# ---- design 1 ----
==> src/rtl/pixel_arbiter_if.sv <==
// Pixel source / framebuffer write bundle between the scanner, draw logic and pixel_arbiter.
// The arbiter uses the slave modport; master is the environment side.
interface pixel_arbiter_if #(
    parameter int unsigned COLOR_W = 1
);
    logic               clr_en;
    logic [9:0]         clr_x;
    logic [8:0]         clr_y;
    logic               clr_done;
    logic               drw_valid;
    logic [9:0]         drw_x;
    logic [8:0]         drw_y;
    logic [COLOR_W-1:0] drw_color;
    logic               drw_ready;
    logic               plot;
    logic [9:0]         px_x;
    logic [8:0]         px_y;
    logic [COLOR_W-1:0] px_color;
    logic               busy_clear;
    logic               frame_cleared;
    logic [15:0]        drop_count;

    modport master (
        output clr_en, clr_x, clr_y, clr_done, drw_valid, drw_x, drw_y, drw_color,
        input  drw_ready, plot, px_x, px_y, px_color, busy_clear, frame_cleared, drop_count
    );

    modport slave (
        input  clr_en, clr_x, clr_y, clr_done, drw_valid, drw_x, drw_y, drw_color,
        output drw_ready, plot, px_x, px_y, px_color, busy_clear, frame_cleared, drop_count
    );
endinterface

==> src/rtl/pixel_arbiter.sv <==
// Selects the clear scanner or a draw request each cycle, clips off-screen samples
// and issues a registered framebuffer write; pulses frame_cleared per completed clear.
module pixel_arbiter #(
    parameter int unsigned WIDTH       = 640,
    parameter int unsigned HEIGHT      = 480,
    parameter int unsigned COLOR_W     = 1,
    parameter int unsigned CLEAR_COLOR = 0
) (
    input logic            clk,
    input logic            reset,
    pixel_arbiter_if.slave bus
);
    localparam int unsigned X_W   = 10;
    localparam int unsigned Y_W   = 9;
    localparam int unsigned CNT_W = 16;
    localparam logic [CNT_W-1:0] CNT_MAX = '1;

    typedef enum logic [1:0] {
        IDLE  = 2'd0,
        CLEAR = 2'd1,
        DONE  = 2'd2
    } state_e;

    state_e             state_q, state_d;
    logic               plot_q, plot_d;
    logic [X_W-1:0]     px_x_q, px_x_d;
    logic [Y_W-1:0]     px_y_q, px_y_d;
    logic [COLOR_W-1:0] px_color_q, px_color_d;
    logic               busy_clear_q, busy_clear_d;
    logic               frame_cleared_q, frame_cleared_d;
    logic [CNT_W-1:0]   drop_count_q, drop_count_d;

    logic               start_c;
    logic               take_c;
    logic               in_range_c;
    logic [X_W-1:0]     smp_x_c;
    logic [Y_W-1:0]     smp_y_c;
    logic [COLOR_W-1:0] smp_color_c;

    // A pending clear start always beats a draw request.
    assign start_c       = bus.clr_en & ~bus.clr_done;
    assign bus.drw_ready = (state_q == IDLE) & ~start_c;

    // Next state and sample source selection.
    always_comb begin
        state_d     = state_q;
        take_c      = 1'b0;
        smp_x_c     = bus.drw_x;
        smp_y_c     = bus.drw_y;
        smp_color_c = bus.drw_color;
        case (state_q)
            IDLE: begin
                if (start_c) begin
                    state_d = CLEAR;
                end else begin
                    take_c = bus.drw_valid;
                end
            end
            CLEAR: begin
                // The done cycle and the abort cycle still carry a scanner sample.
                take_c      = 1'b1;
                smp_x_c     = bus.clr_x;
                smp_y_c     = bus.clr_y;
                smp_color_c = COLOR_W'(CLEAR_COLOR);
                if (bus.clr_done) begin
                    state_d = DONE;
                end else if (!bus.clr_en) begin
                    state_d = IDLE;
                end
            end
            DONE: begin
                state_d = IDLE;
            end
            default: begin
                state_d = IDLE;
            end
        endcase
    end

    // Clipping, write datapath and saturating drop counter.
    always_comb begin
        in_range_c      = (32'(smp_x_c) < WIDTH) && (32'(smp_y_c) < HEIGHT);
        plot_d          = take_c & in_range_c;
        px_x_d          = px_x_q;
        px_y_d          = px_y_q;
        px_color_d      = px_color_q;
        drop_count_d    = drop_count_q;
        busy_clear_d    = (state_d == CLEAR);
        frame_cleared_d = (state_d == DONE);
        if (plot_d) begin
            px_x_d     = smp_x_c;
            px_y_d     = smp_y_c;
            px_color_d = smp_color_c;
        end
        if (take_c && !in_range_c && (drop_count_q != CNT_MAX)) begin
            drop_count_d = drop_count_q + CNT_W'(1);
        end
    end

    always_ff @(posedge clk) begin
        if (reset) begin
            state_q         <= IDLE;
            plot_q          <= 1'b0;
            px_x_q          <= '0;
            px_y_q          <= '0;
            px_color_q      <= '0;
            busy_clear_q    <= 1'b0;
            frame_cleared_q <= 1'b0;
            drop_count_q    <= '0;
        end else begin
            state_q         <= state_d;
            plot_q          <= plot_d;
            px_x_q          <= px_x_d;
            px_y_q          <= px_y_d;
            px_color_q      <= px_color_d;
            busy_clear_q    <= busy_clear_d;
            frame_cleared_q <= frame_cleared_d;
            drop_count_q    <= drop_count_d;
        end
    end

    assign bus.plot          = plot_q;
    assign bus.px_x          = px_x_q;
    assign bus.px_y          = px_y_q;
    assign bus.px_color      = px_color_q;
    assign bus.busy_clear    = busy_clear_q;
    assign bus.frame_cleared = frame_cleared_q;
    assign bus.drop_count    = drop_count_q;
endmodule

==> src/flat_wrapper.sv <==
// flat-port wrapper written by rule: the top's interface ports become plain ports
module pixel_arbiter_flat 
#(
    parameter int unsigned WIDTH       = 640,
    parameter int unsigned HEIGHT      = 480,
    parameter int unsigned COLOR_W     = 1,
    parameter int unsigned CLEAR_COLOR = 0
)
  (clk, reset, bus_clr_en, bus_clr_x, bus_clr_y, bus_clr_done, bus_drw_valid, bus_drw_x, bus_drw_y, bus_drw_color, bus_drw_ready, bus_plot, bus_px_x, bus_px_y, bus_px_color, bus_busy_clear, bus_frame_cleared, bus_drop_count);
  pixel_arbiter_if #(.COLOR_W(COLOR_W)) bus_i ();
  input logic clk;
  input logic reset;
  input wire logic [$bits(bus_i.clr_en)-1:0] bus_clr_en;
  input wire logic [$bits(bus_i.clr_x)-1:0] bus_clr_x;
  input wire logic [$bits(bus_i.clr_y)-1:0] bus_clr_y;
  input wire logic [$bits(bus_i.clr_done)-1:0] bus_clr_done;
  input wire logic [$bits(bus_i.drw_valid)-1:0] bus_drw_valid;
  input wire logic [$bits(bus_i.drw_x)-1:0] bus_drw_x;
  input wire logic [$bits(bus_i.drw_y)-1:0] bus_drw_y;
  input wire logic [$bits(bus_i.drw_color)-1:0] bus_drw_color;
  output wire logic [$bits(bus_i.drw_ready)-1:0] bus_drw_ready;
  output wire logic [$bits(bus_i.plot)-1:0] bus_plot;
  output wire logic [$bits(bus_i.px_x)-1:0] bus_px_x;
  output wire logic [$bits(bus_i.px_y)-1:0] bus_px_y;
  output wire logic [$bits(bus_i.px_color)-1:0] bus_px_color;
  output wire logic [$bits(bus_i.busy_clear)-1:0] bus_busy_clear;
  output wire logic [$bits(bus_i.frame_cleared)-1:0] bus_frame_cleared;
  output wire logic [$bits(bus_i.drop_count)-1:0] bus_drop_count;
  assign bus_i.clr_en = bus_clr_en;
  assign bus_i.clr_x = bus_clr_x;
  assign bus_i.clr_y = bus_clr_y;
  assign bus_i.clr_done = bus_clr_done;
  assign bus_i.drw_valid = bus_drw_valid;
  assign bus_i.drw_x = bus_drw_x;
  assign bus_i.drw_y = bus_drw_y;
  assign bus_i.drw_color = bus_drw_color;
  assign bus_drw_ready = bus_i.drw_ready;
  assign bus_plot = bus_i.plot;
  assign bus_px_x = bus_i.px_x;
  assign bus_px_y = bus_i.px_y;
  assign bus_px_color = bus_i.px_color;
  assign bus_busy_clear = bus_i.busy_clear;
  assign bus_frame_cleared = bus_i.frame_cleared;
  assign bus_drop_count = bus_i.drop_count;
  pixel_arbiter #(.WIDTH(WIDTH), .HEIGHT(HEIGHT), .COLOR_W(COLOR_W), .CLEAR_COLOR(CLEAR_COLOR)) u_core (.clk(clk), .reset(reset), .bus(bus_i));
endmodule
==> config.mk <==
export PLATFORM = sky130hd
export DESIGN_NAME = pixel_arbiter_flat
export DESIGN_NICKNAME = d
export VERILOG_FILES = /design/src/rtl/pixel_arbiter_if.sv /design/src/rtl/pixel_arbiter.sv /design/src/flat_wrapper.sv
export SDC_FILE = /design/constraint.sdc
export NUM_CORES = 1
export LEC_CHECK = 0
export CAP_MARGIN = 20
export CORE_AREA = 2 2 83 85
export CTS_BUF_LIST = sky130_fd_sc_hd__clkbuf_8
export DETAILED_ROUTE_END_ITERATION = 16
export DIE_AREA = 0 0 85 87
export GPL_TIMING_DRIVEN = 0
export PLACE_DENSITY = 0.57
export SETUP_SLACK_MARGIN = 0.4
export SYNTH_ARGS = -nofsm -noshare
export SYNTH_HDL_FRONTEND = slang
export SYNTH_SLANG_ARGS = --single-unit
==> constraint.sdc <==
create_clock -name clk -period 2.6 [get_ports clk]
set_input_delay 0.26 -clock clk [delete_from_list [all_inputs] [get_ports clk]]
set_output_delay 0.26 -clock clk [all_outputs]
set_load 0.005 [all_outputs]
# ---- design 2 ----
**src/rtl/packet_forwarder.sv**
```systemverilog
// ---------------------------------------------------------------------------
// packet_forwarder
//
// Read side of the packet buffer. When the CPU accepts a packet, this block
// drains words 0..last_addr out of packet_ram, one word per cycle. The words
// leave as an AXI-Stream-style beat stream. A one-cycle fwd_done pulse follows
// the final handshake, and packetmem uses it to clear the stored length.
//
// Ports
//   clk          sole clock, all logic on posedge
//   rst          synchronous, active-high reset
//   start        begin forwarding (only looked at while idle)
//   len          last written word address; bits above ADDR_WIDTH ignored
//   busy         high from the cycle after start until the fwd_done cycle
//   ram_addr     read address to packet_ram addra
//   ram_rd_en    read enable to packet_ram
//   ram_rd_data  upper word of packet_ram doa, valid one cycle after rd_en
//   tdata        output beat data
//   tvalid       output beat valid
//   tready       downstream accept
//   tlast        marks the final beat of the packet
//   fwd_done     one-cycle pulse in the cycle after the tlast handshake
//   last_bytes   (PACKET_FORWARDER_TKEEP_EN only) valid bytes in final word
//   tkeep        (PACKET_FORWARDER_TKEEP_EN only) byte enables, byte 0 = MSB
//
// Build option
//   PACKET_FORWARDER_TKEEP_EN : adds last_bytes/tkeep for partial last words
// ---------------------------------------------------------------------------
module packet_forwarder #(
   parameter int ADDR_WIDTH = 10,
   parameter int DATA_WIDTH = 32
) (
   input  logic                  clk,
   input  logic                  rst,
   input  logic                  start,
   input  logic [31:0]           len,
   output logic                  busy,
   output logic [ADDR_WIDTH-1:0] ram_addr,
   output logic                  ram_rd_en,
   input  logic [DATA_WIDTH-1:0] ram_rd_data,
   output logic [DATA_WIDTH-1:0] tdata,
   output logic                  tvalid,
   input  logic                  tready,
   output logic                  tlast,
`ifdef PACKET_FORWARDER_TKEEP_EN
   input  logic [2:0]            last_bytes,
   output logic [3:0]            tkeep,
`endif
   output logic                  fwd_done
);

   typedef enum logic [1:0] {
      IDLE,
      RUN,
      DRAIN
   } state_t;

   state_t                  state;
   state_t                  next_state;
   logic [ADDR_WIDTH-1:0]   last_addr;
   logic                    inflight;
   logic                    inflight_last;
   logic [DATA_WIDTH-1:0]   fifo_data [2];
   logic                    fifo_last [2];
   logic                    wr_ptr;
   logic                    rd_ptr;
   logic [1:0]              fifo_count;
   logic                    pop;
   logic                    push;
   logic                    issue_last;
   logic                    start_accept;
   logic [2:0]              occupancy;
   logic                    unused_len;

   // Only the low ADDR_WIDTH bits of len address the RAM.
   assign unused_len = ^len[31:ADDR_WIDTH];

   assign pop          = tvalid & tready;
   assign push         = inflight;
   assign start_accept = (state == IDLE) && start;
   assign busy         = (state != IDLE);

   // Words already buffered plus the one coming back from the RAM, minus the
   // one leaving this cycle. Keeping this below two means the two-entry FIFO
   // always has room for every read that was issued.
   assign occupancy  = {1'b0, fifo_count} + {2'b00, inflight} - {2'b00, pop};
   assign ram_rd_en  = (state == RUN) && (occupancy < 3'd2);
   assign issue_last = ram_rd_en && (ram_addr == last_addr);

   // Next-state logic. RUN hands over to DRAIN once the final address has
   // been read. DRAIN then waits for the tlast beat to be accepted.
   always_comb begin
      next_state = state;
      case (state)
         IDLE:    if (start) next_state = RUN;
         RUN:     if (issue_last) next_state = DRAIN;
         DRAIN:   if (pop && tlast) next_state = IDLE;
         default: next_state = IDLE;
      endcase
   end

   // State register.
   always_ff @(posedge clk) begin
      if (rst) state <= IDLE;
      else     state <= next_state;
   end

   // Read address counter. It holds at last_addr instead of wrapping, so the
   // RAM is never read past the end of the packet.
   always_ff @(posedge clk) begin
      if (rst) begin
         ram_addr  <= '0;
         last_addr <= '0;
      end else if (start_accept) begin
         ram_addr  <= '0;
         last_addr <= len[ADDR_WIDTH-1:0];
      end else if (ram_rd_en && !issue_last) begin
         ram_addr  <= ram_addr + {{(ADDR_WIDTH-1){1'b0}}, 1'b1};
      end
   end

   // Tracks the word the RAM is returning this cycle. The last-word tag
   // travels with it so tlast does not need a separate beat counter.
   always_ff @(posedge clk) begin
      if (rst) begin
         inflight      <= 1'b0;
         inflight_last <= 1'b0;
      end else begin
         inflight      <= ram_rd_en;
         inflight_last <= issue_last;
      end
   end

   // Two-entry FIFO between the RAM read port and the stream output. A push
   // and a pop in the same cycle both happen and leave the count unchanged.
   always_ff @(posedge clk) begin
      if (rst) begin
         fifo_data[0] <= '0;
         fifo_data[1] <= '0;
         fifo_last[0] <= 1'b0;
         fifo_last[1] <= 1'b0;
         wr_ptr       <= 1'b0;
         rd_ptr       <= 1'b0;
         fifo_count   <= 2'd0;
      end else begin
         if (push) begin
            fifo_data[wr_ptr] <= ram_rd_data;
            fifo_last[wr_ptr] <= inflight_last;
            wr_ptr            <= ~wr_ptr;
         end
         if (pop) rd_ptr <= ~rd_ptr;
         fifo_count <= fifo_count + {1'b0, push} - {1'b0, pop};
      end
   end

   // The read throttle guarantees a word never arrives at a full FIFO.
   always_ff @(posedge clk) begin
      if (!rst) assert (!(push && (fifo_count == 2'd2)));
   end

   // Completion pulse, registered so it lands one cycle after the tlast
   // handshake, in the same cycle busy drops.
   always_ff @(posedge clk) begin
      if (rst) fwd_done <= 1'b0;
      else     fwd_done <= (state == DRAIN) && pop && tlast;
   end

   assign tvalid = (fifo_count != 2'd0);
   assign tdata  = fifo_data[rd_ptr];
   assign tlast  = tvalid && fifo_last[rd_ptr];

`ifdef PACKET_FORWARDER_TKEEP_EN
   logic [2:0] last_bytes_q;

   // Byte count of the final word, held for the whole packet.
   always_ff @(posedge clk) begin
      if (rst)               last_bytes_q <= 3'd0;
      else if (start_accept) last_bytes_q <= last_bytes;
   end

   // Byte enables in network order. An out-of-range count means a full word.
   always_comb begin
      tkeep = 4'b0000;
      if (tvalid) begin
         if (tlast) begin
            case (last_bytes_q)
               3'd1:    tkeep = 4'b1000;
               3'd2:    tkeep = 4'b1100;
               3'd3:    tkeep = 4'b1110;
               default: tkeep = 4'b1111;
            endcase
         end else begin
            tkeep = 4'b1111;
         end
      end
   end
`endif

endmodule

```
**config.mk**
```make
export PLATFORM = sky130hd
export DESIGN_NAME = packet_forwarder
export DESIGN_NICKNAME = d
export VERILOG_FILES = /design/src/rtl/packet_forwarder.sv
export SDC_FILE = /design/constraint.sdc
export NUM_CORES = 1
export LEC_CHECK = 0
export CORE_UTILIZATION = 48
export DETAILED_ROUTE_END_ITERATION = 8
export PLACE_DENSITY = 0.89
export SLEW_MARGIN = 20
export SYNTH_ARGS = -nofsm -noshare
export SYNTH_HDL_FRONTEND = slang
export SYNTH_SLANG_ARGS = --single-unit
```
**constraint.sdc**
```tcl
create_clock -name clk -period 3.1 [get_ports clk]
set_input_delay 0.62 -clock clk [delete_from_list [all_inputs] [get_ports clk]]
set_output_delay 0.62 -clock clk [all_outputs]
set_load 0.01 [all_outputs]
```
# ---- design 3 ----
**src/rtl/const_op_pkg.sv**
```systemverilog
// const_op_pkg: opcode and state types shared by the operator unit, its bus and its divider.
package const_op_pkg;
    localparam int WIDTH_DEFAULT = 32;
    typedef enum logic [4:0] {
        ADD = 5'd0, SUB, MUL, DIV, MOD, EQ, NE, LT, LE, GT, GE, LNOT, BNOT, SHL, ASHL, SHR, ASHR, SEL
    } op_t;
    typedef enum logic [1:0] {ST_IDLE, ST_DIV, ST_DONE} state_t;
endpackage

```
**src/rtl/const_op_if.sv**
```systemverilog
// const_op_if: request/result handshake bus between the operator unit and its neighbours.
interface const_op_if
    import const_op_pkg::*;
#(
    parameter int WIDTH = WIDTH_DEFAULT
);
    logic             in_valid;
    logic             in_ready;
    op_t              in_op;
    logic [WIDTH-1:0] in_a;
    logic [WIDTH-1:0] in_b;
    logic [WIDTH-1:0] in_c;
    logic             out_valid;
    logic             out_ready;
    logic [WIDTH-1:0] out_result;
    logic             out_div_zero;
    modport master (
        output in_valid, in_op, in_a, in_b, in_c, out_ready,
        input  in_ready, out_valid, out_result, out_div_zero
    );
    modport slave (
        input  in_valid, in_op, in_a, in_b, in_c, out_ready,
        output in_ready, out_valid, out_result, out_div_zero
    );
endinterface

```
**src/rtl/const_op_div.sv**
```systemverilog
// const_op_div: unsigned restoring divider, one quotient bit per cycle starting on the start edge.
module const_op_div
    import const_op_pkg::*;
#(
    parameter int WIDTH = WIDTH_DEFAULT
) (
    input  logic             clk,
    input  logic             rst,
    input  logic             start,
    input  logic [WIDTH-1:0] dividend,
    input  logic [WIDTH-1:0] divisor,
    output logic             busy,
    output logic             done,
    output logic [WIDTH-1:0] quotient,
    output logic [WIDTH-1:0] remainder
);
    localparam int CW = $clog2(WIDTH + 1);
    logic [CW-1:0]    cnt;
    logic [WIDTH-1:0] dsr, rem_src, quo_src, dsr_src, rem_nxt;
    logic [WIDTH:0]   trial;
    assign busy = cnt != '0;
    // The start edge already performs the first iteration so the last bit lands WIDTH-1 edges later.
    always_comb begin
        rem_src = start ? '0 : remainder;
        quo_src = start ? dividend : quotient;
        dsr_src = start ? divisor : dsr;
        trial   = {rem_src, quo_src[WIDTH-1]} - {1'b0, dsr_src};
        rem_nxt = trial[WIDTH] ? {rem_src[WIDTH-2:0], quo_src[WIDTH-1]} : trial[WIDTH-1:0];
    end
    always_ff @(posedge clk) begin
        if (rst) begin
            cnt  <= '0;
            done <= 1'b0;
        end else begin
            done <= 1'b0;
            if (start || busy) begin
                remainder <= rem_nxt;
                quotient  <= {quo_src[WIDTH-2:0], ~trial[WIDTH]};
                dsr       <= dsr_src;
                cnt       <= start ? CW'(WIDTH - 1) : cnt - 1'b1;
                done      <= start ? (WIDTH == 1) : (cnt == CW'(1));
            end
        end
    end
endmodule

```
**src/rtl/const_op_unit.sv**
```systemverilog
// const_op_unit: sequential int operator unit; single-cycle ALU ops plus an iterative signed divide.
module const_op_unit
    import const_op_pkg::*;
#(
    parameter int WIDTH = WIDTH_DEFAULT
) (
    input logic       clk,
    input logic       rst,
    const_op_if.slave bus
);
    localparam logic [1:0] S_IDLE = ST_IDLE;
    localparam logic [1:0] S_DIV  = ST_DIV;
    localparam logic [1:0] S_DONE = ST_DONE;
    logic [1:0]       state;
    logic [WIDTH-1:0] alu, abs_a, abs_b, quo, rem, result;
    logic             div_op, accept, start, div_busy, div_done, is_mod, neg_q, neg_r, div_zero;
    logic signed [WIDTH-1:0] sa, sb;
    assign sa = bus.in_a;
    assign sb = bus.in_b;
    assign div_op = bus.in_op == DIV || bus.in_op == MOD;
    assign bus.in_ready = !div_busy && (state == S_IDLE || (state == S_DONE && bus.out_ready));
    assign accept = bus.in_valid && bus.in_ready;
    assign start = accept && div_op && bus.in_b != '0;
    assign abs_a = bus.in_a[WIDTH-1] ? -bus.in_a : bus.in_a;
    assign abs_b = bus.in_b[WIDTH-1] ? -bus.in_b : bus.in_b;
    assign bus.out_valid = state == S_DONE;
    assign bus.out_result = result;
    assign bus.out_div_zero = div_zero;
    // DIV/MOD entries here are only used for a zero divisor; nonzero divisors go through the divider.
    always_comb begin
        case (bus.in_op)
            ADD:       alu = bus.in_a + bus.in_b;
            SUB:       alu = bus.in_a - bus.in_b;
            MUL:       alu = bus.in_a * bus.in_b;
            DIV:       alu = '1;
            MOD:       alu = bus.in_a;
            EQ:        alu = WIDTH'(sa == sb);
            NE:        alu = WIDTH'(sa != sb);
            LT:        alu = WIDTH'(sa < sb);
            LE:        alu = WIDTH'(sa <= sb);
            GT:        alu = WIDTH'(sa > sb);
            GE:        alu = WIDTH'(sa >= sb);
            LNOT:      alu = WIDTH'(bus.in_a == '0);
            BNOT:      alu = ~bus.in_a;
            SHL, ASHL: alu = bus.in_a << bus.in_b;
            SHR:       alu = bus.in_a >> bus.in_b;
            ASHR:      alu = sa >>> bus.in_b;
            SEL:       alu = bus.in_a != '0 ? bus.in_b : bus.in_c;
            default:   alu = '0;
        endcase
    end
    const_op_div #(.WIDTH(WIDTH)) u_div (
        .clk      (clk),
        .rst      (rst),
        .start    (start),
        .dividend (abs_a),
        .divisor  (abs_b),
        .busy     (div_busy),
        .done     (div_done),
        .quotient (quo),
        .remainder(rem)
    );
    always_ff @(posedge clk) begin
        if (rst) begin
            state    <= S_IDLE;
            result   <= '0;
            div_zero <= 1'b0;
            is_mod   <= 1'b0;
            neg_q    <= 1'b0;
            neg_r    <= 1'b0;
        end else if (start) begin
            state  <= S_DIV;
            is_mod <= bus.in_op == MOD;
            neg_q  <= bus.in_a[WIDTH-1] ^ bus.in_b[WIDTH-1];
            neg_r  <= bus.in_a[WIDTH-1];
        end else if (accept) begin
            state    <= S_DONE;
            result   <= alu;
            div_zero <= div_op;
        end else if (state == S_DIV && div_done) begin
            state    <= S_DONE;
            result   <= is_mod ? (neg_r ? -rem : rem) : (neg_q ? -quo : quo);
            div_zero <= 1'b0;
        end else if (state == S_DONE && bus.out_ready) begin
            state <= S_IDLE;
        end
    end
endmodule

```
**src/flat_wrapper.sv**
```systemverilog
// flat-port wrapper written by rule: the top's interface ports become plain ports
module const_op_unit_flat import const_op_pkg::*;
#(
    parameter int WIDTH = WIDTH_DEFAULT
)
  (clk, rst, bus_in_valid, bus_in_op, bus_in_a, bus_in_b, bus_in_c, bus_out_ready, bus_in_ready, bus_out_valid, bus_out_result, bus_out_div_zero);
  const_op_if #(.WIDTH(WIDTH)) bus_i ();
  input logic clk;
  input logic rst;
  input wire logic [$bits(bus_i.in_valid)-1:0] bus_in_valid;
  input wire logic [$bits(bus_i.in_op)-1:0] bus_in_op;
  input wire logic [$bits(bus_i.in_a)-1:0] bus_in_a;
  input wire logic [$bits(bus_i.in_b)-1:0] bus_in_b;
  input wire logic [$bits(bus_i.in_c)-1:0] bus_in_c;
  input wire logic [$bits(bus_i.out_ready)-1:0] bus_out_ready;
  output wire logic [$bits(bus_i.in_ready)-1:0] bus_in_ready;
  output wire logic [$bits(bus_i.out_valid)-1:0] bus_out_valid;
  output wire logic [$bits(bus_i.out_result)-1:0] bus_out_result;
  output wire logic [$bits(bus_i.out_div_zero)-1:0] bus_out_div_zero;
  assign bus_i.in_valid = bus_in_valid;
  assign bus_i.in_op = bus_in_op;
  assign bus_i.in_a = bus_in_a;
  assign bus_i.in_b = bus_in_b;
  assign bus_i.in_c = bus_in_c;
  assign bus_i.out_ready = bus_out_ready;
  assign bus_in_ready = bus_i.in_ready;
  assign bus_out_valid = bus_i.out_valid;
  assign bus_out_result = bus_i.out_result;
  assign bus_out_div_zero = bus_i.out_div_zero;
  const_op_unit #(.WIDTH(WIDTH)) u_core (.clk(clk), .rst(rst), .bus(bus_i));
endmodule
```
**config.mk**
```make
export PLATFORM = sky130hd
export DESIGN_NAME = const_op_unit_flat
export DESIGN_NICKNAME = d
export VERILOG_FILES = /design/src/rtl/const_op_pkg.sv /design/src/rtl/const_op_if.sv /design/src/rtl/const_op_div.sv /design/src/rtl/const_op_unit.sv /design/src/flat_wrapper.sv
export SDC_FILE = /design/constraint.sdc
export NUM_CORES = 2
export LEC_CHECK = 0
export CAP_MARGIN = 20
export CORE_ASPECT_RATIO = 0.9
export CORE_MARGIN = 4
export CORE_UTILIZATION = 50
export CTS_BUF_LIST = sky130_fd_sc_hd__clkbuf_2
export CTS_CLUSTER_DIAMETER = 50
export CTS_CLUSTER_SIZE = 30
export DETAILED_ROUTE_END_ITERATION = 6
export GPL_TIMING_DRIVEN = 0
export PLACE_DENSITY = 0.8
export SETUP_SLACK_MARGIN = 0.5
export SYNTH_ARGS = -nofsm -noshare
export SYNTH_HDL_FRONTEND = slang
export SYNTH_SLANG_ARGS = --single-unit
```
**constraint.sdc**
```tcl
create_clock -name clk -period 15.9 [get_ports clk]
set_input_delay 3.18 -clock clk [delete_from_list [all_inputs] [get_ports clk]]
set_output_delay 3.18 -clock clk [all_outputs]
set_load 0.01 [all_outputs]
```
# ---- design 4 ----
$ cat src/rtl/muldiv_seq_if.sv
// Request/response bundle between the EX stage and the iterative multiply/divide sequencer.
interface muldiv_seq_if #(
    parameter int XLEN = 32
);
    logic            start;
    logic [2:0]      op;
    logic [XLEN-1:0] a;
    logic [XLEN-1:0] b;
    logic            flush;
    logic            busy;
    logic            done;
    logic [XLEN-1:0] result;

    modport master (output start, op, a, b, flush, input busy, done, result);
    modport slave  (input start, op, a, b, flush, output busy, done, result);
endinterface

$ cat src/rtl/muldiv_seq.sv
// Iterative RV32M sequencer: 1-bit/cycle shift-add multiplier and restoring divider.
// Handshake: start is taken only in IDLE; busy stays high from the accept edge until DONE
// exits; done is a 1-cycle pulse with result valid; flush aborts in any state with no done.
module muldiv_seq #(
    parameter int XLEN      = 32,
    parameter bit FAST_SPEC = 1'b1
) (
    input  logic          clk,
    input  logic          rst_n,
    muldiv_seq_if.slave   bus,
    output logic [1:0]    state_o
);
    localparam int CW = $clog2(XLEN) + 1;

    typedef enum logic [1:0] {IDLE = 2'd0, CALC = 2'd1, DONE = 2'd2} state_t;

    state_t            state_q;
    logic [2:0]        op_q;
    logic              sa_q, sb_q, bz_q, spec_q;
    logic [XLEN-1:0]   a_q, opnd_q, result_q;
    logic [2*XLEN-1:0] acc_q, acc_d;
    logic [CW-1:0]     cnt_q;
    logic              busy_q, done_q;

    // b==0 and DIV-overflow results; op[1] separates REM/REMU from DIV/DIVU.
    function automatic logic [XLEN-1:0] special_val(input logic [2:0] op, input logic [XLEN-1:0] a,
                                                    input logic bz);
        if (op[1]) special_val = bz ? a : '0;
        else       special_val = bz ? '1 : a;
    endfunction

    logic            sa_in, sb_in, bz_in, spec_in;
    logic [XLEN-1:0] mag_a_in, mag_b_in;

    always_comb begin
        sa_in    = !((bus.op == 3'b011) || (bus.op[2] && bus.op[0])) && bus.a[XLEN-1];
        sb_in    = ((bus.op == 3'b000) || (bus.op == 3'b001) || (bus.op == 3'b100) ||
                    (bus.op == 3'b110)) && bus.b[XLEN-1];
        mag_a_in = sa_in ? -bus.a : bus.a;
        mag_b_in = sb_in ? -bus.b : bus.b;
        bz_in    = (bus.b == '0);
        spec_in  = bus.op[2] && (bz_in || (!bus.op[0] && (bus.a == {1'b1, {(XLEN-1){1'b0}}}) &&
                                          (bus.b == '1)));
    end

    logic [XLEN:0]     mul_sum, div_shift, div_diff;
    logic [2*XLEN-1:0] prod;
    logic [XLEN-1:0]   quo, rem, fin_d;

    // acc holds {partial product, multiplier} for MUL and {remainder, quotient} for DIV.
    always_comb begin
        mul_sum   = {1'b0, acc_q[2*XLEN-1:XLEN]} + (acc_q[0] ? {1'b0, opnd_q} : '0);
        div_shift = acc_q[2*XLEN-1:XLEN-1];
        div_diff  = div_shift - {1'b0, opnd_q};
        if (op_q[2])
            acc_d = {(div_diff[XLEN] ? div_shift[XLEN-1:0] : div_diff[XLEN-1:0]),
                     acc_q[XLEN-2:0], ~div_diff[XLEN]};
        else
            acc_d = {mul_sum, acc_q[XLEN-1:1]};

        prod = (sa_q ^ sb_q) ? -acc_d : acc_d;
        quo  = acc_d[XLEN-1:0];
        rem  = acc_d[2*XLEN-1:XLEN];
        case (op_q)
            3'b000:  fin_d = prod[XLEN-1:0];
            3'b100:  fin_d = (sa_q ^ sb_q) ? -quo : quo;
            3'b101:  fin_d = quo;
            3'b110:  fin_d = sa_q ? -rem : rem;
            3'b111:  fin_d = rem;
            default: fin_d = prod[2*XLEN-1:XLEN];
        endcase
        if (spec_q) fin_d = special_val(op_q, a_q, bz_q);
    end

    always_ff @(posedge clk or negedge rst_n) begin
        if (!rst_n) begin
            state_q  <= IDLE;
            op_q     <= '0;
            sa_q     <= 1'b0;
            sb_q     <= 1'b0;
            bz_q     <= 1'b0;
            spec_q   <= 1'b0;
            a_q      <= '0;
            opnd_q   <= '0;
            acc_q    <= '0;
            cnt_q    <= '0;
            result_q <= '0;
            busy_q   <= 1'b0;
            done_q   <= 1'b0;
        end else if (bus.flush) begin
            state_q <= IDLE;
            busy_q  <= 1'b0;
            done_q  <= 1'b0;
        end else begin
            case (state_q)
                IDLE: begin
                    done_q <= 1'b0;
                    if (bus.start) begin
                        op_q   <= bus.op;
                        sa_q   <= sa_in;
                        sb_q   <= sb_in;
                        bz_q   <= bz_in;
                        spec_q <= spec_in;
                        a_q    <= bus.a;
                        opnd_q <= bus.op[2] ? mag_b_in : mag_a_in;
                        acc_q  <= {{XLEN{1'b0}}, (bus.op[2] ? mag_a_in : mag_b_in)};
                        busy_q <= 1'b1;
                        if (FAST_SPEC && spec_in) begin
                            result_q <= special_val(bus.op, bus.a, bz_in);
                            done_q   <= 1'b1;
                            state_q  <= DONE;
                        end else begin
                            cnt_q   <= CW'(XLEN);
                            state_q <= CALC;
                        end
                    end
                end
                CALC: begin
                    acc_q <= acc_d;
                    cnt_q <= cnt_q - CW'(1);
                    if (cnt_q == CW'(1)) begin
                        result_q <= fin_d;
                        done_q   <= 1'b1;
                        state_q  <= DONE;
                    end
                end
                DONE: begin
                    done_q  <= 1'b0;
                    busy_q  <= 1'b0;
                    state_q <= IDLE;
                end
                default: begin
                    busy_q  <= 1'b0;
                    done_q  <= 1'b0;
                    state_q <= IDLE;
                end
            endcase
        end
    end

    assign bus.busy   = busy_q;
    assign bus.done   = done_q;
    assign bus.result = result_q;
    assign state_o    = state_q;
endmodule
$ cat src/flat_wrapper.sv
// flat-port wrapper written by rule: the top's interface ports become plain ports
module muldiv_seq_flat 
#(
    parameter int XLEN      = 32,
    parameter bit FAST_SPEC = 1'b1
)
  (clk, rst_n, state_o, bus_start, bus_op, bus_a, bus_b, bus_flush, bus_busy, bus_done, bus_result);
  muldiv_seq_if #(.XLEN(XLEN)) bus_i ();
  input  logic clk;
  input  logic rst_n;
  output logic [1:0] state_o;
  input wire logic [$bits(bus_i.start)-1:0] bus_start;
  input wire logic [$bits(bus_i.op)-1:0] bus_op;
  input wire logic [$bits(bus_i.a)-1:0] bus_a;
  input wire logic [$bits(bus_i.b)-1:0] bus_b;
  input wire logic [$bits(bus_i.flush)-1:0] bus_flush;
  output wire logic [$bits(bus_i.busy)-1:0] bus_busy;
  output wire logic [$bits(bus_i.done)-1:0] bus_done;
  output wire logic [$bits(bus_i.result)-1:0] bus_result;
  assign bus_i.start = bus_start;
  assign bus_i.op = bus_op;
  assign bus_i.a = bus_a;
  assign bus_i.b = bus_b;
  assign bus_i.flush = bus_flush;
  assign bus_busy = bus_i.busy;
  assign bus_done = bus_i.done;
  assign bus_result = bus_i.result;
  muldiv_seq #(.XLEN(XLEN), .FAST_SPEC(FAST_SPEC)) u_core (.clk(clk), .rst_n(rst_n), .bus(bus_i), .state_o(state_o));
endmodule
$ cat config.mk
export PLATFORM = sky130hd
export DESIGN_NAME = muldiv_seq_flat
export DESIGN_NICKNAME = d
export VERILOG_FILES = /design/src/rtl/muldiv_seq_if.sv /design/src/rtl/muldiv_seq.sv /design/src/flat_wrapper.sv
export SDC_FILE = /design/constraint.sdc
export NUM_CORES = 1
export LEC_CHECK = 0
export CAP_MARGIN = 20
export CELL_PAD_IN_SITES_DETAIL_PLACEMENT = 0
export CELL_PAD_IN_SITES_GLOBAL_PLACEMENT = 1
export CORE_MARGIN = 3
export CORE_UTILIZATION = 40
export CTS_CLUSTER_DIAMETER = 50
export DETAILED_ROUTE_END_ITERATION = 8
export GPL_TIMING_DRIVEN = 0
export PLACE_DENSITY = 0.78
export RECOVER_POWER = 25
export SLEW_MARGIN = 20
export SYNTH_ARGS = -nofsm -noshare
export SYNTH_HDL_FRONTEND = slang
export SYNTH_SLANG_ARGS = --single-unit
$ cat constraint.sdc
create_clock -name clk -period 13.26 [get_ports clk]
set_input_delay 2.652 -clock clk [delete_from_list [all_inputs] [get_ports clk]]
set_output_delay 2.652 -clock clk [all_outputs]
set_load 0.05 [all_outputs]
**Design 3: metal 1**

Bar = 100 um. Cells faint in the background.
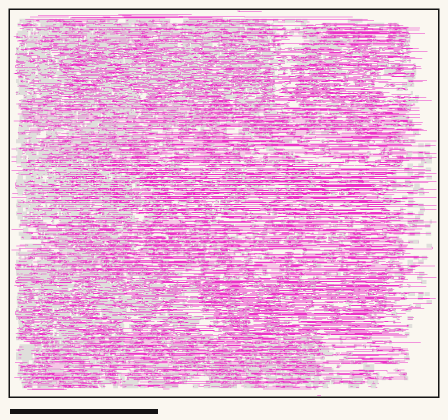
longest straight run = 106 um
wire length on this layer = 70.6 mm
nets with wire on the layer = 5016

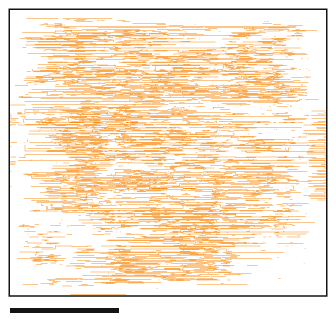
**Above:** design 3 (signal wires on met3).
Bar = 100 um.
nets with wire on the layer = 1229
wire length on this layer = 35.2 mm
longest straight run = 146 um

==> results.json, design 3 <==
{
  "logic_area_sq_um": 28800,
  "cp_top_family": "buffers and inverters",
  "max-slew-margin-rel_pct": 10.7,
  "largest_class": "logic gates",
  "dieWidth_um": 290,
  "clockBufferDepth": 2,
  "drt-total-wl_um": 209000,
  "rsz0062_at_grt": "false",
  "wire_per_inst_um": 37.3,
  "synth.logic.top_family": "adder cells",
  "dpl_cell_area_sq_um": 38700,
  "initial_core_util_pct": 50.7,
  "top_cell_area_share_pct": 23.0,
  "drc": 47,
  "tns_ns": 0,
  "compound_area_share_pct": 17.9,
  "status": "complete, but fails checks",
  "hp-start": "u_core.bus.out_result[5]$_SDFFE_PP0P_",
  "netlist_area_sq_um": 35700,
  "violations": "DRC",
  "dp_slack_ns": 0.657,
  "gp_congestion": 1.18,
  "ys_cells": 4439,
  "grt_first_pass_wirelength_um": 285000
}
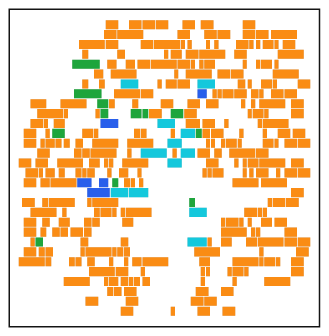
**Above:** design 1 (sizing map).
cyan -> _6 and larger  # cells 12, share 3.7%
blue -> _3 and _4 cells  # cells 5, share 1.6%
orange -> _0 and _1 cells  # cells 292, share 91%
green -> _2 cells  # cells 12, share 3.7%

==> results.json, design 1 <==
{
  "status": "complete, no violations",
  "maxCapViolCount": 0,
  "synth.logic.top_family": "simple AND/OR/NAND/NOR gates",
  "synth_dominant_cell_count": "nand2_1",
  "synth_adder_area_share_pct": 0.660,
  "fillers": 671,
  "synthToLayoutAreaGrowth_pct": 55.6,
  "dp_slack_ns": 0.253,
  "startpoint_type": "flop",
  "grt_use_met3_pct": 3.79,
  "grt_remaining_overflow": 0,
  "grt_max_degree": 14,
  "stdcell_count": 401,
  "nWellTaps": 80,
  "antenna_left": 0,
  "max-slew-margin-rel_pct": 64.9,
  "dp_hpwl_um": 4120,
  "clkbuf_count": 5,
  "post_cts.repair.setup_buffers": 0,
  "path_buffers": 3
}
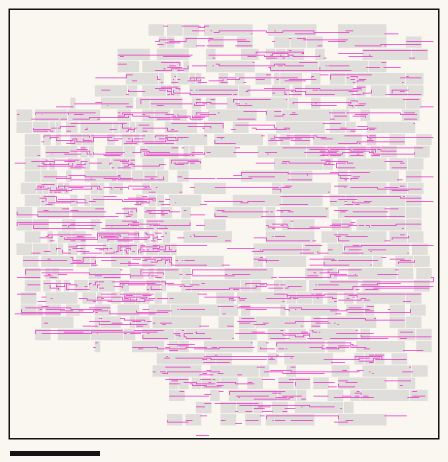
**Above:** design 2 (metal 1).
Bar = 20 um. Cells faint in the background.
nets with wire on the layer = 431
longest straight run = 31.3 um
main direction = horizontal
wire length on this layer = 3750 um

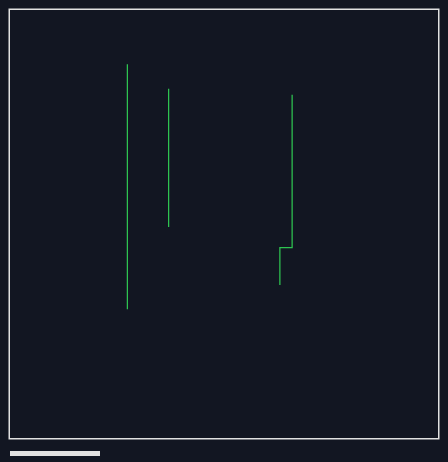
**Above:** design 2 (met4 routing).
Bar = 20 um.
nets with wire on the layer = 2
main direction = vertical
wire length on this layer = 130 um
share of all routed wire = 1.5%
longest straight run = 54.4 um

==> results.json, design 2 <==
{
  "post_cts_resized": 6,
  "status": "complete, no violations",
  "r2r_start": "fifo_count[0]$_SDFF_PP0_",
  "common_cells": "and2_1, edfxtp_1, nand2_1",
  "signal_buffers": 105,
  "initialDrtViolationCount": 120,
  "initial_core_util_pct": 50.4,
  "gp_congestion": 0.797,
  "antenna_found_initial": 0,
  "htree_levels": 3,
  "drc": 0,
  "nWellTaps": 105,
  "path_cells": "inv_1, nand3_2, o21ai_1, ha_2, fa_1, or3_4, inv_2, clkdlybuf4s15_2",
  "ys_cells": 343,
  "holdBufCountCts": 0
}
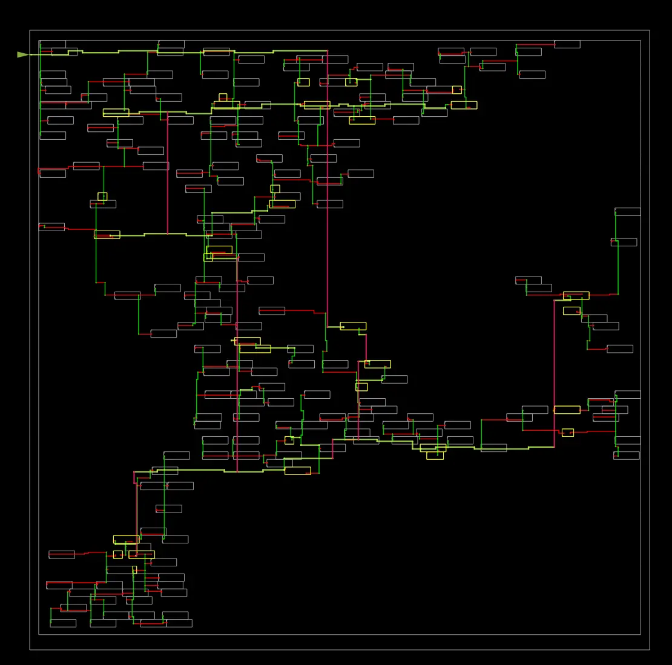
**Above:** design 4 (clock wiring as the flow saved it).
CTS Buf Count: 17
Late-Pin Clk Latency: 0.51 ns

==> results.json, design 4 <==
{
  "status": "complete, but fails checks",
  "violations": "capacitance limit, slew limit",
  "track_usage_pct": 40.3,
  "cp_top_family": "AND-OR/OR-AND gates",
  "ys_sh_mux_pct": 6.09,
  "maxCapViolCount": 1,
  "r2r_cells": 23,
  "routed-wl-met2_um": 42900,
  "post_cts_resized": 0,
  "crit_path_start": "u_core.acc_q[31]$_DFFE_PN0P_",
  "drv_slew": 86,
  "simple_gate_share_pct": 21.0,
  "ys_ff": 177,
  "hp-class": "flop to flop",
  "compound_area_share_pct": 29.4,
  "clkbuf_count": 18,
  "whs_path_depth": 1,
  "synth_adder_area_share_pct": 6.31,
  "final.period_utilization_pct": 61.9,
  "nWellTaps": 600,
  "fillers": 4731,
  "r2r_setup_slack_ns": 5.05,
  "post_cts.repair.setup_buffers": 0,
  "synth.largest_area_cell": "dfrtp_1",
  "top_register": "u_core.acc_q",
  "edf_count": 0
}

# ---- design 5 ----
**Design 5: clock wiring as the flow saved it**

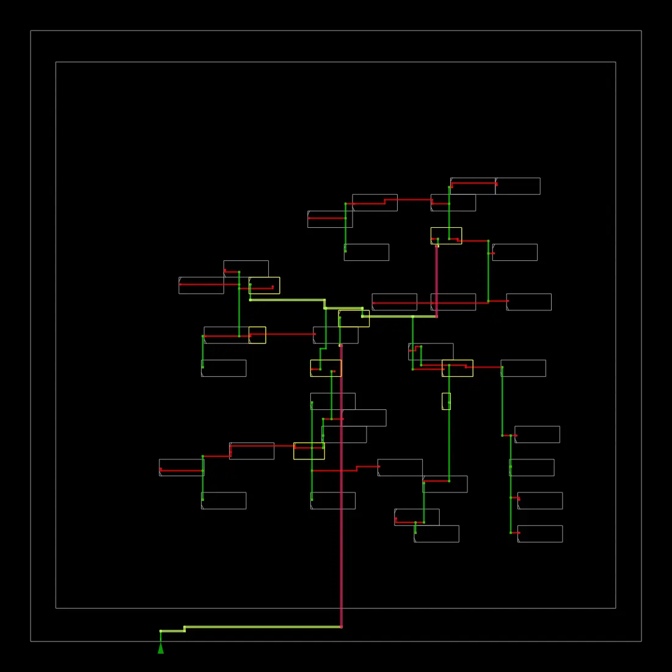

File: config.mk
export PLATFORM = sky130hd
export DESIGN_NAME = c7bifu_fetch_ctrl_flat
export DESIGN_NICKNAME = d
export VERILOG_FILES = /design/src/rtl/c7bifu_fetch_ctrl_if.sv /design/src/rtl/c7bifu_fetch_ctrl.sv /design/src/flat_wrapper.sv
export SDC_FILE = /design/constraint.sdc
export NUM_CORES = 1
export LEC_CHECK = 0
export CORE_MARGIN = 4
export CORE_UTILIZATION = 34
export DETAILED_ROUTE_END_ITERATION = 8
export PLACE_DENSITY = 0.81
export SYNTH_ARGS = -nofsm -noshare
export SYNTH_HDL_FRONTEND = slang
export SYNTH_SLANG_ARGS = --single-unit
File: constraint.sdc
create_clock -name clk -period 2.4 [get_ports clk]
set_clock_uncertainty 0.15 [all_clocks]
set_input_delay 0.24 -clock clk [delete_from_list [all_inputs] [get_ports clk]]
set_output_delay 0.24 -clock clk [all_outputs]
set_load 0.02 [all_outputs]
File: src/rtl/c7bifu_fetch_ctrl_if.sv
// Fetch controller bus bundle: pipeline control, instruction-memory request/response, and IQ write.
// master is the fetch controller; slave is the surrounding pipeline, memory and IQ.
interface c7bifu_fetch_ctrl_if;
    logic        fetch_en;
    logic        flush;
    logic [31:0] flush_pc;
    logic        fetch_req_vld;
    logic [31:0] fetch_req_addr;
    logic        fetch_req_rdy;
    logic        fetch_resp_vld;
    logic [63:0] fetch_resp_data;
    logic        iq_data_vld;
    logic [31:0] iq_data_addr;
    logic [63:0] iq_data;
    logic        iq_flush;
    logic        iq_full;
    logic        fetch_busy;

    modport master (
        input  fetch_en, flush, flush_pc, fetch_req_rdy, fetch_resp_vld, fetch_resp_data, iq_full,
        output fetch_req_vld, fetch_req_addr, iq_data_vld, iq_data_addr, iq_data, iq_flush,
        output fetch_busy
    );

    modport slave (
        output fetch_en, flush, flush_pc, fetch_req_rdy, fetch_resp_vld, fetch_resp_data, iq_full,
        input  fetch_req_vld, fetch_req_addr, iq_data_vld, iq_data_addr, iq_data, iq_flush,
        input  fetch_busy
    );
endinterface

File: src/rtl/c7bifu_fetch_ctrl.sv
// Fetch sequencer: one outstanding 8-byte-aligned fetch at a time, writes each returned
// doubleword into the IQ, and drops stale responses after a redirect.
module c7bifu_fetch_ctrl #(
    parameter logic [31:0] RESET_PC = 32'h1c00_0000,
    parameter logic [31:0] NOP_INST = 32'h0340_0000
) (
    input logic                   clk,
    input logic                   resetn,
    c7bifu_fetch_ctrl_if.master   bus
);

    typedef enum logic [1:0] {StIdle, StReq, StWait, StDrop} state_e;

    state_e      state_q;
    logic [31:0] pc_q;
    logic [31:0] pc_line;
    logic        unused_pc_bits;

    assign pc_line        = {pc_q[31:3], 3'b000};
    assign unused_pc_bits = ^pc_q[1:0];

    always_ff @(posedge clk) begin
        if (!resetn) begin
            state_q <= StIdle;
            pc_q    <= RESET_PC;
        end else begin
            unique case (state_q)
                StIdle: begin
                    if (bus.flush) begin
                        pc_q <= bus.flush_pc;
                    end else if (bus.fetch_en && !bus.iq_full) begin
                        state_q <= StReq;
                    end
                end
                StReq: begin
                    if (bus.flush) begin
                        pc_q    <= bus.flush_pc;
                        state_q <= StIdle;
                    end else if (bus.fetch_req_rdy) begin
                        state_q <= StWait;
                    end
                end
                StWait: begin
                    if (bus.flush) begin
                        pc_q    <= bus.flush_pc;
                        // Without a response this cycle, the in-flight one is still owed to us.
                        state_q <= bus.fetch_resp_vld ? StIdle : StDrop;
                    end else if (bus.fetch_resp_vld) begin
                        pc_q    <= pc_line + 32'd8;
                        state_q <= StIdle;
                    end
                end
                StDrop: begin
                    if (bus.flush) begin
                        pc_q <= bus.flush_pc;
                    end
                    if (bus.fetch_resp_vld) begin
                        state_q <= StIdle;
                    end
                end
                default: state_q <= StIdle;
            endcase
        end
    end

    always_comb begin
        bus.fetch_req_vld  = 1'b0;
        bus.fetch_req_addr = '0;
        bus.iq_data_vld    = 1'b0;
        bus.iq_data_addr   = '0;
        bus.iq_data        = '0;
        bus.iq_flush       = bus.flush;
        bus.fetch_busy     = (state_q != StIdle);

        if (state_q == StReq) begin
            bus.fetch_req_vld  = !bus.flush;
            bus.fetch_req_addr = pc_line;
        end

        if (state_q == StWait && bus.fetch_resp_vld && !bus.flush) begin
            bus.iq_data_vld  = 1'b1;
            bus.iq_data_addr = pc_line;
            // A fetch entered mid-doubleword must not execute the word before the target.
            bus.iq_data      = {bus.fetch_resp_data[63:32],
                                pc_q[2] ? NOP_INST : bus.fetch_resp_data[31:0]};
        end
    end

endmodule
File: src/flat_wrapper.sv
// flat-port wrapper written by rule: the top's interface ports become plain ports
module c7bifu_fetch_ctrl_flat 
#(
    parameter logic [31:0] RESET_PC = 32'h1c00_0000,
    parameter logic [31:0] NOP_INST = 32'h0340_0000
)
  (clk, resetn, bus_fetch_en, bus_flush, bus_flush_pc, bus_fetch_req_rdy, bus_fetch_resp_vld, bus_fetch_resp_data, bus_iq_full, bus_fetch_req_vld, bus_fetch_req_addr, bus_iq_data_vld, bus_iq_data_addr, bus_iq_data, bus_iq_flush, bus_fetch_busy);
  c7bifu_fetch_ctrl_if bus_i ();
  input logic clk;
  input logic resetn;
  input wire logic [$bits(bus_i.fetch_en)-1:0] bus_fetch_en;
  input wire logic [$bits(bus_i.flush)-1:0] bus_flush;
  input wire logic [$bits(bus_i.flush_pc)-1:0] bus_flush_pc;
  input wire logic [$bits(bus_i.fetch_req_rdy)-1:0] bus_fetch_req_rdy;
  input wire logic [$bits(bus_i.fetch_resp_vld)-1:0] bus_fetch_resp_vld;
  input wire logic [$bits(bus_i.fetch_resp_data)-1:0] bus_fetch_resp_data;
  input wire logic [$bits(bus_i.iq_full)-1:0] bus_iq_full;
  output wire logic [$bits(bus_i.fetch_req_vld)-1:0] bus_fetch_req_vld;
  output wire logic [$bits(bus_i.fetch_req_addr)-1:0] bus_fetch_req_addr;
  output wire logic [$bits(bus_i.iq_data_vld)-1:0] bus_iq_data_vld;
  output wire logic [$bits(bus_i.iq_data_addr)-1:0] bus_iq_data_addr;
  output wire logic [$bits(bus_i.iq_data)-1:0] bus_iq_data;
  output wire logic [$bits(bus_i.iq_flush)-1:0] bus_iq_flush;
  output wire logic [$bits(bus_i.fetch_busy)-1:0] bus_fetch_busy;
  assign bus_i.fetch_en = bus_fetch_en;
  assign bus_i.flush = bus_flush;
  assign bus_i.flush_pc = bus_flush_pc;
  assign bus_i.fetch_req_rdy = bus_fetch_req_rdy;
  assign bus_i.fetch_resp_vld = bus_fetch_resp_vld;
  assign bus_i.fetch_resp_data = bus_fetch_resp_data;
  assign bus_i.iq_full = bus_iq_full;
  assign bus_fetch_req_vld = bus_i.fetch_req_vld;
  assign bus_fetch_req_addr = bus_i.fetch_req_addr;
  assign bus_iq_data_vld = bus_i.iq_data_vld;
  assign bus_iq_data_addr = bus_i.iq_data_addr;
  assign bus_iq_data = bus_i.iq_data;
  assign bus_iq_flush = bus_i.iq_flush;
  assign bus_fetch_busy = bus_i.fetch_busy;
  c7bifu_fetch_ctrl #(.RESET_PC(RESET_PC), .NOP_INST(NOP_INST)) u_core (.clk(clk), .resetn(resetn), .bus(bus_i));
endmodule
# ---- design 6 ----
`config.mk`:
```
export PLATFORM = sky130hd
export DESIGN_NAME = rally_referee_flat
export DESIGN_NICKNAME = d
export VERILOG_FILES = /design/src/rtl/rally_referee_if.sv /design/src/rtl/rally_referee.sv /design/src/flat_wrapper.sv
export SDC_FILE = /design/constraint.sdc
export NUM_CORES = 1
export LEC_CHECK = 0
export CAP_MARGIN = 15
export CORE_MARGIN = 8
export CORE_UTILIZATION = 52
export CTS_BUF_LIST = sky130_fd_sc_hd__clkbuf_16
export CTS_CLUSTER_SIZE = 8
export DETAILED_ROUTE_END_ITERATION = 7
export PLACE_DENSITY = 0.92
export SLEW_MARGIN = 20
export SYNTH_ARGS = -nofsm -noshare
export SYNTH_HDL_FRONTEND = slang
export SYNTH_SLANG_ARGS = --single-unit
```
`constraint.sdc`:
```
create_clock -name clock -period 3.1 [get_ports clock]
set_clock_uncertainty 0.1 [all_clocks]
set_input_delay 0.62 -clock clock [delete_from_list [all_inputs] [get_ports clock]]
set_output_delay 0.62 -clock clock [all_outputs]
set_load 0.05 [all_outputs]
```
`src/rtl/rally_referee_if.sv`:
```
// Referee <-> ball link: ball reports position/direction/hit count, referee sends hit and serve pulses.
interface rally_referee_if;
  logic [1:0]  direction;
  logic [15:0] light;
  logic [2:0]  hitnum;
  logic        leftdirection;
  logic        rightdirection;
  logic [1:0]  serve;

  modport master (
    input  direction, light, hitnum,
    output leftdirection, rightdirection, serve
  );

  modport slave (
    output direction, light, hitnum,
    input  leftdirection, rightdirection, serve
  );
endinterface

```
`src/rtl/rally_referee.sv`:
```
// Game controller for the ball block: forwards button presses as hit pulses, detects misses,
// keeps score, issues serves and declares a winner at WIN_SCORE.
module rally_referee #(
  parameter int unsigned WIN_SCORE    = 5,
  parameter int unsigned SERVE_DELAY  = 8,
  parameter int unsigned MISS_CONFIRM = 2
) (
  input  logic                  clock,
  input  logic                  reset,
  input  logic                  btn_left,
  input  logic                  btn_right,
  input  logic                  new_game,
  rally_referee_if.master       ball,
  output logic [3:0]            score_left,
  output logic [3:0]            score_right,
  output logic                  game_over,
  output logic [1:0]            winner,
  output logic [2:0]            max_rally
);

  localparam logic [1:0] SERVE_WAIT = 2'd0;
  localparam logic [1:0] RALLY      = 2'd1;
  localparam logic [1:0] POINT      = 2'd2;
  localparam logic [1:0] GAME_OVER  = 2'd3;

  localparam logic SRV_RIGHT = 1'b0;
  localparam logic SRV_LEFT  = 1'b1;

  localparam int unsigned DW = $clog2(MISS_CONFIRM + 1);
  localparam int unsigned CW = (SERVE_DELAY > 1) ? $clog2(SERVE_DELAY) : 1;

  logic [1:0]    state_q, state_d;
  logic          server_q, server_d;
  logic          btn_left_prev_q, btn_right_prev_q;
  logic          leftdirection_q, leftdirection_d;
  logic          rightdirection_q, rightdirection_d;
  logic [1:0]    serve_q, serve_d;
  logic [3:0]    score_left_q, score_left_d;
  logic [3:0]    score_right_q, score_right_d;
  logic [1:0]    winner_q, winner_d;
  logic [2:0]    max_rally_q, max_rally_d;
  logic [DW-1:0] dark_cnt_q, dark_cnt_d;
  logic [CW-1:0] delay_cnt_q, delay_cnt_d;
  logic [1:0]    dir_prev_q;

  logic press_left, press_right;
  logic [3:0] scorer_score;

  assign press_left   = btn_left  & ~btn_left_prev_q;
  assign press_right  = btn_right & ~btn_right_prev_q;
  assign scorer_score = (server_q == SRV_LEFT) ? score_left_q : score_right_q;

  always_comb begin
    state_d          = state_q;
    server_d         = server_q;
    leftdirection_d  = 1'b0;
    rightdirection_d = 1'b0;
    serve_d          = 2'b00;
    score_left_d     = score_left_q;
    score_right_d    = score_right_q;
    winner_d         = winner_q;
    max_rally_d      = max_rally_q;
    dark_cnt_d       = '0;
    delay_cnt_d      = '0;

    case (state_q)
      SERVE_WAIT: begin
        if (server_q == SRV_RIGHT && press_right && ball.light == 16'h0001) begin
          leftdirection_d = 1'b1;
          state_d         = RALLY;
        end else if (server_q == SRV_LEFT && press_left && ball.light == 16'h8000) begin
          rightdirection_d = 1'b1;
          state_d          = RALLY;
        end
      end
      RALLY: begin
        rightdirection_d = press_left;
        leftdirection_d  = press_right;
        if (ball.hitnum > max_rally_q) max_rally_d = ball.hitnum;
        // A single dark cycle after a return flips direction, so it never accumulates.
        if (ball.light == '0 && ball.direction != 2'b00 && ball.direction == dir_prev_q)
          dark_cnt_d = dark_cnt_q + DW'(1);
        if (dark_cnt_d == DW'(MISS_CONFIRM)) begin
          dark_cnt_d = '0;
          state_d    = POINT;
          if (ball.direction == 2'b01) begin
            server_d      = SRV_RIGHT;
            score_right_d = (score_right_q == 4'hF) ? score_right_q : score_right_q + 4'd1;
          end else begin
            server_d     = SRV_LEFT;
            score_left_d = (score_left_q == 4'hF) ? score_left_q : score_left_q + 4'd1;
          end
        end
      end
      POINT: begin
        delay_cnt_d = delay_cnt_q + CW'(1);
        if (delay_cnt_q == CW'(SERVE_DELAY - 1)) begin
          delay_cnt_d = '0;
          if (scorer_score == 4'(WIN_SCORE)) begin
            state_d  = GAME_OVER;
            winner_d = (server_q == SRV_LEFT) ? 2'b10 : 2'b01;
          end else begin
            serve_d = (server_q == SRV_LEFT) ? 2'b10 : 2'b01;
            state_d = SERVE_WAIT;
          end
        end
      end
      GAME_OVER: begin
        if (new_game) begin
          score_left_d  = '0;
          score_right_d = '0;
          winner_d      = '0;
          max_rally_d   = '0;
          server_d      = SRV_RIGHT;
          serve_d       = 2'b01;
          state_d       = SERVE_WAIT;
        end
      end
      default: state_d = SERVE_WAIT;
    endcase
  end

  always_ff @(posedge clock or negedge reset) begin
    if (!reset) begin
      state_q          <= SERVE_WAIT;
      server_q         <= SRV_RIGHT;
      btn_left_prev_q  <= 1'b0;
      btn_right_prev_q <= 1'b0;
      leftdirection_q  <= 1'b0;
      rightdirection_q <= 1'b0;
      serve_q          <= 2'b00;
      score_left_q     <= '0;
      score_right_q    <= '0;
      winner_q         <= '0;
      max_rally_q      <= '0;
      dark_cnt_q       <= '0;
      delay_cnt_q      <= '0;
      dir_prev_q       <= 2'b00;
    end else begin
      state_q          <= state_d;
      server_q         <= server_d;
      btn_left_prev_q  <= btn_left;
      btn_right_prev_q <= btn_right;
      leftdirection_q  <= leftdirection_d;
      rightdirection_q <= rightdirection_d;
      serve_q          <= serve_d;
      score_left_q     <= score_left_d;
      score_right_q    <= score_right_d;
      winner_q         <= winner_d;
      max_rally_q      <= max_rally_d;
      dark_cnt_q       <= dark_cnt_d;
      delay_cnt_q      <= delay_cnt_d;
      dir_prev_q       <= ball.direction;
    end
  end

  assign ball.leftdirection  = leftdirection_q;
  assign ball.rightdirection = rightdirection_q;
  assign ball.serve          = serve_q;
  assign score_left          = score_left_q;
  assign score_right         = score_right_q;
  assign game_over           = (state_q == GAME_OVER);
  assign winner              = winner_q;
  assign max_rally           = max_rally_q;

endmodule
```
`src/flat_wrapper.sv`:
```
// flat-port wrapper written by rule: the top's interface ports become plain ports
module rally_referee_flat 
#(
  parameter int unsigned WIN_SCORE    = 5,
  parameter int unsigned SERVE_DELAY  = 8,
  parameter int unsigned MISS_CONFIRM = 2
)
  (clock, reset, btn_left, btn_right, new_game, score_left, score_right, game_over, winner, max_rally, ball_direction, ball_light, ball_hitnum, ball_leftdirection, ball_rightdirection, ball_serve);
  rally_referee_if ball_i ();
  input  logic clock;
  input  logic reset;
  input  logic btn_left;
  input  logic btn_right;
  input  logic new_game;
  output logic [3:0] score_left;
  output logic [3:0] score_right;
  output logic game_over;
  output logic [1:0] winner;
  output logic [2:0] max_rally;
  input wire logic [$bits(ball_i.direction)-1:0] ball_direction;
  input wire logic [$bits(ball_i.light)-1:0] ball_light;
  input wire logic [$bits(ball_i.hitnum)-1:0] ball_hitnum;
  output wire logic [$bits(ball_i.leftdirection)-1:0] ball_leftdirection;
  output wire logic [$bits(ball_i.rightdirection)-1:0] ball_rightdirection;
  output wire logic [$bits(ball_i.serve)-1:0] ball_serve;
  assign ball_i.direction = ball_direction;
  assign ball_i.light = ball_light;
  assign ball_i.hitnum = ball_hitnum;
  assign ball_leftdirection = ball_i.leftdirection;
  assign ball_rightdirection = ball_i.rightdirection;
  assign ball_serve = ball_i.serve;
  rally_referee #(.WIN_SCORE(WIN_SCORE), .SERVE_DELAY(SERVE_DELAY), .MISS_CONFIRM(MISS_CONFIRM)) u_core (.clock(clock), .reset(reset), .btn_left(btn_left), .btn_right(btn_right), .new_game(new_game), .ball(ball_i), .score_left(score_left), .score_right(score_right), .game_over(game_over), .winner(winner), .max_rally(max_rally));
endmodule
```
**Design 6: clock wiring as the flow saved it**

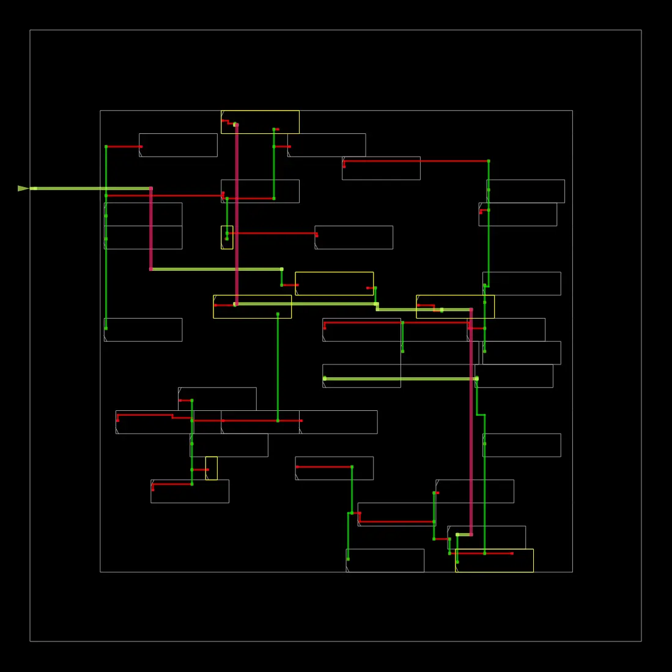
Late-Pin Clk Latency: 0.27 ns
CTS Buf Count: 5
flip-flops: 29

==> results.json, design 6 <==
{
  "status": "complete, no violations",
  "dp_hpwl_um": 3200,
  "chip_area_sq_um": 5190,
  "p_seq_share_pct": 42.6,
  "rsz0062_at_grt": "false",
  "yosysWarnings": 0,
  "synth_adder_area_share_pct": 5.36,
  "worst_path_max_delay_cell": "clkdlybuf4s50_1",
  "worst_pin_slew_ns": 0.659,
  "max_freq_mhz": 361,
  "pg_seq_mw": 0.387,
  "core-area_sq_um": 3030,
  "antenna_left": 0,
  "io_pins": 44,
  "clock_sinks": 29,
  "comb.multi_input.count": 114,
  "stdcell_count": 252,
  "clockBufferDepth": 2,
  "synthCells": 159
}
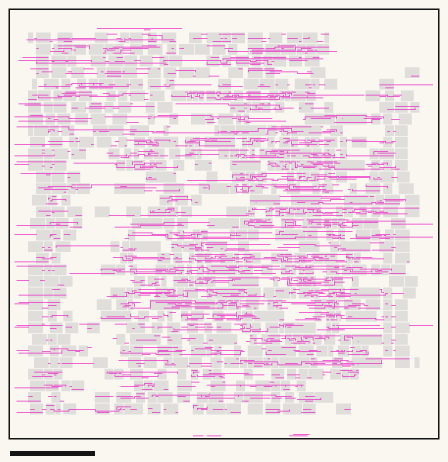
**Above:** design 5 (metal 1).
Bar = 20 um. Cells faint in the background.
longest straight run = 30.4 um
main direction = horizontal
nets with wire on the layer = 633
share of all routed wire = 37%

Notes on 'clock wiring as the flow saved it' of design 5 above:
clock-net power: 0.441 mW
Late-Pin Clk Latency: 0.28 ns
Clock Sinks: 32

==> results.json, design 5 <==
{
  "nonClkBufAreaFrac_pct": 45.4,
  "status": "complete, no violations",
  "synthToLayoutAreaGrowth_pct": 84.6,
  "path_depth": 5,
  "power_mw": 1.43,
  "hp-class": "input pin to flop",
  "synth_dominant_cell_count": "and2_1",
  "ys_ff": 32,
  "lay_top_cells": "clkdlybuf4s50_1, and2_1, dlygate4sd2_1, dfxtp_1, buf_4",
  "clock_area_share_pct": 1.75,
  "p_leak_nw": 2.53,
  "dp_slack_ns": -0.0842,
  "tns_ns": 0,
  "grt_remaining_overflow": 0,
  "io_buffers": 226,
  "signal_buffers": 258,
  "gp_congestion": 0.962,
  "critPathMaxStageDelay_ns": 0.62,
  "netlist_area_sq_um": 2900,
  "timing.final.ws_setup_ns": 0.119,
  "nFlopsAndLatches": 32,
  "logic_area_sq_um": 2030,
  "initialDrtViolationCount": 183,
  "path_common_cell": "clkdlybuf4s50_1",
  "design_area_sq_um": 5350,
  "switchingPower_mw": 0.398,
  "drive_gt1_share_pct": 8.62,
  "io_pins": 235,
  "holdBufCountCts": 0,
  "top_register": "u_core.pc_q"
}

==> gallery <==
Signal wires on met3.
Bar = 20 um.
image #1
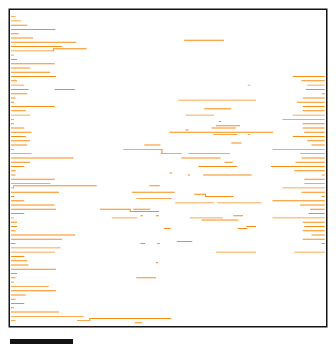
image #2
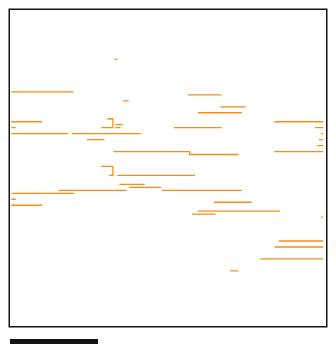
- largest die: image #1
Image #2 is design 6.
Image #1 is design 5.

Key to image #2:
nets with wire on the layer = 34
main direction = horizontal


# ---- design 7 ----
**Design 7: signal wires on met3**

Bar = 50 um.
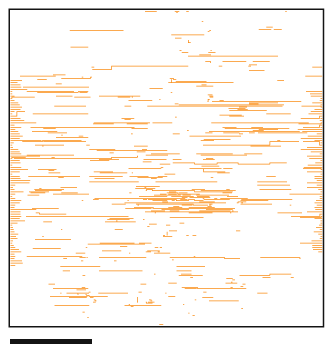

--- config.mk ---
export PLATFORM = sky130hd
export DESIGN_NAME = histogram_cdf
export DESIGN_NICKNAME = d
export VERILOG_FILES = /design/src/rtl/histogram_cdf.sv
export SDC_FILE = /design/constraint.sdc
export NUM_CORES = 1
export LEC_CHECK = 0
export CORE_AREA = 2 2 189 191
export DETAILED_ROUTE_END_ITERATION = 7
export DIE_AREA = 0 0 191 193
export PLACE_DENSITY = 0.78
export SLEW_MARGIN = 40
export SYNTH_ARGS = -nofsm -noshare
export SYNTH_HDL_FRONTEND = slang
export SYNTH_SLANG_ARGS = --single-unit
--- constraint.sdc ---
create_clock -name clock -period 11.65 [get_ports clock]
set_clock_uncertainty 0.15 [all_clocks]
set_input_delay 1.7475 -clock clock [delete_from_list [all_inputs] [get_ports clock]]
set_output_delay 1.7475 -clock clock [all_outputs]
set_load 0.005 [all_outputs]
--- src/rtl/histogram_cdf.sv ---
// Histogram-to-CDF stage: streams 32 packed histogram words from scratch memory,
// writes the saturating running prefix sum back, and reports cdf_min and the pixel total.
module histogram_cdf #(
  parameter logic [15:0] HIST_BASE_ADDR = 16'h0000,
  parameter logic [15:0] CDF_BASE_ADDR  = 16'h0020,
  parameter int          NUM_WORDS      = 32,
  parameter int          BIN_WIDTH      = 16
) (
  input  logic         clock,
  input  logic         reset,
  input  logic         start_cdf,
  input  logic [127:0] scratch_memory_rdata0,
  output logic [15:0]  scratch_memory_address_pointer0,
  output logic         write_enable,
  output logic [15:0]  write_address,
  output logic [127:0] scratch_memory_wdata,
  output logic [15:0]  cdf_min,
  output logic [16:0]  cdf_total,
  output logic         cdf_overflow,
  output logic         cdf_busy,
  output logic         cdf_computation_done
);

  localparam int LANES = 128 / BIN_WIDTH;
  localparam logic [15:0] LAST_WORD = 16'(NUM_WORDS - 1);

  typedef enum logic [1:0] {IDLE, RUN, DRAIN, DONE} state_t;

  state_t        state_r;
  logic [15:0]   issue_idx_r;
  logic [15:0]   wr_idx_r;
  logic [16:0]   acc_r;
  logic          min_found_r;
  logic          rd_valid_r;

  logic [127:0]  cdf_word_s;
  logic [16:0]   sum_s;
  logic          any_ovf_s;
  logic          nz_found_s;
  logic [15:0]   nz_val_s;

  // Eight-lane prefix chain over the word currently on the read bus.
  always_comb begin
    logic [16:0] run_v;
    run_v      = acc_r;
    any_ovf_s  = 1'b0;
    nz_found_s = 1'b0;
    nz_val_s   = 16'h0000;
    cdf_word_s = 128'h0;
    for (int k = 0; k < LANES; k++) begin
      run_v = run_v + 17'(scratch_memory_rdata0[BIN_WIDTH*k +: BIN_WIDTH]);
      if (run_v > 17'h0FFFF) begin
        cdf_word_s[BIN_WIDTH*k +: BIN_WIDTH] = 16'hFFFF;
        any_ovf_s = 1'b1;
      end else begin
        cdf_word_s[BIN_WIDTH*k +: BIN_WIDTH] = run_v[15:0];
      end
      // Lowest non-zero lane wins within the word.
      if (!nz_found_s && (scratch_memory_rdata0[BIN_WIDTH*k +: BIN_WIDTH] != 16'h0000)) begin
        nz_found_s = 1'b1;
        nz_val_s   = cdf_word_s[BIN_WIDTH*k +: BIN_WIDTH];
      end else begin
        nz_found_s = nz_found_s;
      end
    end
    sum_s = run_v;
  end

  // Control FSM, read issue, registered write-back and result registers.
  always_ff @(posedge clock) begin
    if (reset) begin
      state_r                         <= IDLE;
      issue_idx_r                     <= 16'h0000;
      wr_idx_r                        <= 16'h0000;
      acc_r                           <= 17'h00000;
      min_found_r                     <= 1'b0;
      rd_valid_r                      <= 1'b0;
      scratch_memory_address_pointer0 <= HIST_BASE_ADDR;
      write_enable                    <= 1'b0;
      write_address                   <= 16'h0000;
      scratch_memory_wdata            <= 128'h0;
      cdf_min                         <= 16'h0000;
      cdf_total                       <= 17'h00000;
      cdf_overflow                    <= 1'b0;
      cdf_busy                        <= 1'b0;
      cdf_computation_done            <= 1'b0;
    end else begin
      write_enable <= rd_valid_r;
      if (rd_valid_r) begin
        scratch_memory_wdata <= cdf_word_s;
        write_address        <= CDF_BASE_ADDR + wr_idx_r;
        wr_idx_r             <= wr_idx_r + 16'h0001;
        acc_r                <= sum_s;
        if (any_ovf_s) cdf_overflow <= 1'b1;
        if (!min_found_r && nz_found_s) begin
          cdf_min     <= nz_val_s;
          min_found_r <= 1'b1;
        end
      end

      case (state_r)
        IDLE: begin
          scratch_memory_address_pointer0 <= HIST_BASE_ADDR;
          cdf_computation_done            <= 1'b0;
          rd_valid_r                      <= 1'b0;
          if (start_cdf) begin
            acc_r        <= 17'h00000;
            cdf_min      <= 16'h0000;
            cdf_overflow <= 1'b0;
            min_found_r  <= 1'b0;
            issue_idx_r  <= 16'h0000;
            wr_idx_r     <= 16'h0000;
            cdf_busy     <= 1'b1;
            state_r      <= RUN;
          end
        end
        RUN: begin
          rd_valid_r <= 1'b1;
          if (issue_idx_r == LAST_WORD) begin
            state_r <= DRAIN;
          end else begin
            scratch_memory_address_pointer0 <= scratch_memory_address_pointer0 + 16'h0001;
            issue_idx_r                     <= issue_idx_r + 16'h0001;
          end
        end
        DRAIN: begin
          rd_valid_r <= 1'b0;
          if (!rd_valid_r) begin
            cdf_busy             <= 1'b0;
            cdf_computation_done <= 1'b1;
            cdf_total            <= acc_r;
            state_r              <= DONE;
          end
        end
        DONE: begin
          cdf_computation_done <= 1'b0;
          state_r              <= IDLE;
        end
        default: begin
          state_r <= IDLE;
        end
      endcase
    end
  end

endmodule

# ---- design 8 ----
[config.mk]
export PLATFORM = sky130hd
export DESIGN_NAME = cfh_sched
export DESIGN_NICKNAME = d
export VERILOG_FILES = /design/src/rtl/cfh_sched.sv
export SDC_FILE = /design/constraint.sdc
export NUM_CORES = 1
export LEC_CHECK = 0
export ABC_AREA = 1
export ABC_CLOCK_PERIOD_IN_PS = 2800
export CAP_MARGIN = 0
export CORE_MARGIN = 3
export CORE_UTILIZATION = 29
export CTS_CLUSTER_DIAMETER = 30
export DETAILED_ROUTE_END_ITERATION = 16
export GPL_TIMING_DRIVEN = 1
export PLACE_DENSITY_LB_ADDON = 0.2
export SKIP_CTS_REPAIR_TIMING = 1
export SYNTH_ARGS = -nofsm -noshare
export SYNTH_HDL_FRONTEND = slang
export SYNTH_SLANG_ARGS = --single-unit
[constraint.sdc]
create_clock -name CLK -period 2.8 [get_ports CLK]
set_input_delay 0.28 -clock CLK [delete_from_list [all_inputs] [get_ports CLK]]
set_output_delay 0.28 -clock CLK [all_outputs]
set_load 0.05 [all_outputs]
[src/rtl/cfh_sched.sv]
// Two-stage, 8-word butterfly scheduler around a shared 2-cycle-latency 4-input butterfly.
// Loads a frame, issues four butterfly groups, writes results back in place, then streams the frame out.
module cfh_sched (
  input  logic        CLK,
  input  logic        RESET,
  input  logic [11:0] in_data,
  input  logic        in_valid,
  output logic        in_ready,
  output logic [11:0] bf_i0,
  output logic [11:0] bf_i1,
  output logic [11:0] bf_i2,
  output logic [11:0] bf_i3,
  input  logic [11:0] bf_o0,
  input  logic [11:0] bf_o1,
  input  logic [11:0] bf_o2,
  input  logic [11:0] bf_o3,
  output logic [11:0] out_data,
  output logic        out_valid,
  input  logic        out_ready,
  output logic        busy
);

  typedef enum logic [2:0] {
    ST_LOAD = 3'd0,
    ST_S0   = 3'd1,
    ST_W0   = 3'd2,
    ST_S1   = 3'd3,
    ST_W1   = 3'd4,
    ST_OUT  = 3'd5
  } state_t;

  state_t      state_q;
  logic        phase_q;
  logic [2:0]  idx_q;
  logic [11:0] x_q [0:7];
  logic [2:0]  tag0_q;
  logic [2:0]  tag1_q;
  logic        in_ready_q;
  logic        out_valid_q;
  logic        busy_q;
  logic [11:0] out_data_q;

  logic        issue_vld_d;
  logic [1:0]  issue_slot_d;

  // Buffer index of operand/destination k for issue slot 0..3 (stage-0 pair, then stage-1 pair).
  function automatic logic [2:0] slot_idx(input logic [1:0] slot, input logic [1:0] k);
    logic [11:0] map;
    logic [2:0]  res;
    case (slot)
      2'd0:    map = {3'd5, 3'd4, 3'd1, 3'd0};
      2'd1:    map = {3'd7, 3'd6, 3'd3, 3'd2};
      2'd2:    map = {3'd6, 3'd2, 3'd4, 3'd0};
      2'd3:    map = {3'd7, 3'd3, 3'd5, 3'd1};
      default: map = 12'd0;
    endcase
    case (k)
      2'd0:    res = map[2:0];
      2'd1:    res = map[5:3];
      2'd2:    res = map[8:6];
      2'd3:    res = map[11:9];
      default: res = 3'd0;
    endcase
    return res;
  endfunction

  // Operands are read straight from the buffer in the issue cycle so stage-1 sees settled stage-0 results.
  always_comb begin
    issue_vld_d  = (state_q == ST_S0) || (state_q == ST_S1);
    issue_slot_d = {(state_q == ST_S1), phase_q};
    if (issue_vld_d) begin
      bf_i0 = x_q[slot_idx(issue_slot_d, 2'd0)];
      bf_i1 = x_q[slot_idx(issue_slot_d, 2'd1)];
      bf_i2 = x_q[slot_idx(issue_slot_d, 2'd2)];
      bf_i3 = x_q[slot_idx(issue_slot_d, 2'd3)];
    end else begin
      bf_i0 = 12'd0;
      bf_i1 = 12'd0;
      bf_i2 = 12'd0;
      bf_i3 = 12'd0;
    end
  end

  // Control FSM, buffer, issue-tag pipe and registered handshake outputs.
  always_ff @(posedge CLK) begin
    if (RESET) begin
      state_q     <= ST_LOAD;
      phase_q     <= 1'b0;
      idx_q       <= 3'd0;
      tag0_q      <= 3'd0;
      tag1_q      <= 3'd0;
      in_ready_q  <= 1'b1;
      out_valid_q <= 1'b0;
      busy_q      <= 1'b0;
      out_data_q  <= 12'd0;
      for (int i = 0; i < 8; i++) begin
        x_q[i] <= 12'd0;
      end
    end else begin
      tag0_q <= {issue_vld_d, issue_slot_d};
      tag1_q <= tag0_q;
      // Tag bit 2 marks a live issue two cycles ago; results land in o0..o3 destination order.
      if (tag1_q[2]) begin
        x_q[slot_idx(tag1_q[1:0], 2'd0)] <= bf_o0;
        x_q[slot_idx(tag1_q[1:0], 2'd1)] <= bf_o1;
        x_q[slot_idx(tag1_q[1:0], 2'd2)] <= bf_o2;
        x_q[slot_idx(tag1_q[1:0], 2'd3)] <= bf_o3;
      end else begin
        tag1_q <= tag0_q;
      end
      case (state_q)
        ST_LOAD: begin
          if (in_valid && in_ready_q) begin
            x_q[idx_q] <= in_data;
            idx_q      <= idx_q + 3'd1;
            if (idx_q == 3'd7) begin
              state_q    <= ST_S0;
              phase_q    <= 1'b0;
              in_ready_q <= 1'b0;
              busy_q     <= 1'b1;
            end else begin
              state_q <= ST_LOAD;
            end
          end else begin
            state_q <= ST_LOAD;
          end
        end
        ST_S0, ST_W0, ST_S1: begin
          phase_q <= ~phase_q;
          if (phase_q) begin
            state_q <= state_t'(state_q + 3'd1);
          end else begin
            state_q <= state_q;
          end
        end
        ST_W1: begin
          phase_q <= ~phase_q;
          if (phase_q) begin
            state_q     <= ST_OUT;
            out_valid_q <= 1'b1;
            out_data_q  <= x_q[0];
          end else begin
            state_q <= ST_W1;
          end
        end
        ST_OUT: begin
          if (out_ready) begin
            if (idx_q == 3'd7) begin
              state_q     <= ST_LOAD;
              idx_q       <= 3'd0;
              out_valid_q <= 1'b0;
              out_data_q  <= 12'd0;
              in_ready_q  <= 1'b1;
              busy_q      <= 1'b0;
            end else begin
              idx_q      <= idx_q + 3'd1;
              out_data_q <= x_q[idx_q + 3'd1];
            end
          end else begin
            state_q <= ST_OUT;
          end
        end
        default: begin
          state_q     <= ST_LOAD;
          phase_q     <= 1'b0;
          idx_q       <= 3'd0;
          in_ready_q  <= 1'b1;
          out_valid_q <= 1'b0;
          busy_q      <= 1'b0;
          out_data_q  <= 12'd0;
        end
      endcase
    end
  end

  assign in_ready  = in_ready_q;
  assign out_valid = out_valid_q;
  assign out_data  = out_data_q;
  assign busy      = busy_q;

endmodule

# ---- design 9 ----
## src/rtl/cpu_bus_dma.sv

```systemverilog
// cpu_bus_dma: single-channel memory-to-memory DMA that borrows the CPU bus.
// It requests the bus with busrq_n, waits for busak_n, then moves one byte per
// RD1/RD2/WR1/WR2 sequence until the count runs out or an abort/protocol error
// ends the transfer. It then releases the bus through a one-cycle REL state.
//
// Optional feature: define DMA_FILL_EN to enable fill mode. In fill mode the
// read cycles are skipped, fill_val is written to every destination address,
// and the source address does not advance. When the macro is undefined, fill
// and fill_val are ignored.
//
// Ports:
//   clk, reset        clock; synchronous active-high reset
//   start             one-cycle transfer request (honoured only in IDLE)
//   src, dst, len     source/destination start addresses and byte count
//   fill, fill_val    fill-mode select and fill byte
//   abort             early-termination request
//   busrq_n, busak_n  CPU bus request/acknowledge handshake
//   bus_en            DMA owns A/dout/strobes
//   A, dout, di       address, write data, read data (one-cycle read latency)
//   mreq_n/rd_n/wr_n  active-low memory strobes
//   busy, done, aborted, remaining  status
module cpu_bus_dma #(
  parameter int unsigned LEN_W = 16
) (
  input  logic             clk,
  input  logic             reset,
  input  logic             start,
  input  logic [15:0]      src,
  input  logic [15:0]      dst,
  input  logic [LEN_W-1:0] len,
  input  logic             fill,
  input  logic [7:0]       fill_val,
  input  logic             abort,
  output logic             busrq_n,
  input  logic             busak_n,
  output logic             bus_en,
  output logic [15:0]      A,
  output logic [7:0]       dout,
  input  logic [7:0]       di,
  output logic             mreq_n,
  output logic             rd_n,
  output logic             wr_n,
  output logic             busy,
  output logic             done,
  output logic             aborted,
  output logic [LEN_W-1:0] remaining
);

  localparam logic [2:0] StIdle = 3'd0;
  localparam logic [2:0] StReq  = 3'd1;
  localparam logic [2:0] StRd1  = 3'd2;
  localparam logic [2:0] StRd2  = 3'd3;
  localparam logic [2:0] StWr1  = 3'd4;
  localparam logic [2:0] StWr2  = 3'd5;
  localparam logic [2:0] StRel  = 3'd6;

  logic [2:0]       state_q, state_d;
  logic [15:0]      src_q, src_d;
  logic [15:0]      dst_q, dst_d;
  logic [LEN_W-1:0] rem_q, rem_d;
  logic [7:0]       data_q, data_d;
  logic             abort_pend_q, abort_pend_d;
  logic             err_q, err_d;
  logic             zero_done_q, zero_done_d;

  logic             accept;
  logic             in_bus;
  logic             fill_mode;
  logic [7:0]       fill_byte;

  assign accept = (state_q == StIdle) && start && (len != '0);
  assign in_bus = (state_q == StRd1) || (state_q == StRd2) ||
                  (state_q == StWr1) || (state_q == StWr2);

`ifdef DMA_FILL_EN
  logic       fill_q, fill_d;
  logic [7:0] fill_val_q, fill_val_d;

  always_comb begin
    fill_d     = fill_q;
    fill_val_d = fill_val_q;
    if (accept) begin
      fill_d     = fill;
      fill_val_d = fill_val;
    end
  end

  always_ff @(posedge clk) begin
    if (reset) begin
      fill_q     <= 1'b0;
      fill_val_q <= 8'h00;
    end else begin
      fill_q     <= fill_d;
      fill_val_q <= fill_val_d;
    end
  end

  assign fill_mode = fill_q;
  assign fill_byte = fill_val_q;
`else
  logic unused_fill;
  assign unused_fill = ^{fill, fill_val};
  assign fill_mode   = 1'b0;
  assign fill_byte   = 8'h00;
`endif

  always_comb begin
    state_d      = state_q;
    src_d        = src_q;
    dst_d        = dst_q;
    rem_d        = rem_q;
    data_d       = data_q;
    abort_pend_d = abort_pend_q;
    err_d        = err_q;
    zero_done_d  = 1'b0;

    // Abort and lost-grant are remembered so the byte in flight still completes.
    if (in_bus) begin
      if (abort)   abort_pend_d = 1'b1;
      if (busak_n) err_d        = 1'b1;
    end

    case (state_q)
      StIdle: begin
        if (accept) begin
          src_d        = src;
          dst_d        = dst;
          rem_d        = len;
          abort_pend_d = 1'b0;
          err_d        = 1'b0;
          state_d      = StReq;
        end else if (start) begin
          zero_done_d = 1'b1;
        end
      end
      StReq: begin
        if (abort) begin
          state_d = StRel;
        end else if (!busak_n) begin
          state_d = fill_mode ? StWr1 : StRd1;
        end
      end
      StRd1: state_d = StRd2;
      StRd2: begin
        data_d  = di;
        state_d = StWr1;
      end
      StWr1: state_d = StWr2;
      StWr2: begin
        src_d = fill_mode ? src_q : src_q + 16'd1;
        dst_d = dst_q + 16'd1;
        rem_d = rem_q - LEN_W'(1);
        // Include this cycle's abort/busak_n since the flags update only at the edge.
        if ((rem_q == LEN_W'(1)) || abort_pend_q || abort || busak_n || err_q) begin
          state_d = StRel;
        end else begin
          state_d = fill_mode ? StWr1 : StRd1;
        end
      end
      StRel:   state_d = StIdle;
      default: state_d = StIdle;
    endcase
  end

  always_ff @(posedge clk) begin
    if (reset) begin
      state_q      <= StIdle;
      src_q        <= 16'h0000;
      dst_q        <= 16'h0000;
      rem_q        <= '0;
      data_q       <= 8'h00;
      abort_pend_q <= 1'b0;
      err_q        <= 1'b0;
      zero_done_q  <= 1'b0;
    end else begin
      state_q      <= state_d;
      src_q        <= src_d;
      dst_q        <= dst_d;
      rem_q        <= rem_d;
      data_q       <= data_d;
      abort_pend_q <= abort_pend_d;
      err_q        <= err_d;
      zero_done_q  <= zero_done_d;
    end
  end

  always_comb begin
    busrq_n = 1'b1;
    bus_en  = 1'b0;
    A       = 16'h0000;
    dout    = 8'h00;
    mreq_n  = 1'b1;
    rd_n    = 1'b1;
    wr_n    = 1'b1;
    case (state_q)
      StReq: busrq_n = 1'b0;
      StRd1, StRd2: begin
        busrq_n = 1'b0;
        bus_en  = 1'b1;
        A       = src_q;
        mreq_n  = 1'b0;
        rd_n    = 1'b0;
      end
      StWr1, StWr2: begin
        busrq_n = 1'b0;
        bus_en  = 1'b1;
        A       = dst_q;
        dout    = fill_mode ? fill_byte : data_q;
        mreq_n  = 1'b0;
        wr_n    = (state_q == StWr2) ? 1'b0 : 1'b1;
      end
      default: ;
    endcase
  end

  // A lost grant always reports as aborted, even if it hit the last byte.
  assign busy      = (state_q != StIdle);
  assign done      = zero_done_q || ((state_q == StRel) && (rem_q == '0) && !err_q);
  assign aborted   = (state_q == StRel) && ((rem_q != '0) || err_q);
  assign remaining = rem_q;

endmodule

```

## config.mk

```make
export PLATFORM = sky130hd
export DESIGN_NAME = cpu_bus_dma
export DESIGN_NICKNAME = d
export VERILOG_FILES = /design/src/rtl/cpu_bus_dma.sv
export SDC_FILE = /design/constraint.sdc
export NUM_CORES = 1
export LEC_CHECK = 0
export ABC_AREA = 1
export CAP_MARGIN = 30
export CELL_PAD_IN_SITES_DETAIL_PLACEMENT = 0
export CELL_PAD_IN_SITES_GLOBAL_PLACEMENT = 1
export CORE_UTILIZATION = 29
export CTS_CLUSTER_SIZE = 20
export DETAILED_ROUTE_END_ITERATION = 8
export HOLD_SLACK_MARGIN = 0.03
export PLACE_DENSITY = 0.84
export SYNTH_ARGS = -nofsm -noshare
export SYNTH_HDL_FRONTEND = slang
export SYNTH_SLANG_ARGS = --single-unit
```

## constraint.sdc

```tcl
create_clock -name clk -period 1.6 [get_ports clk]
set_input_delay 0.32 -clock clk [delete_from_list [all_inputs] [get_ports clk]]
set_output_delay 0.32 -clock clk [all_outputs]
set_load 0.1 [all_outputs]
```

# ---- design 10 ----
## src/rtl/credit_switch_allocator.sv

```systemverilog
// Five-port credit-based switch allocator: per-output round-robin arbitration
// with packet locking (wormhole) and downstream credit tracking.
module credit_switch_allocator #(
  parameter int unsigned CREDITS = 4
) (
  input  logic       clk,
  input  logic       rst,
  input  logic [4:0] req_N,
  input  logic [4:0] req_E,
  input  logic [4:0] req_W,
  input  logic [4:0] req_S,
  input  logic [4:0] req_L,
  input  logic [4:0] tail,
  input  logic [4:0] credit_in,
  output logic [4:0] grant,
  output logic [4:0] xbar_sel_N,
  output logic [4:0] xbar_sel_E,
  output logic [4:0] xbar_sel_W,
  output logic [4:0] xbar_sel_S,
  output logic [4:0] xbar_sel_L,
  output logic [4:0] out_valid,
  output logic       credit_err
);

  localparam int unsigned PORTS  = 5;
  localparam int unsigned IDX_W  = 3;
  localparam int unsigned CRED_W = 3;
  localparam logic [CRED_W-1:0] CRED_MAX = CRED_W'(CREDITS);
  localparam logic [IDX_W-1:0]  LAST_IDX = IDX_W'(PORTS - 1);

  typedef enum logic {IDLE, LOCKED} state_t;

  logic [PORTS-1:0]  req      [PORTS];
  logic [PORTS-1:0]  req_ok;
  logic [PORTS-1:0]  want     [PORTS];  // want[o][i]: input i validly requests output o

  state_t            state    [PORTS];
  logic [IDX_W-1:0]  owner    [PORTS];
  logic [IDX_W-1:0]  rr       [PORTS];
  logic [CRED_W-1:0] credit   [PORTS];
  logic [PORTS-1:0]  xsel     [PORTS];

  logic [IDX_W-1:0]  win      [PORTS];
  logic [PORTS-1:0]  win_ok;
  logic [PORTS-1:0]  grant_d;
  logic [PORTS-1:0]  xsel_d   [PORTS];

  assign req[0] = req_N;
  assign req[1] = req_E;
  assign req[2] = req_W;
  assign req[3] = req_S;
  assign req[4] = req_L;

  assign xbar_sel_N = xsel[0];
  assign xbar_sel_E = xsel[1];
  assign xbar_sel_W = xsel[2];
  assign xbar_sel_S = xsel[3];
  assign xbar_sel_L = xsel[4];

  function automatic logic [IDX_W-1:0] rr_idx(input logic [IDX_W-1:0] base, input int k);
    return IDX_W'((int'(base) + k) % int'(PORTS));
  endfunction

  // Multi-hot request vectors are dropped for the cycle
  always_comb begin
    for (int i = 0; i < PORTS; i++) begin
      req_ok[i] = $onehot(req[i]);
    end
    for (int o = 0; o < PORTS; o++) begin
      for (int i = 0; i < PORTS; i++) begin
        want[o][i] = req_ok[i] & req[i][o];
      end
    end
  end

  // Per-output arbitration; descending scan so the nearest requester after rr wins
  always_comb begin
    grant_d = '0;
    for (int o = 0; o < PORTS; o++) begin
      win[o]    = rr[o];
      win_ok[o] = 1'b0;
      xsel_d[o] = '0;
      if (state[o] == LOCKED) begin
        win[o]    = owner[o];
        win_ok[o] = want[o][owner[o]];
      end else begin
        for (int k = PORTS - 1; k >= 0; k--) begin
          if (want[o][rr_idx(rr[o], k)]) begin
            win[o]    = rr_idx(rr[o], k);
            win_ok[o] = 1'b1;
          end
        end
      end
      if (credit[o] == '0) begin
        win_ok[o] = 1'b0;
      end
      if (win_ok[o]) begin
        xsel_d[o][win[o]] = 1'b1;
        grant_d[win[o]]   = 1'b1;
      end
    end
  end

  always_ff @(posedge clk) begin
    if (rst) begin
      grant      <= '0;
      out_valid  <= '0;
      credit_err <= 1'b0;
      for (int o = 0; o < PORTS; o++) begin
        state[o]  <= IDLE;
        owner[o]  <= '0;
        rr[o]     <= '0;
        credit[o] <= CRED_MAX;
        xsel[o]   <= '0;
      end
    end else begin
      grant     <= grant_d;
      out_valid <= win_ok;
      for (int o = 0; o < PORTS; o++) begin
        xsel[o] <= xsel_d[o];
        if (win_ok[o]) begin
          if (tail[win[o]]) begin
            state[o] <= IDLE;
            rr[o]    <= (win[o] == LAST_IDX) ? '0 : win[o] + IDX_W'(1);
          end else begin
            state[o] <= LOCKED;
            owner[o] <= win[o];
          end
        end
        // A returned credit beyond capacity is discarded and flagged
        if (credit_in[o] && !win_ok[o]) begin
          if (credit[o] == CRED_MAX) begin
            credit_err <= 1'b1;
          end else begin
            credit[o] <= credit[o] + CRED_W'(1);
          end
        end else if (!credit_in[o] && win_ok[o]) begin
          credit[o] <= credit[o] - CRED_W'(1);
        end
      end
    end
  end

endmodule

```

## config.mk

```make
export PLATFORM = sky130hd
export DESIGN_NAME = credit_switch_allocator
export DESIGN_NICKNAME = d
export VERILOG_FILES = /design/src/rtl/credit_switch_allocator.sv
export SDC_FILE = /design/constraint.sdc
export NUM_CORES = 1
export LEC_CHECK = 0
export ABC_AREA = 1
export CAP_MARGIN = 20
export CORE_MARGIN = 1.5
export CORE_UTILIZATION = 35
export DETAILED_ROUTE_END_ITERATION = 16
export GPL_ROUTABILITY_DRIVEN = 0
export MAX_ROUTING_LAYER = met4
export PLACE_DENSITY = 0.62
export SETUP_SLACK_MARGIN = 0.5
export SYNTH_ARGS = -nofsm -noshare
export SYNTH_HDL_FRONTEND = slang
export SYNTH_SLANG_ARGS = --single-unit
```

## constraint.sdc

```tcl
create_clock -name clk -period 8.24 [get_ports clk]
set_clock_uncertainty 0.05 [all_clocks]
set_input_delay 0.824 -clock clk [delete_from_list [all_inputs] [get_ports clk]]
set_output_delay 0.824 -clock clk [all_outputs]
set_load 0.01 [all_outputs]
```

**Design 9: signal wires on met3**

Bar = 20 um.
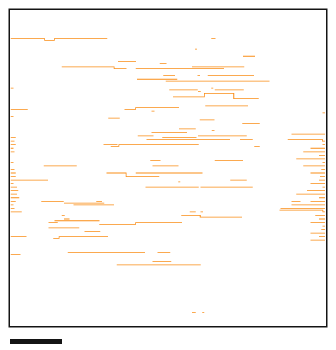
longest straight run = 39.6 um
main direction = horizontal
wire length on this layer = 1060 um
share of all routed wire = 6.5%
nets with wire on the layer = 101

==> results.json, design 9 <==
{
  "yosysWarnings": 0,
  "r2r_start": "state_q[0]$_SDFFE_PP0P_",
  "ys_sh_xor_pct": 1.06,
  "drive_gt1_share_pct": 35.7,
  "timing.final.ws_setup_ns": -0.357,
  "warning_count": 40,
  "crit_path_start": "state_q[0]$_SDFFE_PP0P_",
  "setup_viol": 32,
  "clock_sinks": 62,
  "violations": "setup timing",
  "status": "complete, but fails checks",
  "ys_ff": 62,
  "dpl_cell_area_sq_um": 6830,
  "wire_per_inst_um": 15.1
}
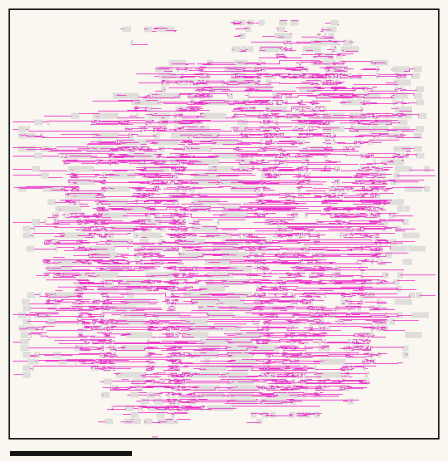
**Above:** design 8 (metal 1).
Bar = 50 um. Cells faint in the background.
longest straight run = 47.8 um
nets with wire on the layer = 1229
share of all routed wire = 44%

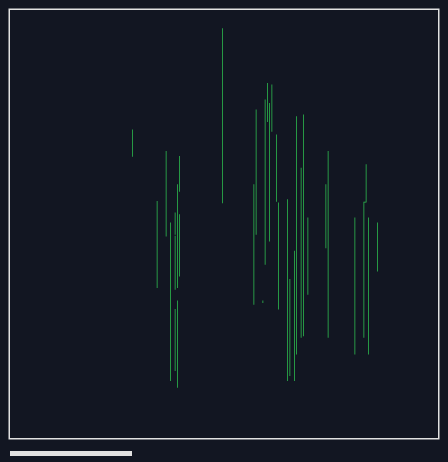
**Above:** design 8 (met4 routing).
Bar = 50 um.
main direction = vertical
longest straight run = 97.2 um
wire length on this layer = 1480 um
nets with wire on the layer = 33
share of all routed wire = 4.0%

==> results.json, design 8 <==
{
  "status": "complete, no violations",
  "synth.top_cells.by_area": "edfxtp_1, nand2_1, inv_1",
  "post-route-util_pct": 38.4,
  "drive_gt1_share_pct": 12.7,
  "wl_met3_um": 3430,
  "nonClkBufAreaFrac_pct": 15.5,
  "clk_pin_slew_worst_paths_ns": 0.07,
  "met1_usage_pct": 34.6,
  "clockBufferDepth": 2,
  "clock_sinks": 124,
  "skew_ns": 0.0129,
  "cp_max_fo": 12,
  "hold_viol": 0,
  "ys_cells": 1155,
  "nFlopsAndLatches": 124,
  "seqCellArea_sq_um": 3450,
  "max_freq_mhz": 367,
  "simple_gate_share_pct": 22.4,
  "htree_levels": 4,
  "synthCells": 1155,
  "via_count": 9076,
  "ys_chip_area_sq_um": 8300
}
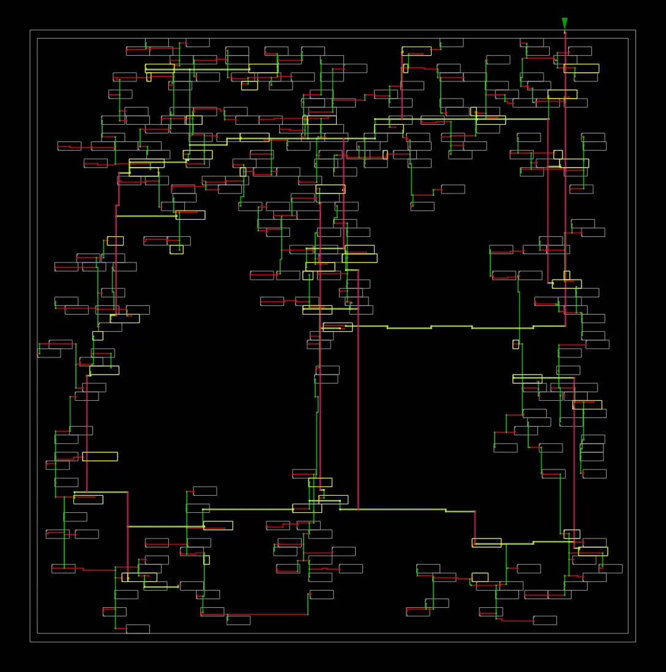
**Above:** design 7 (clock wiring as the flow saved it).
CTS Buf Count: 29
count of clock buffers in the final design: 38

About 'signal wires on met3' of design 7:
wire length on this layer = 5210 um
nets with wire on the layer = 411
main direction = horizontal
longest straight run = 82.3 um

==> results.json, design 7 <==
{
  "clock_sinks": 250,
  "warning_count": 36,
  "stdcell_count": 3046,
  "ys_sh_mux_pct": 1.51,
  "largest_class": "logic gates",
  "synthToLayoutAreaGrowth_pct": 38.4,
  "whs_ns": 0.305,
  "ys_cells": 2080,
  "wl_met3_um": 5210,
  "dr.pass1.iters": 5,
  "status": "complete, no violations",
  "placed_cells": 2987,
  "syn_avg_cell_area_sq_um": 7.98,
  "comb_share_pct": 48.3,
  "chip_area_sq_um": 36900,
  "die_y_um": 193,
  "end_kind": "flop"
}
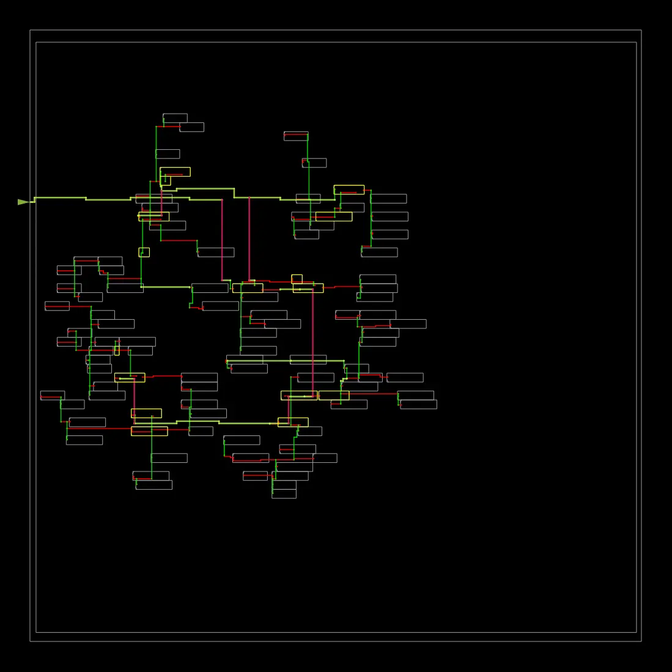
**Above:** design 10 (clock wiring as the flow saved it).
count of clock buffers in the final design: 10

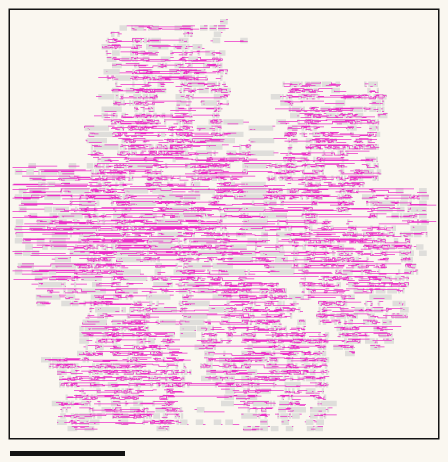
**Above:** design 10 (metal 1).
Bar = 50 um. Cells faint in the background.
wire length on this layer = 15900 um
longest straight run = 80.0 um
nets with wire on the layer = 1893
main direction = horizontal
share of all routed wire = 47%

==> results.json, design 10 <==
{
  "common_cells": "nand2_1, inv_1, nand3_1",
  "yosysWarnings": 0,
  "whs_ns": 0.549,
  "final.period_utilization_pct": 74.1,
  "cts_buffers": 9,
  "status": "complete, no violations",
  "htree_levels": 3,
  "routed.top_layer": "met4",
  "grt_first_pass_wirelength_um": 55300,
  "io_buffers": 72,
  "ys_sh_xor_pct": 3.80,
  "grt_max_degree": 24,
  "r2r_start": "rr[0][3]$_SDFFCE_PP0P_",
  "synthCells": 1836,
  "hp-class": "flop to flop",
  "ys_cells": 1836,
  "stdcell_count": 2350,
  "via_per_inst": 5.07,
  "synth.logic.top_family": "simple AND/OR/NAND/NOR gates",
  "routed-wl-met2_um": 14800
}

==> layout pictures side by side <==
M2 wires.
picture 1
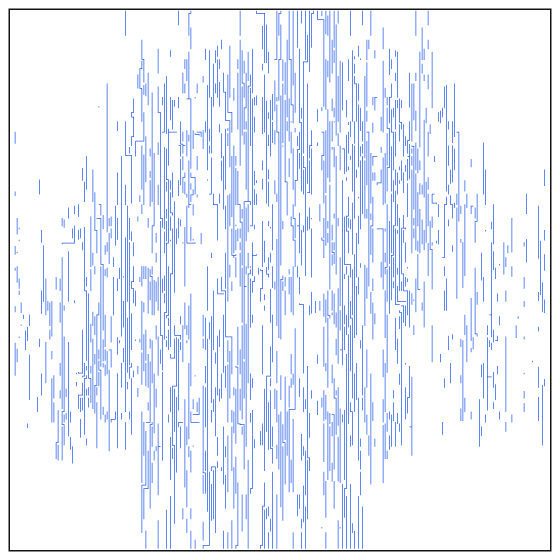
picture 2
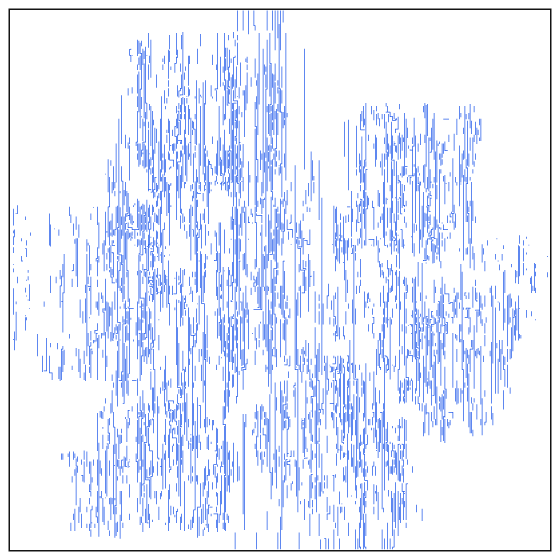
picture 3
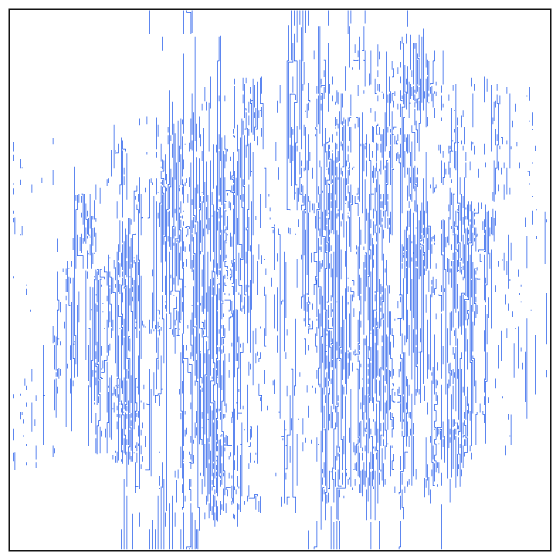
picture 4
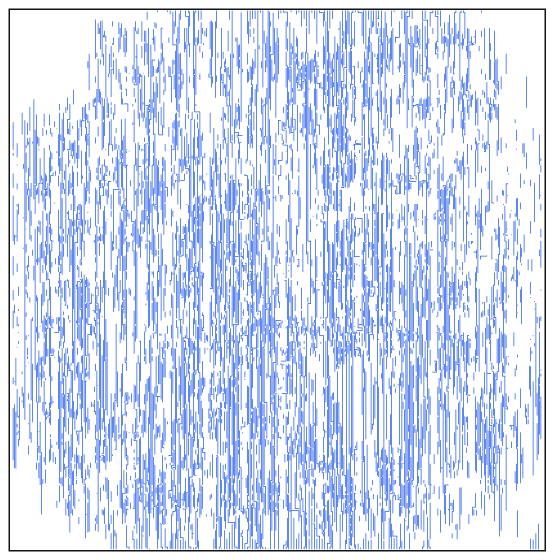
design 7: picture 4
design 8: picture 3
design 9: picture 1
design 10: picture 2

Key to picture 1:
longest straight run = 46.2 um
wire length on this layer = 7770 um
nets with wire on the layer = 756



==> gallery <==
Metal 1.
shot_01.png
Bar = 50 um. Cells faint in the background.
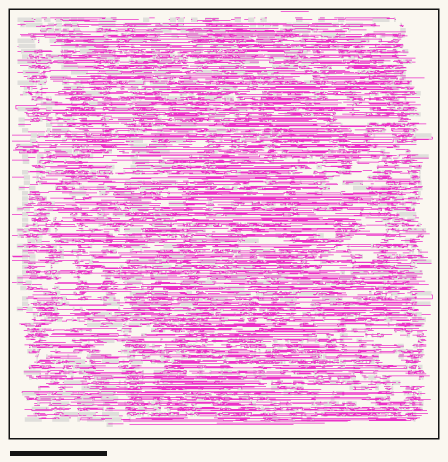
shot_02.png
Bar = 20 um. Cells faint in the background.
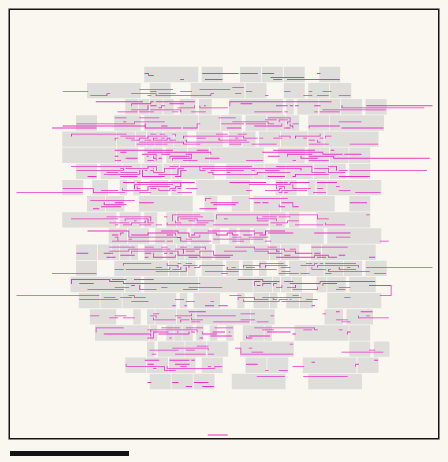
shot_03.png
Bar = 20 um. Cells faint in the background.
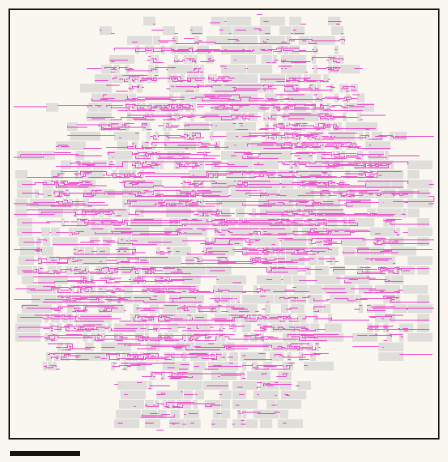
shot_04.png
Bar = 50 um. Cells faint in the background.
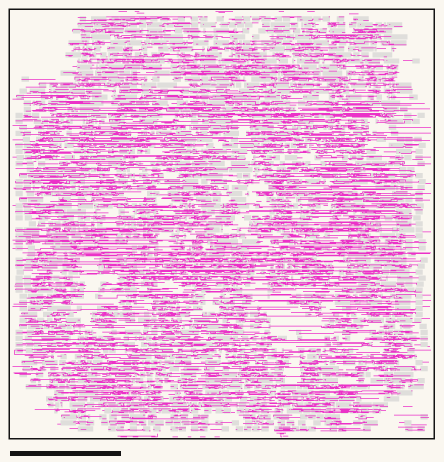
shot_05.png
Bar = 20 um. Cells faint in the background.
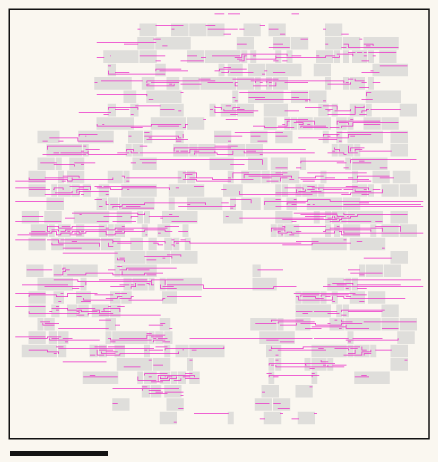
- smallest die: shot_02.png
- largest die: shot_01.png
design 1 -> shot_05.png
design 6 -> shot_02.png
design 7 -> shot_04.png
design 4 -> shot_01.png
design 9 -> shot_03.png


==> layout pictures side by side <==
Signal wires on met3.
Plate I
Bar = 20 um.
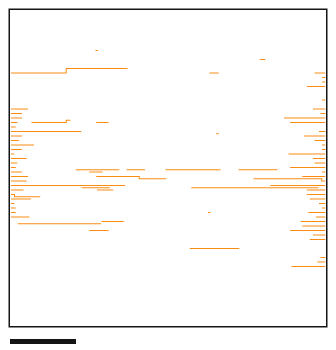
Plate II
Bar = 50 um.
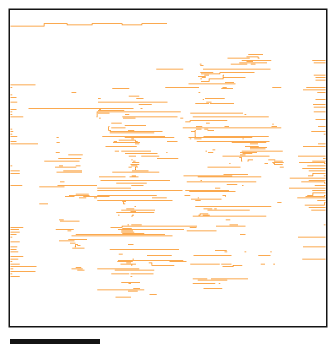
Plate III
Bar = 50 um.
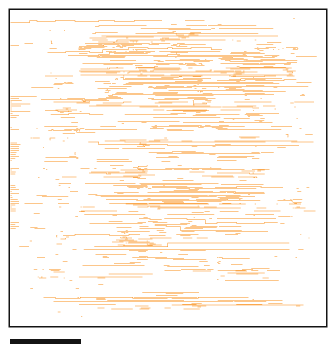
Plate IV
Bar = 50 um.
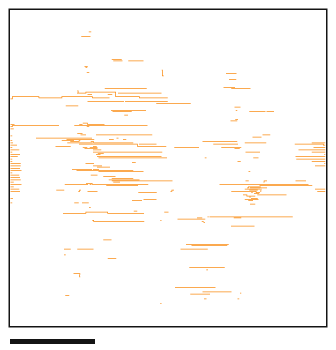
Of these, smallest die: Plate I
- Plate III = design 4
- Plate IV = design 10
- Plate II = design 8
- Plate I = design 2

Key to Plate II:
main direction = horizontal
share of all routed wire = 9.2%
wire length on this layer = 3440 um

No activity file was given, so power comes from the tool's default toggle rates.
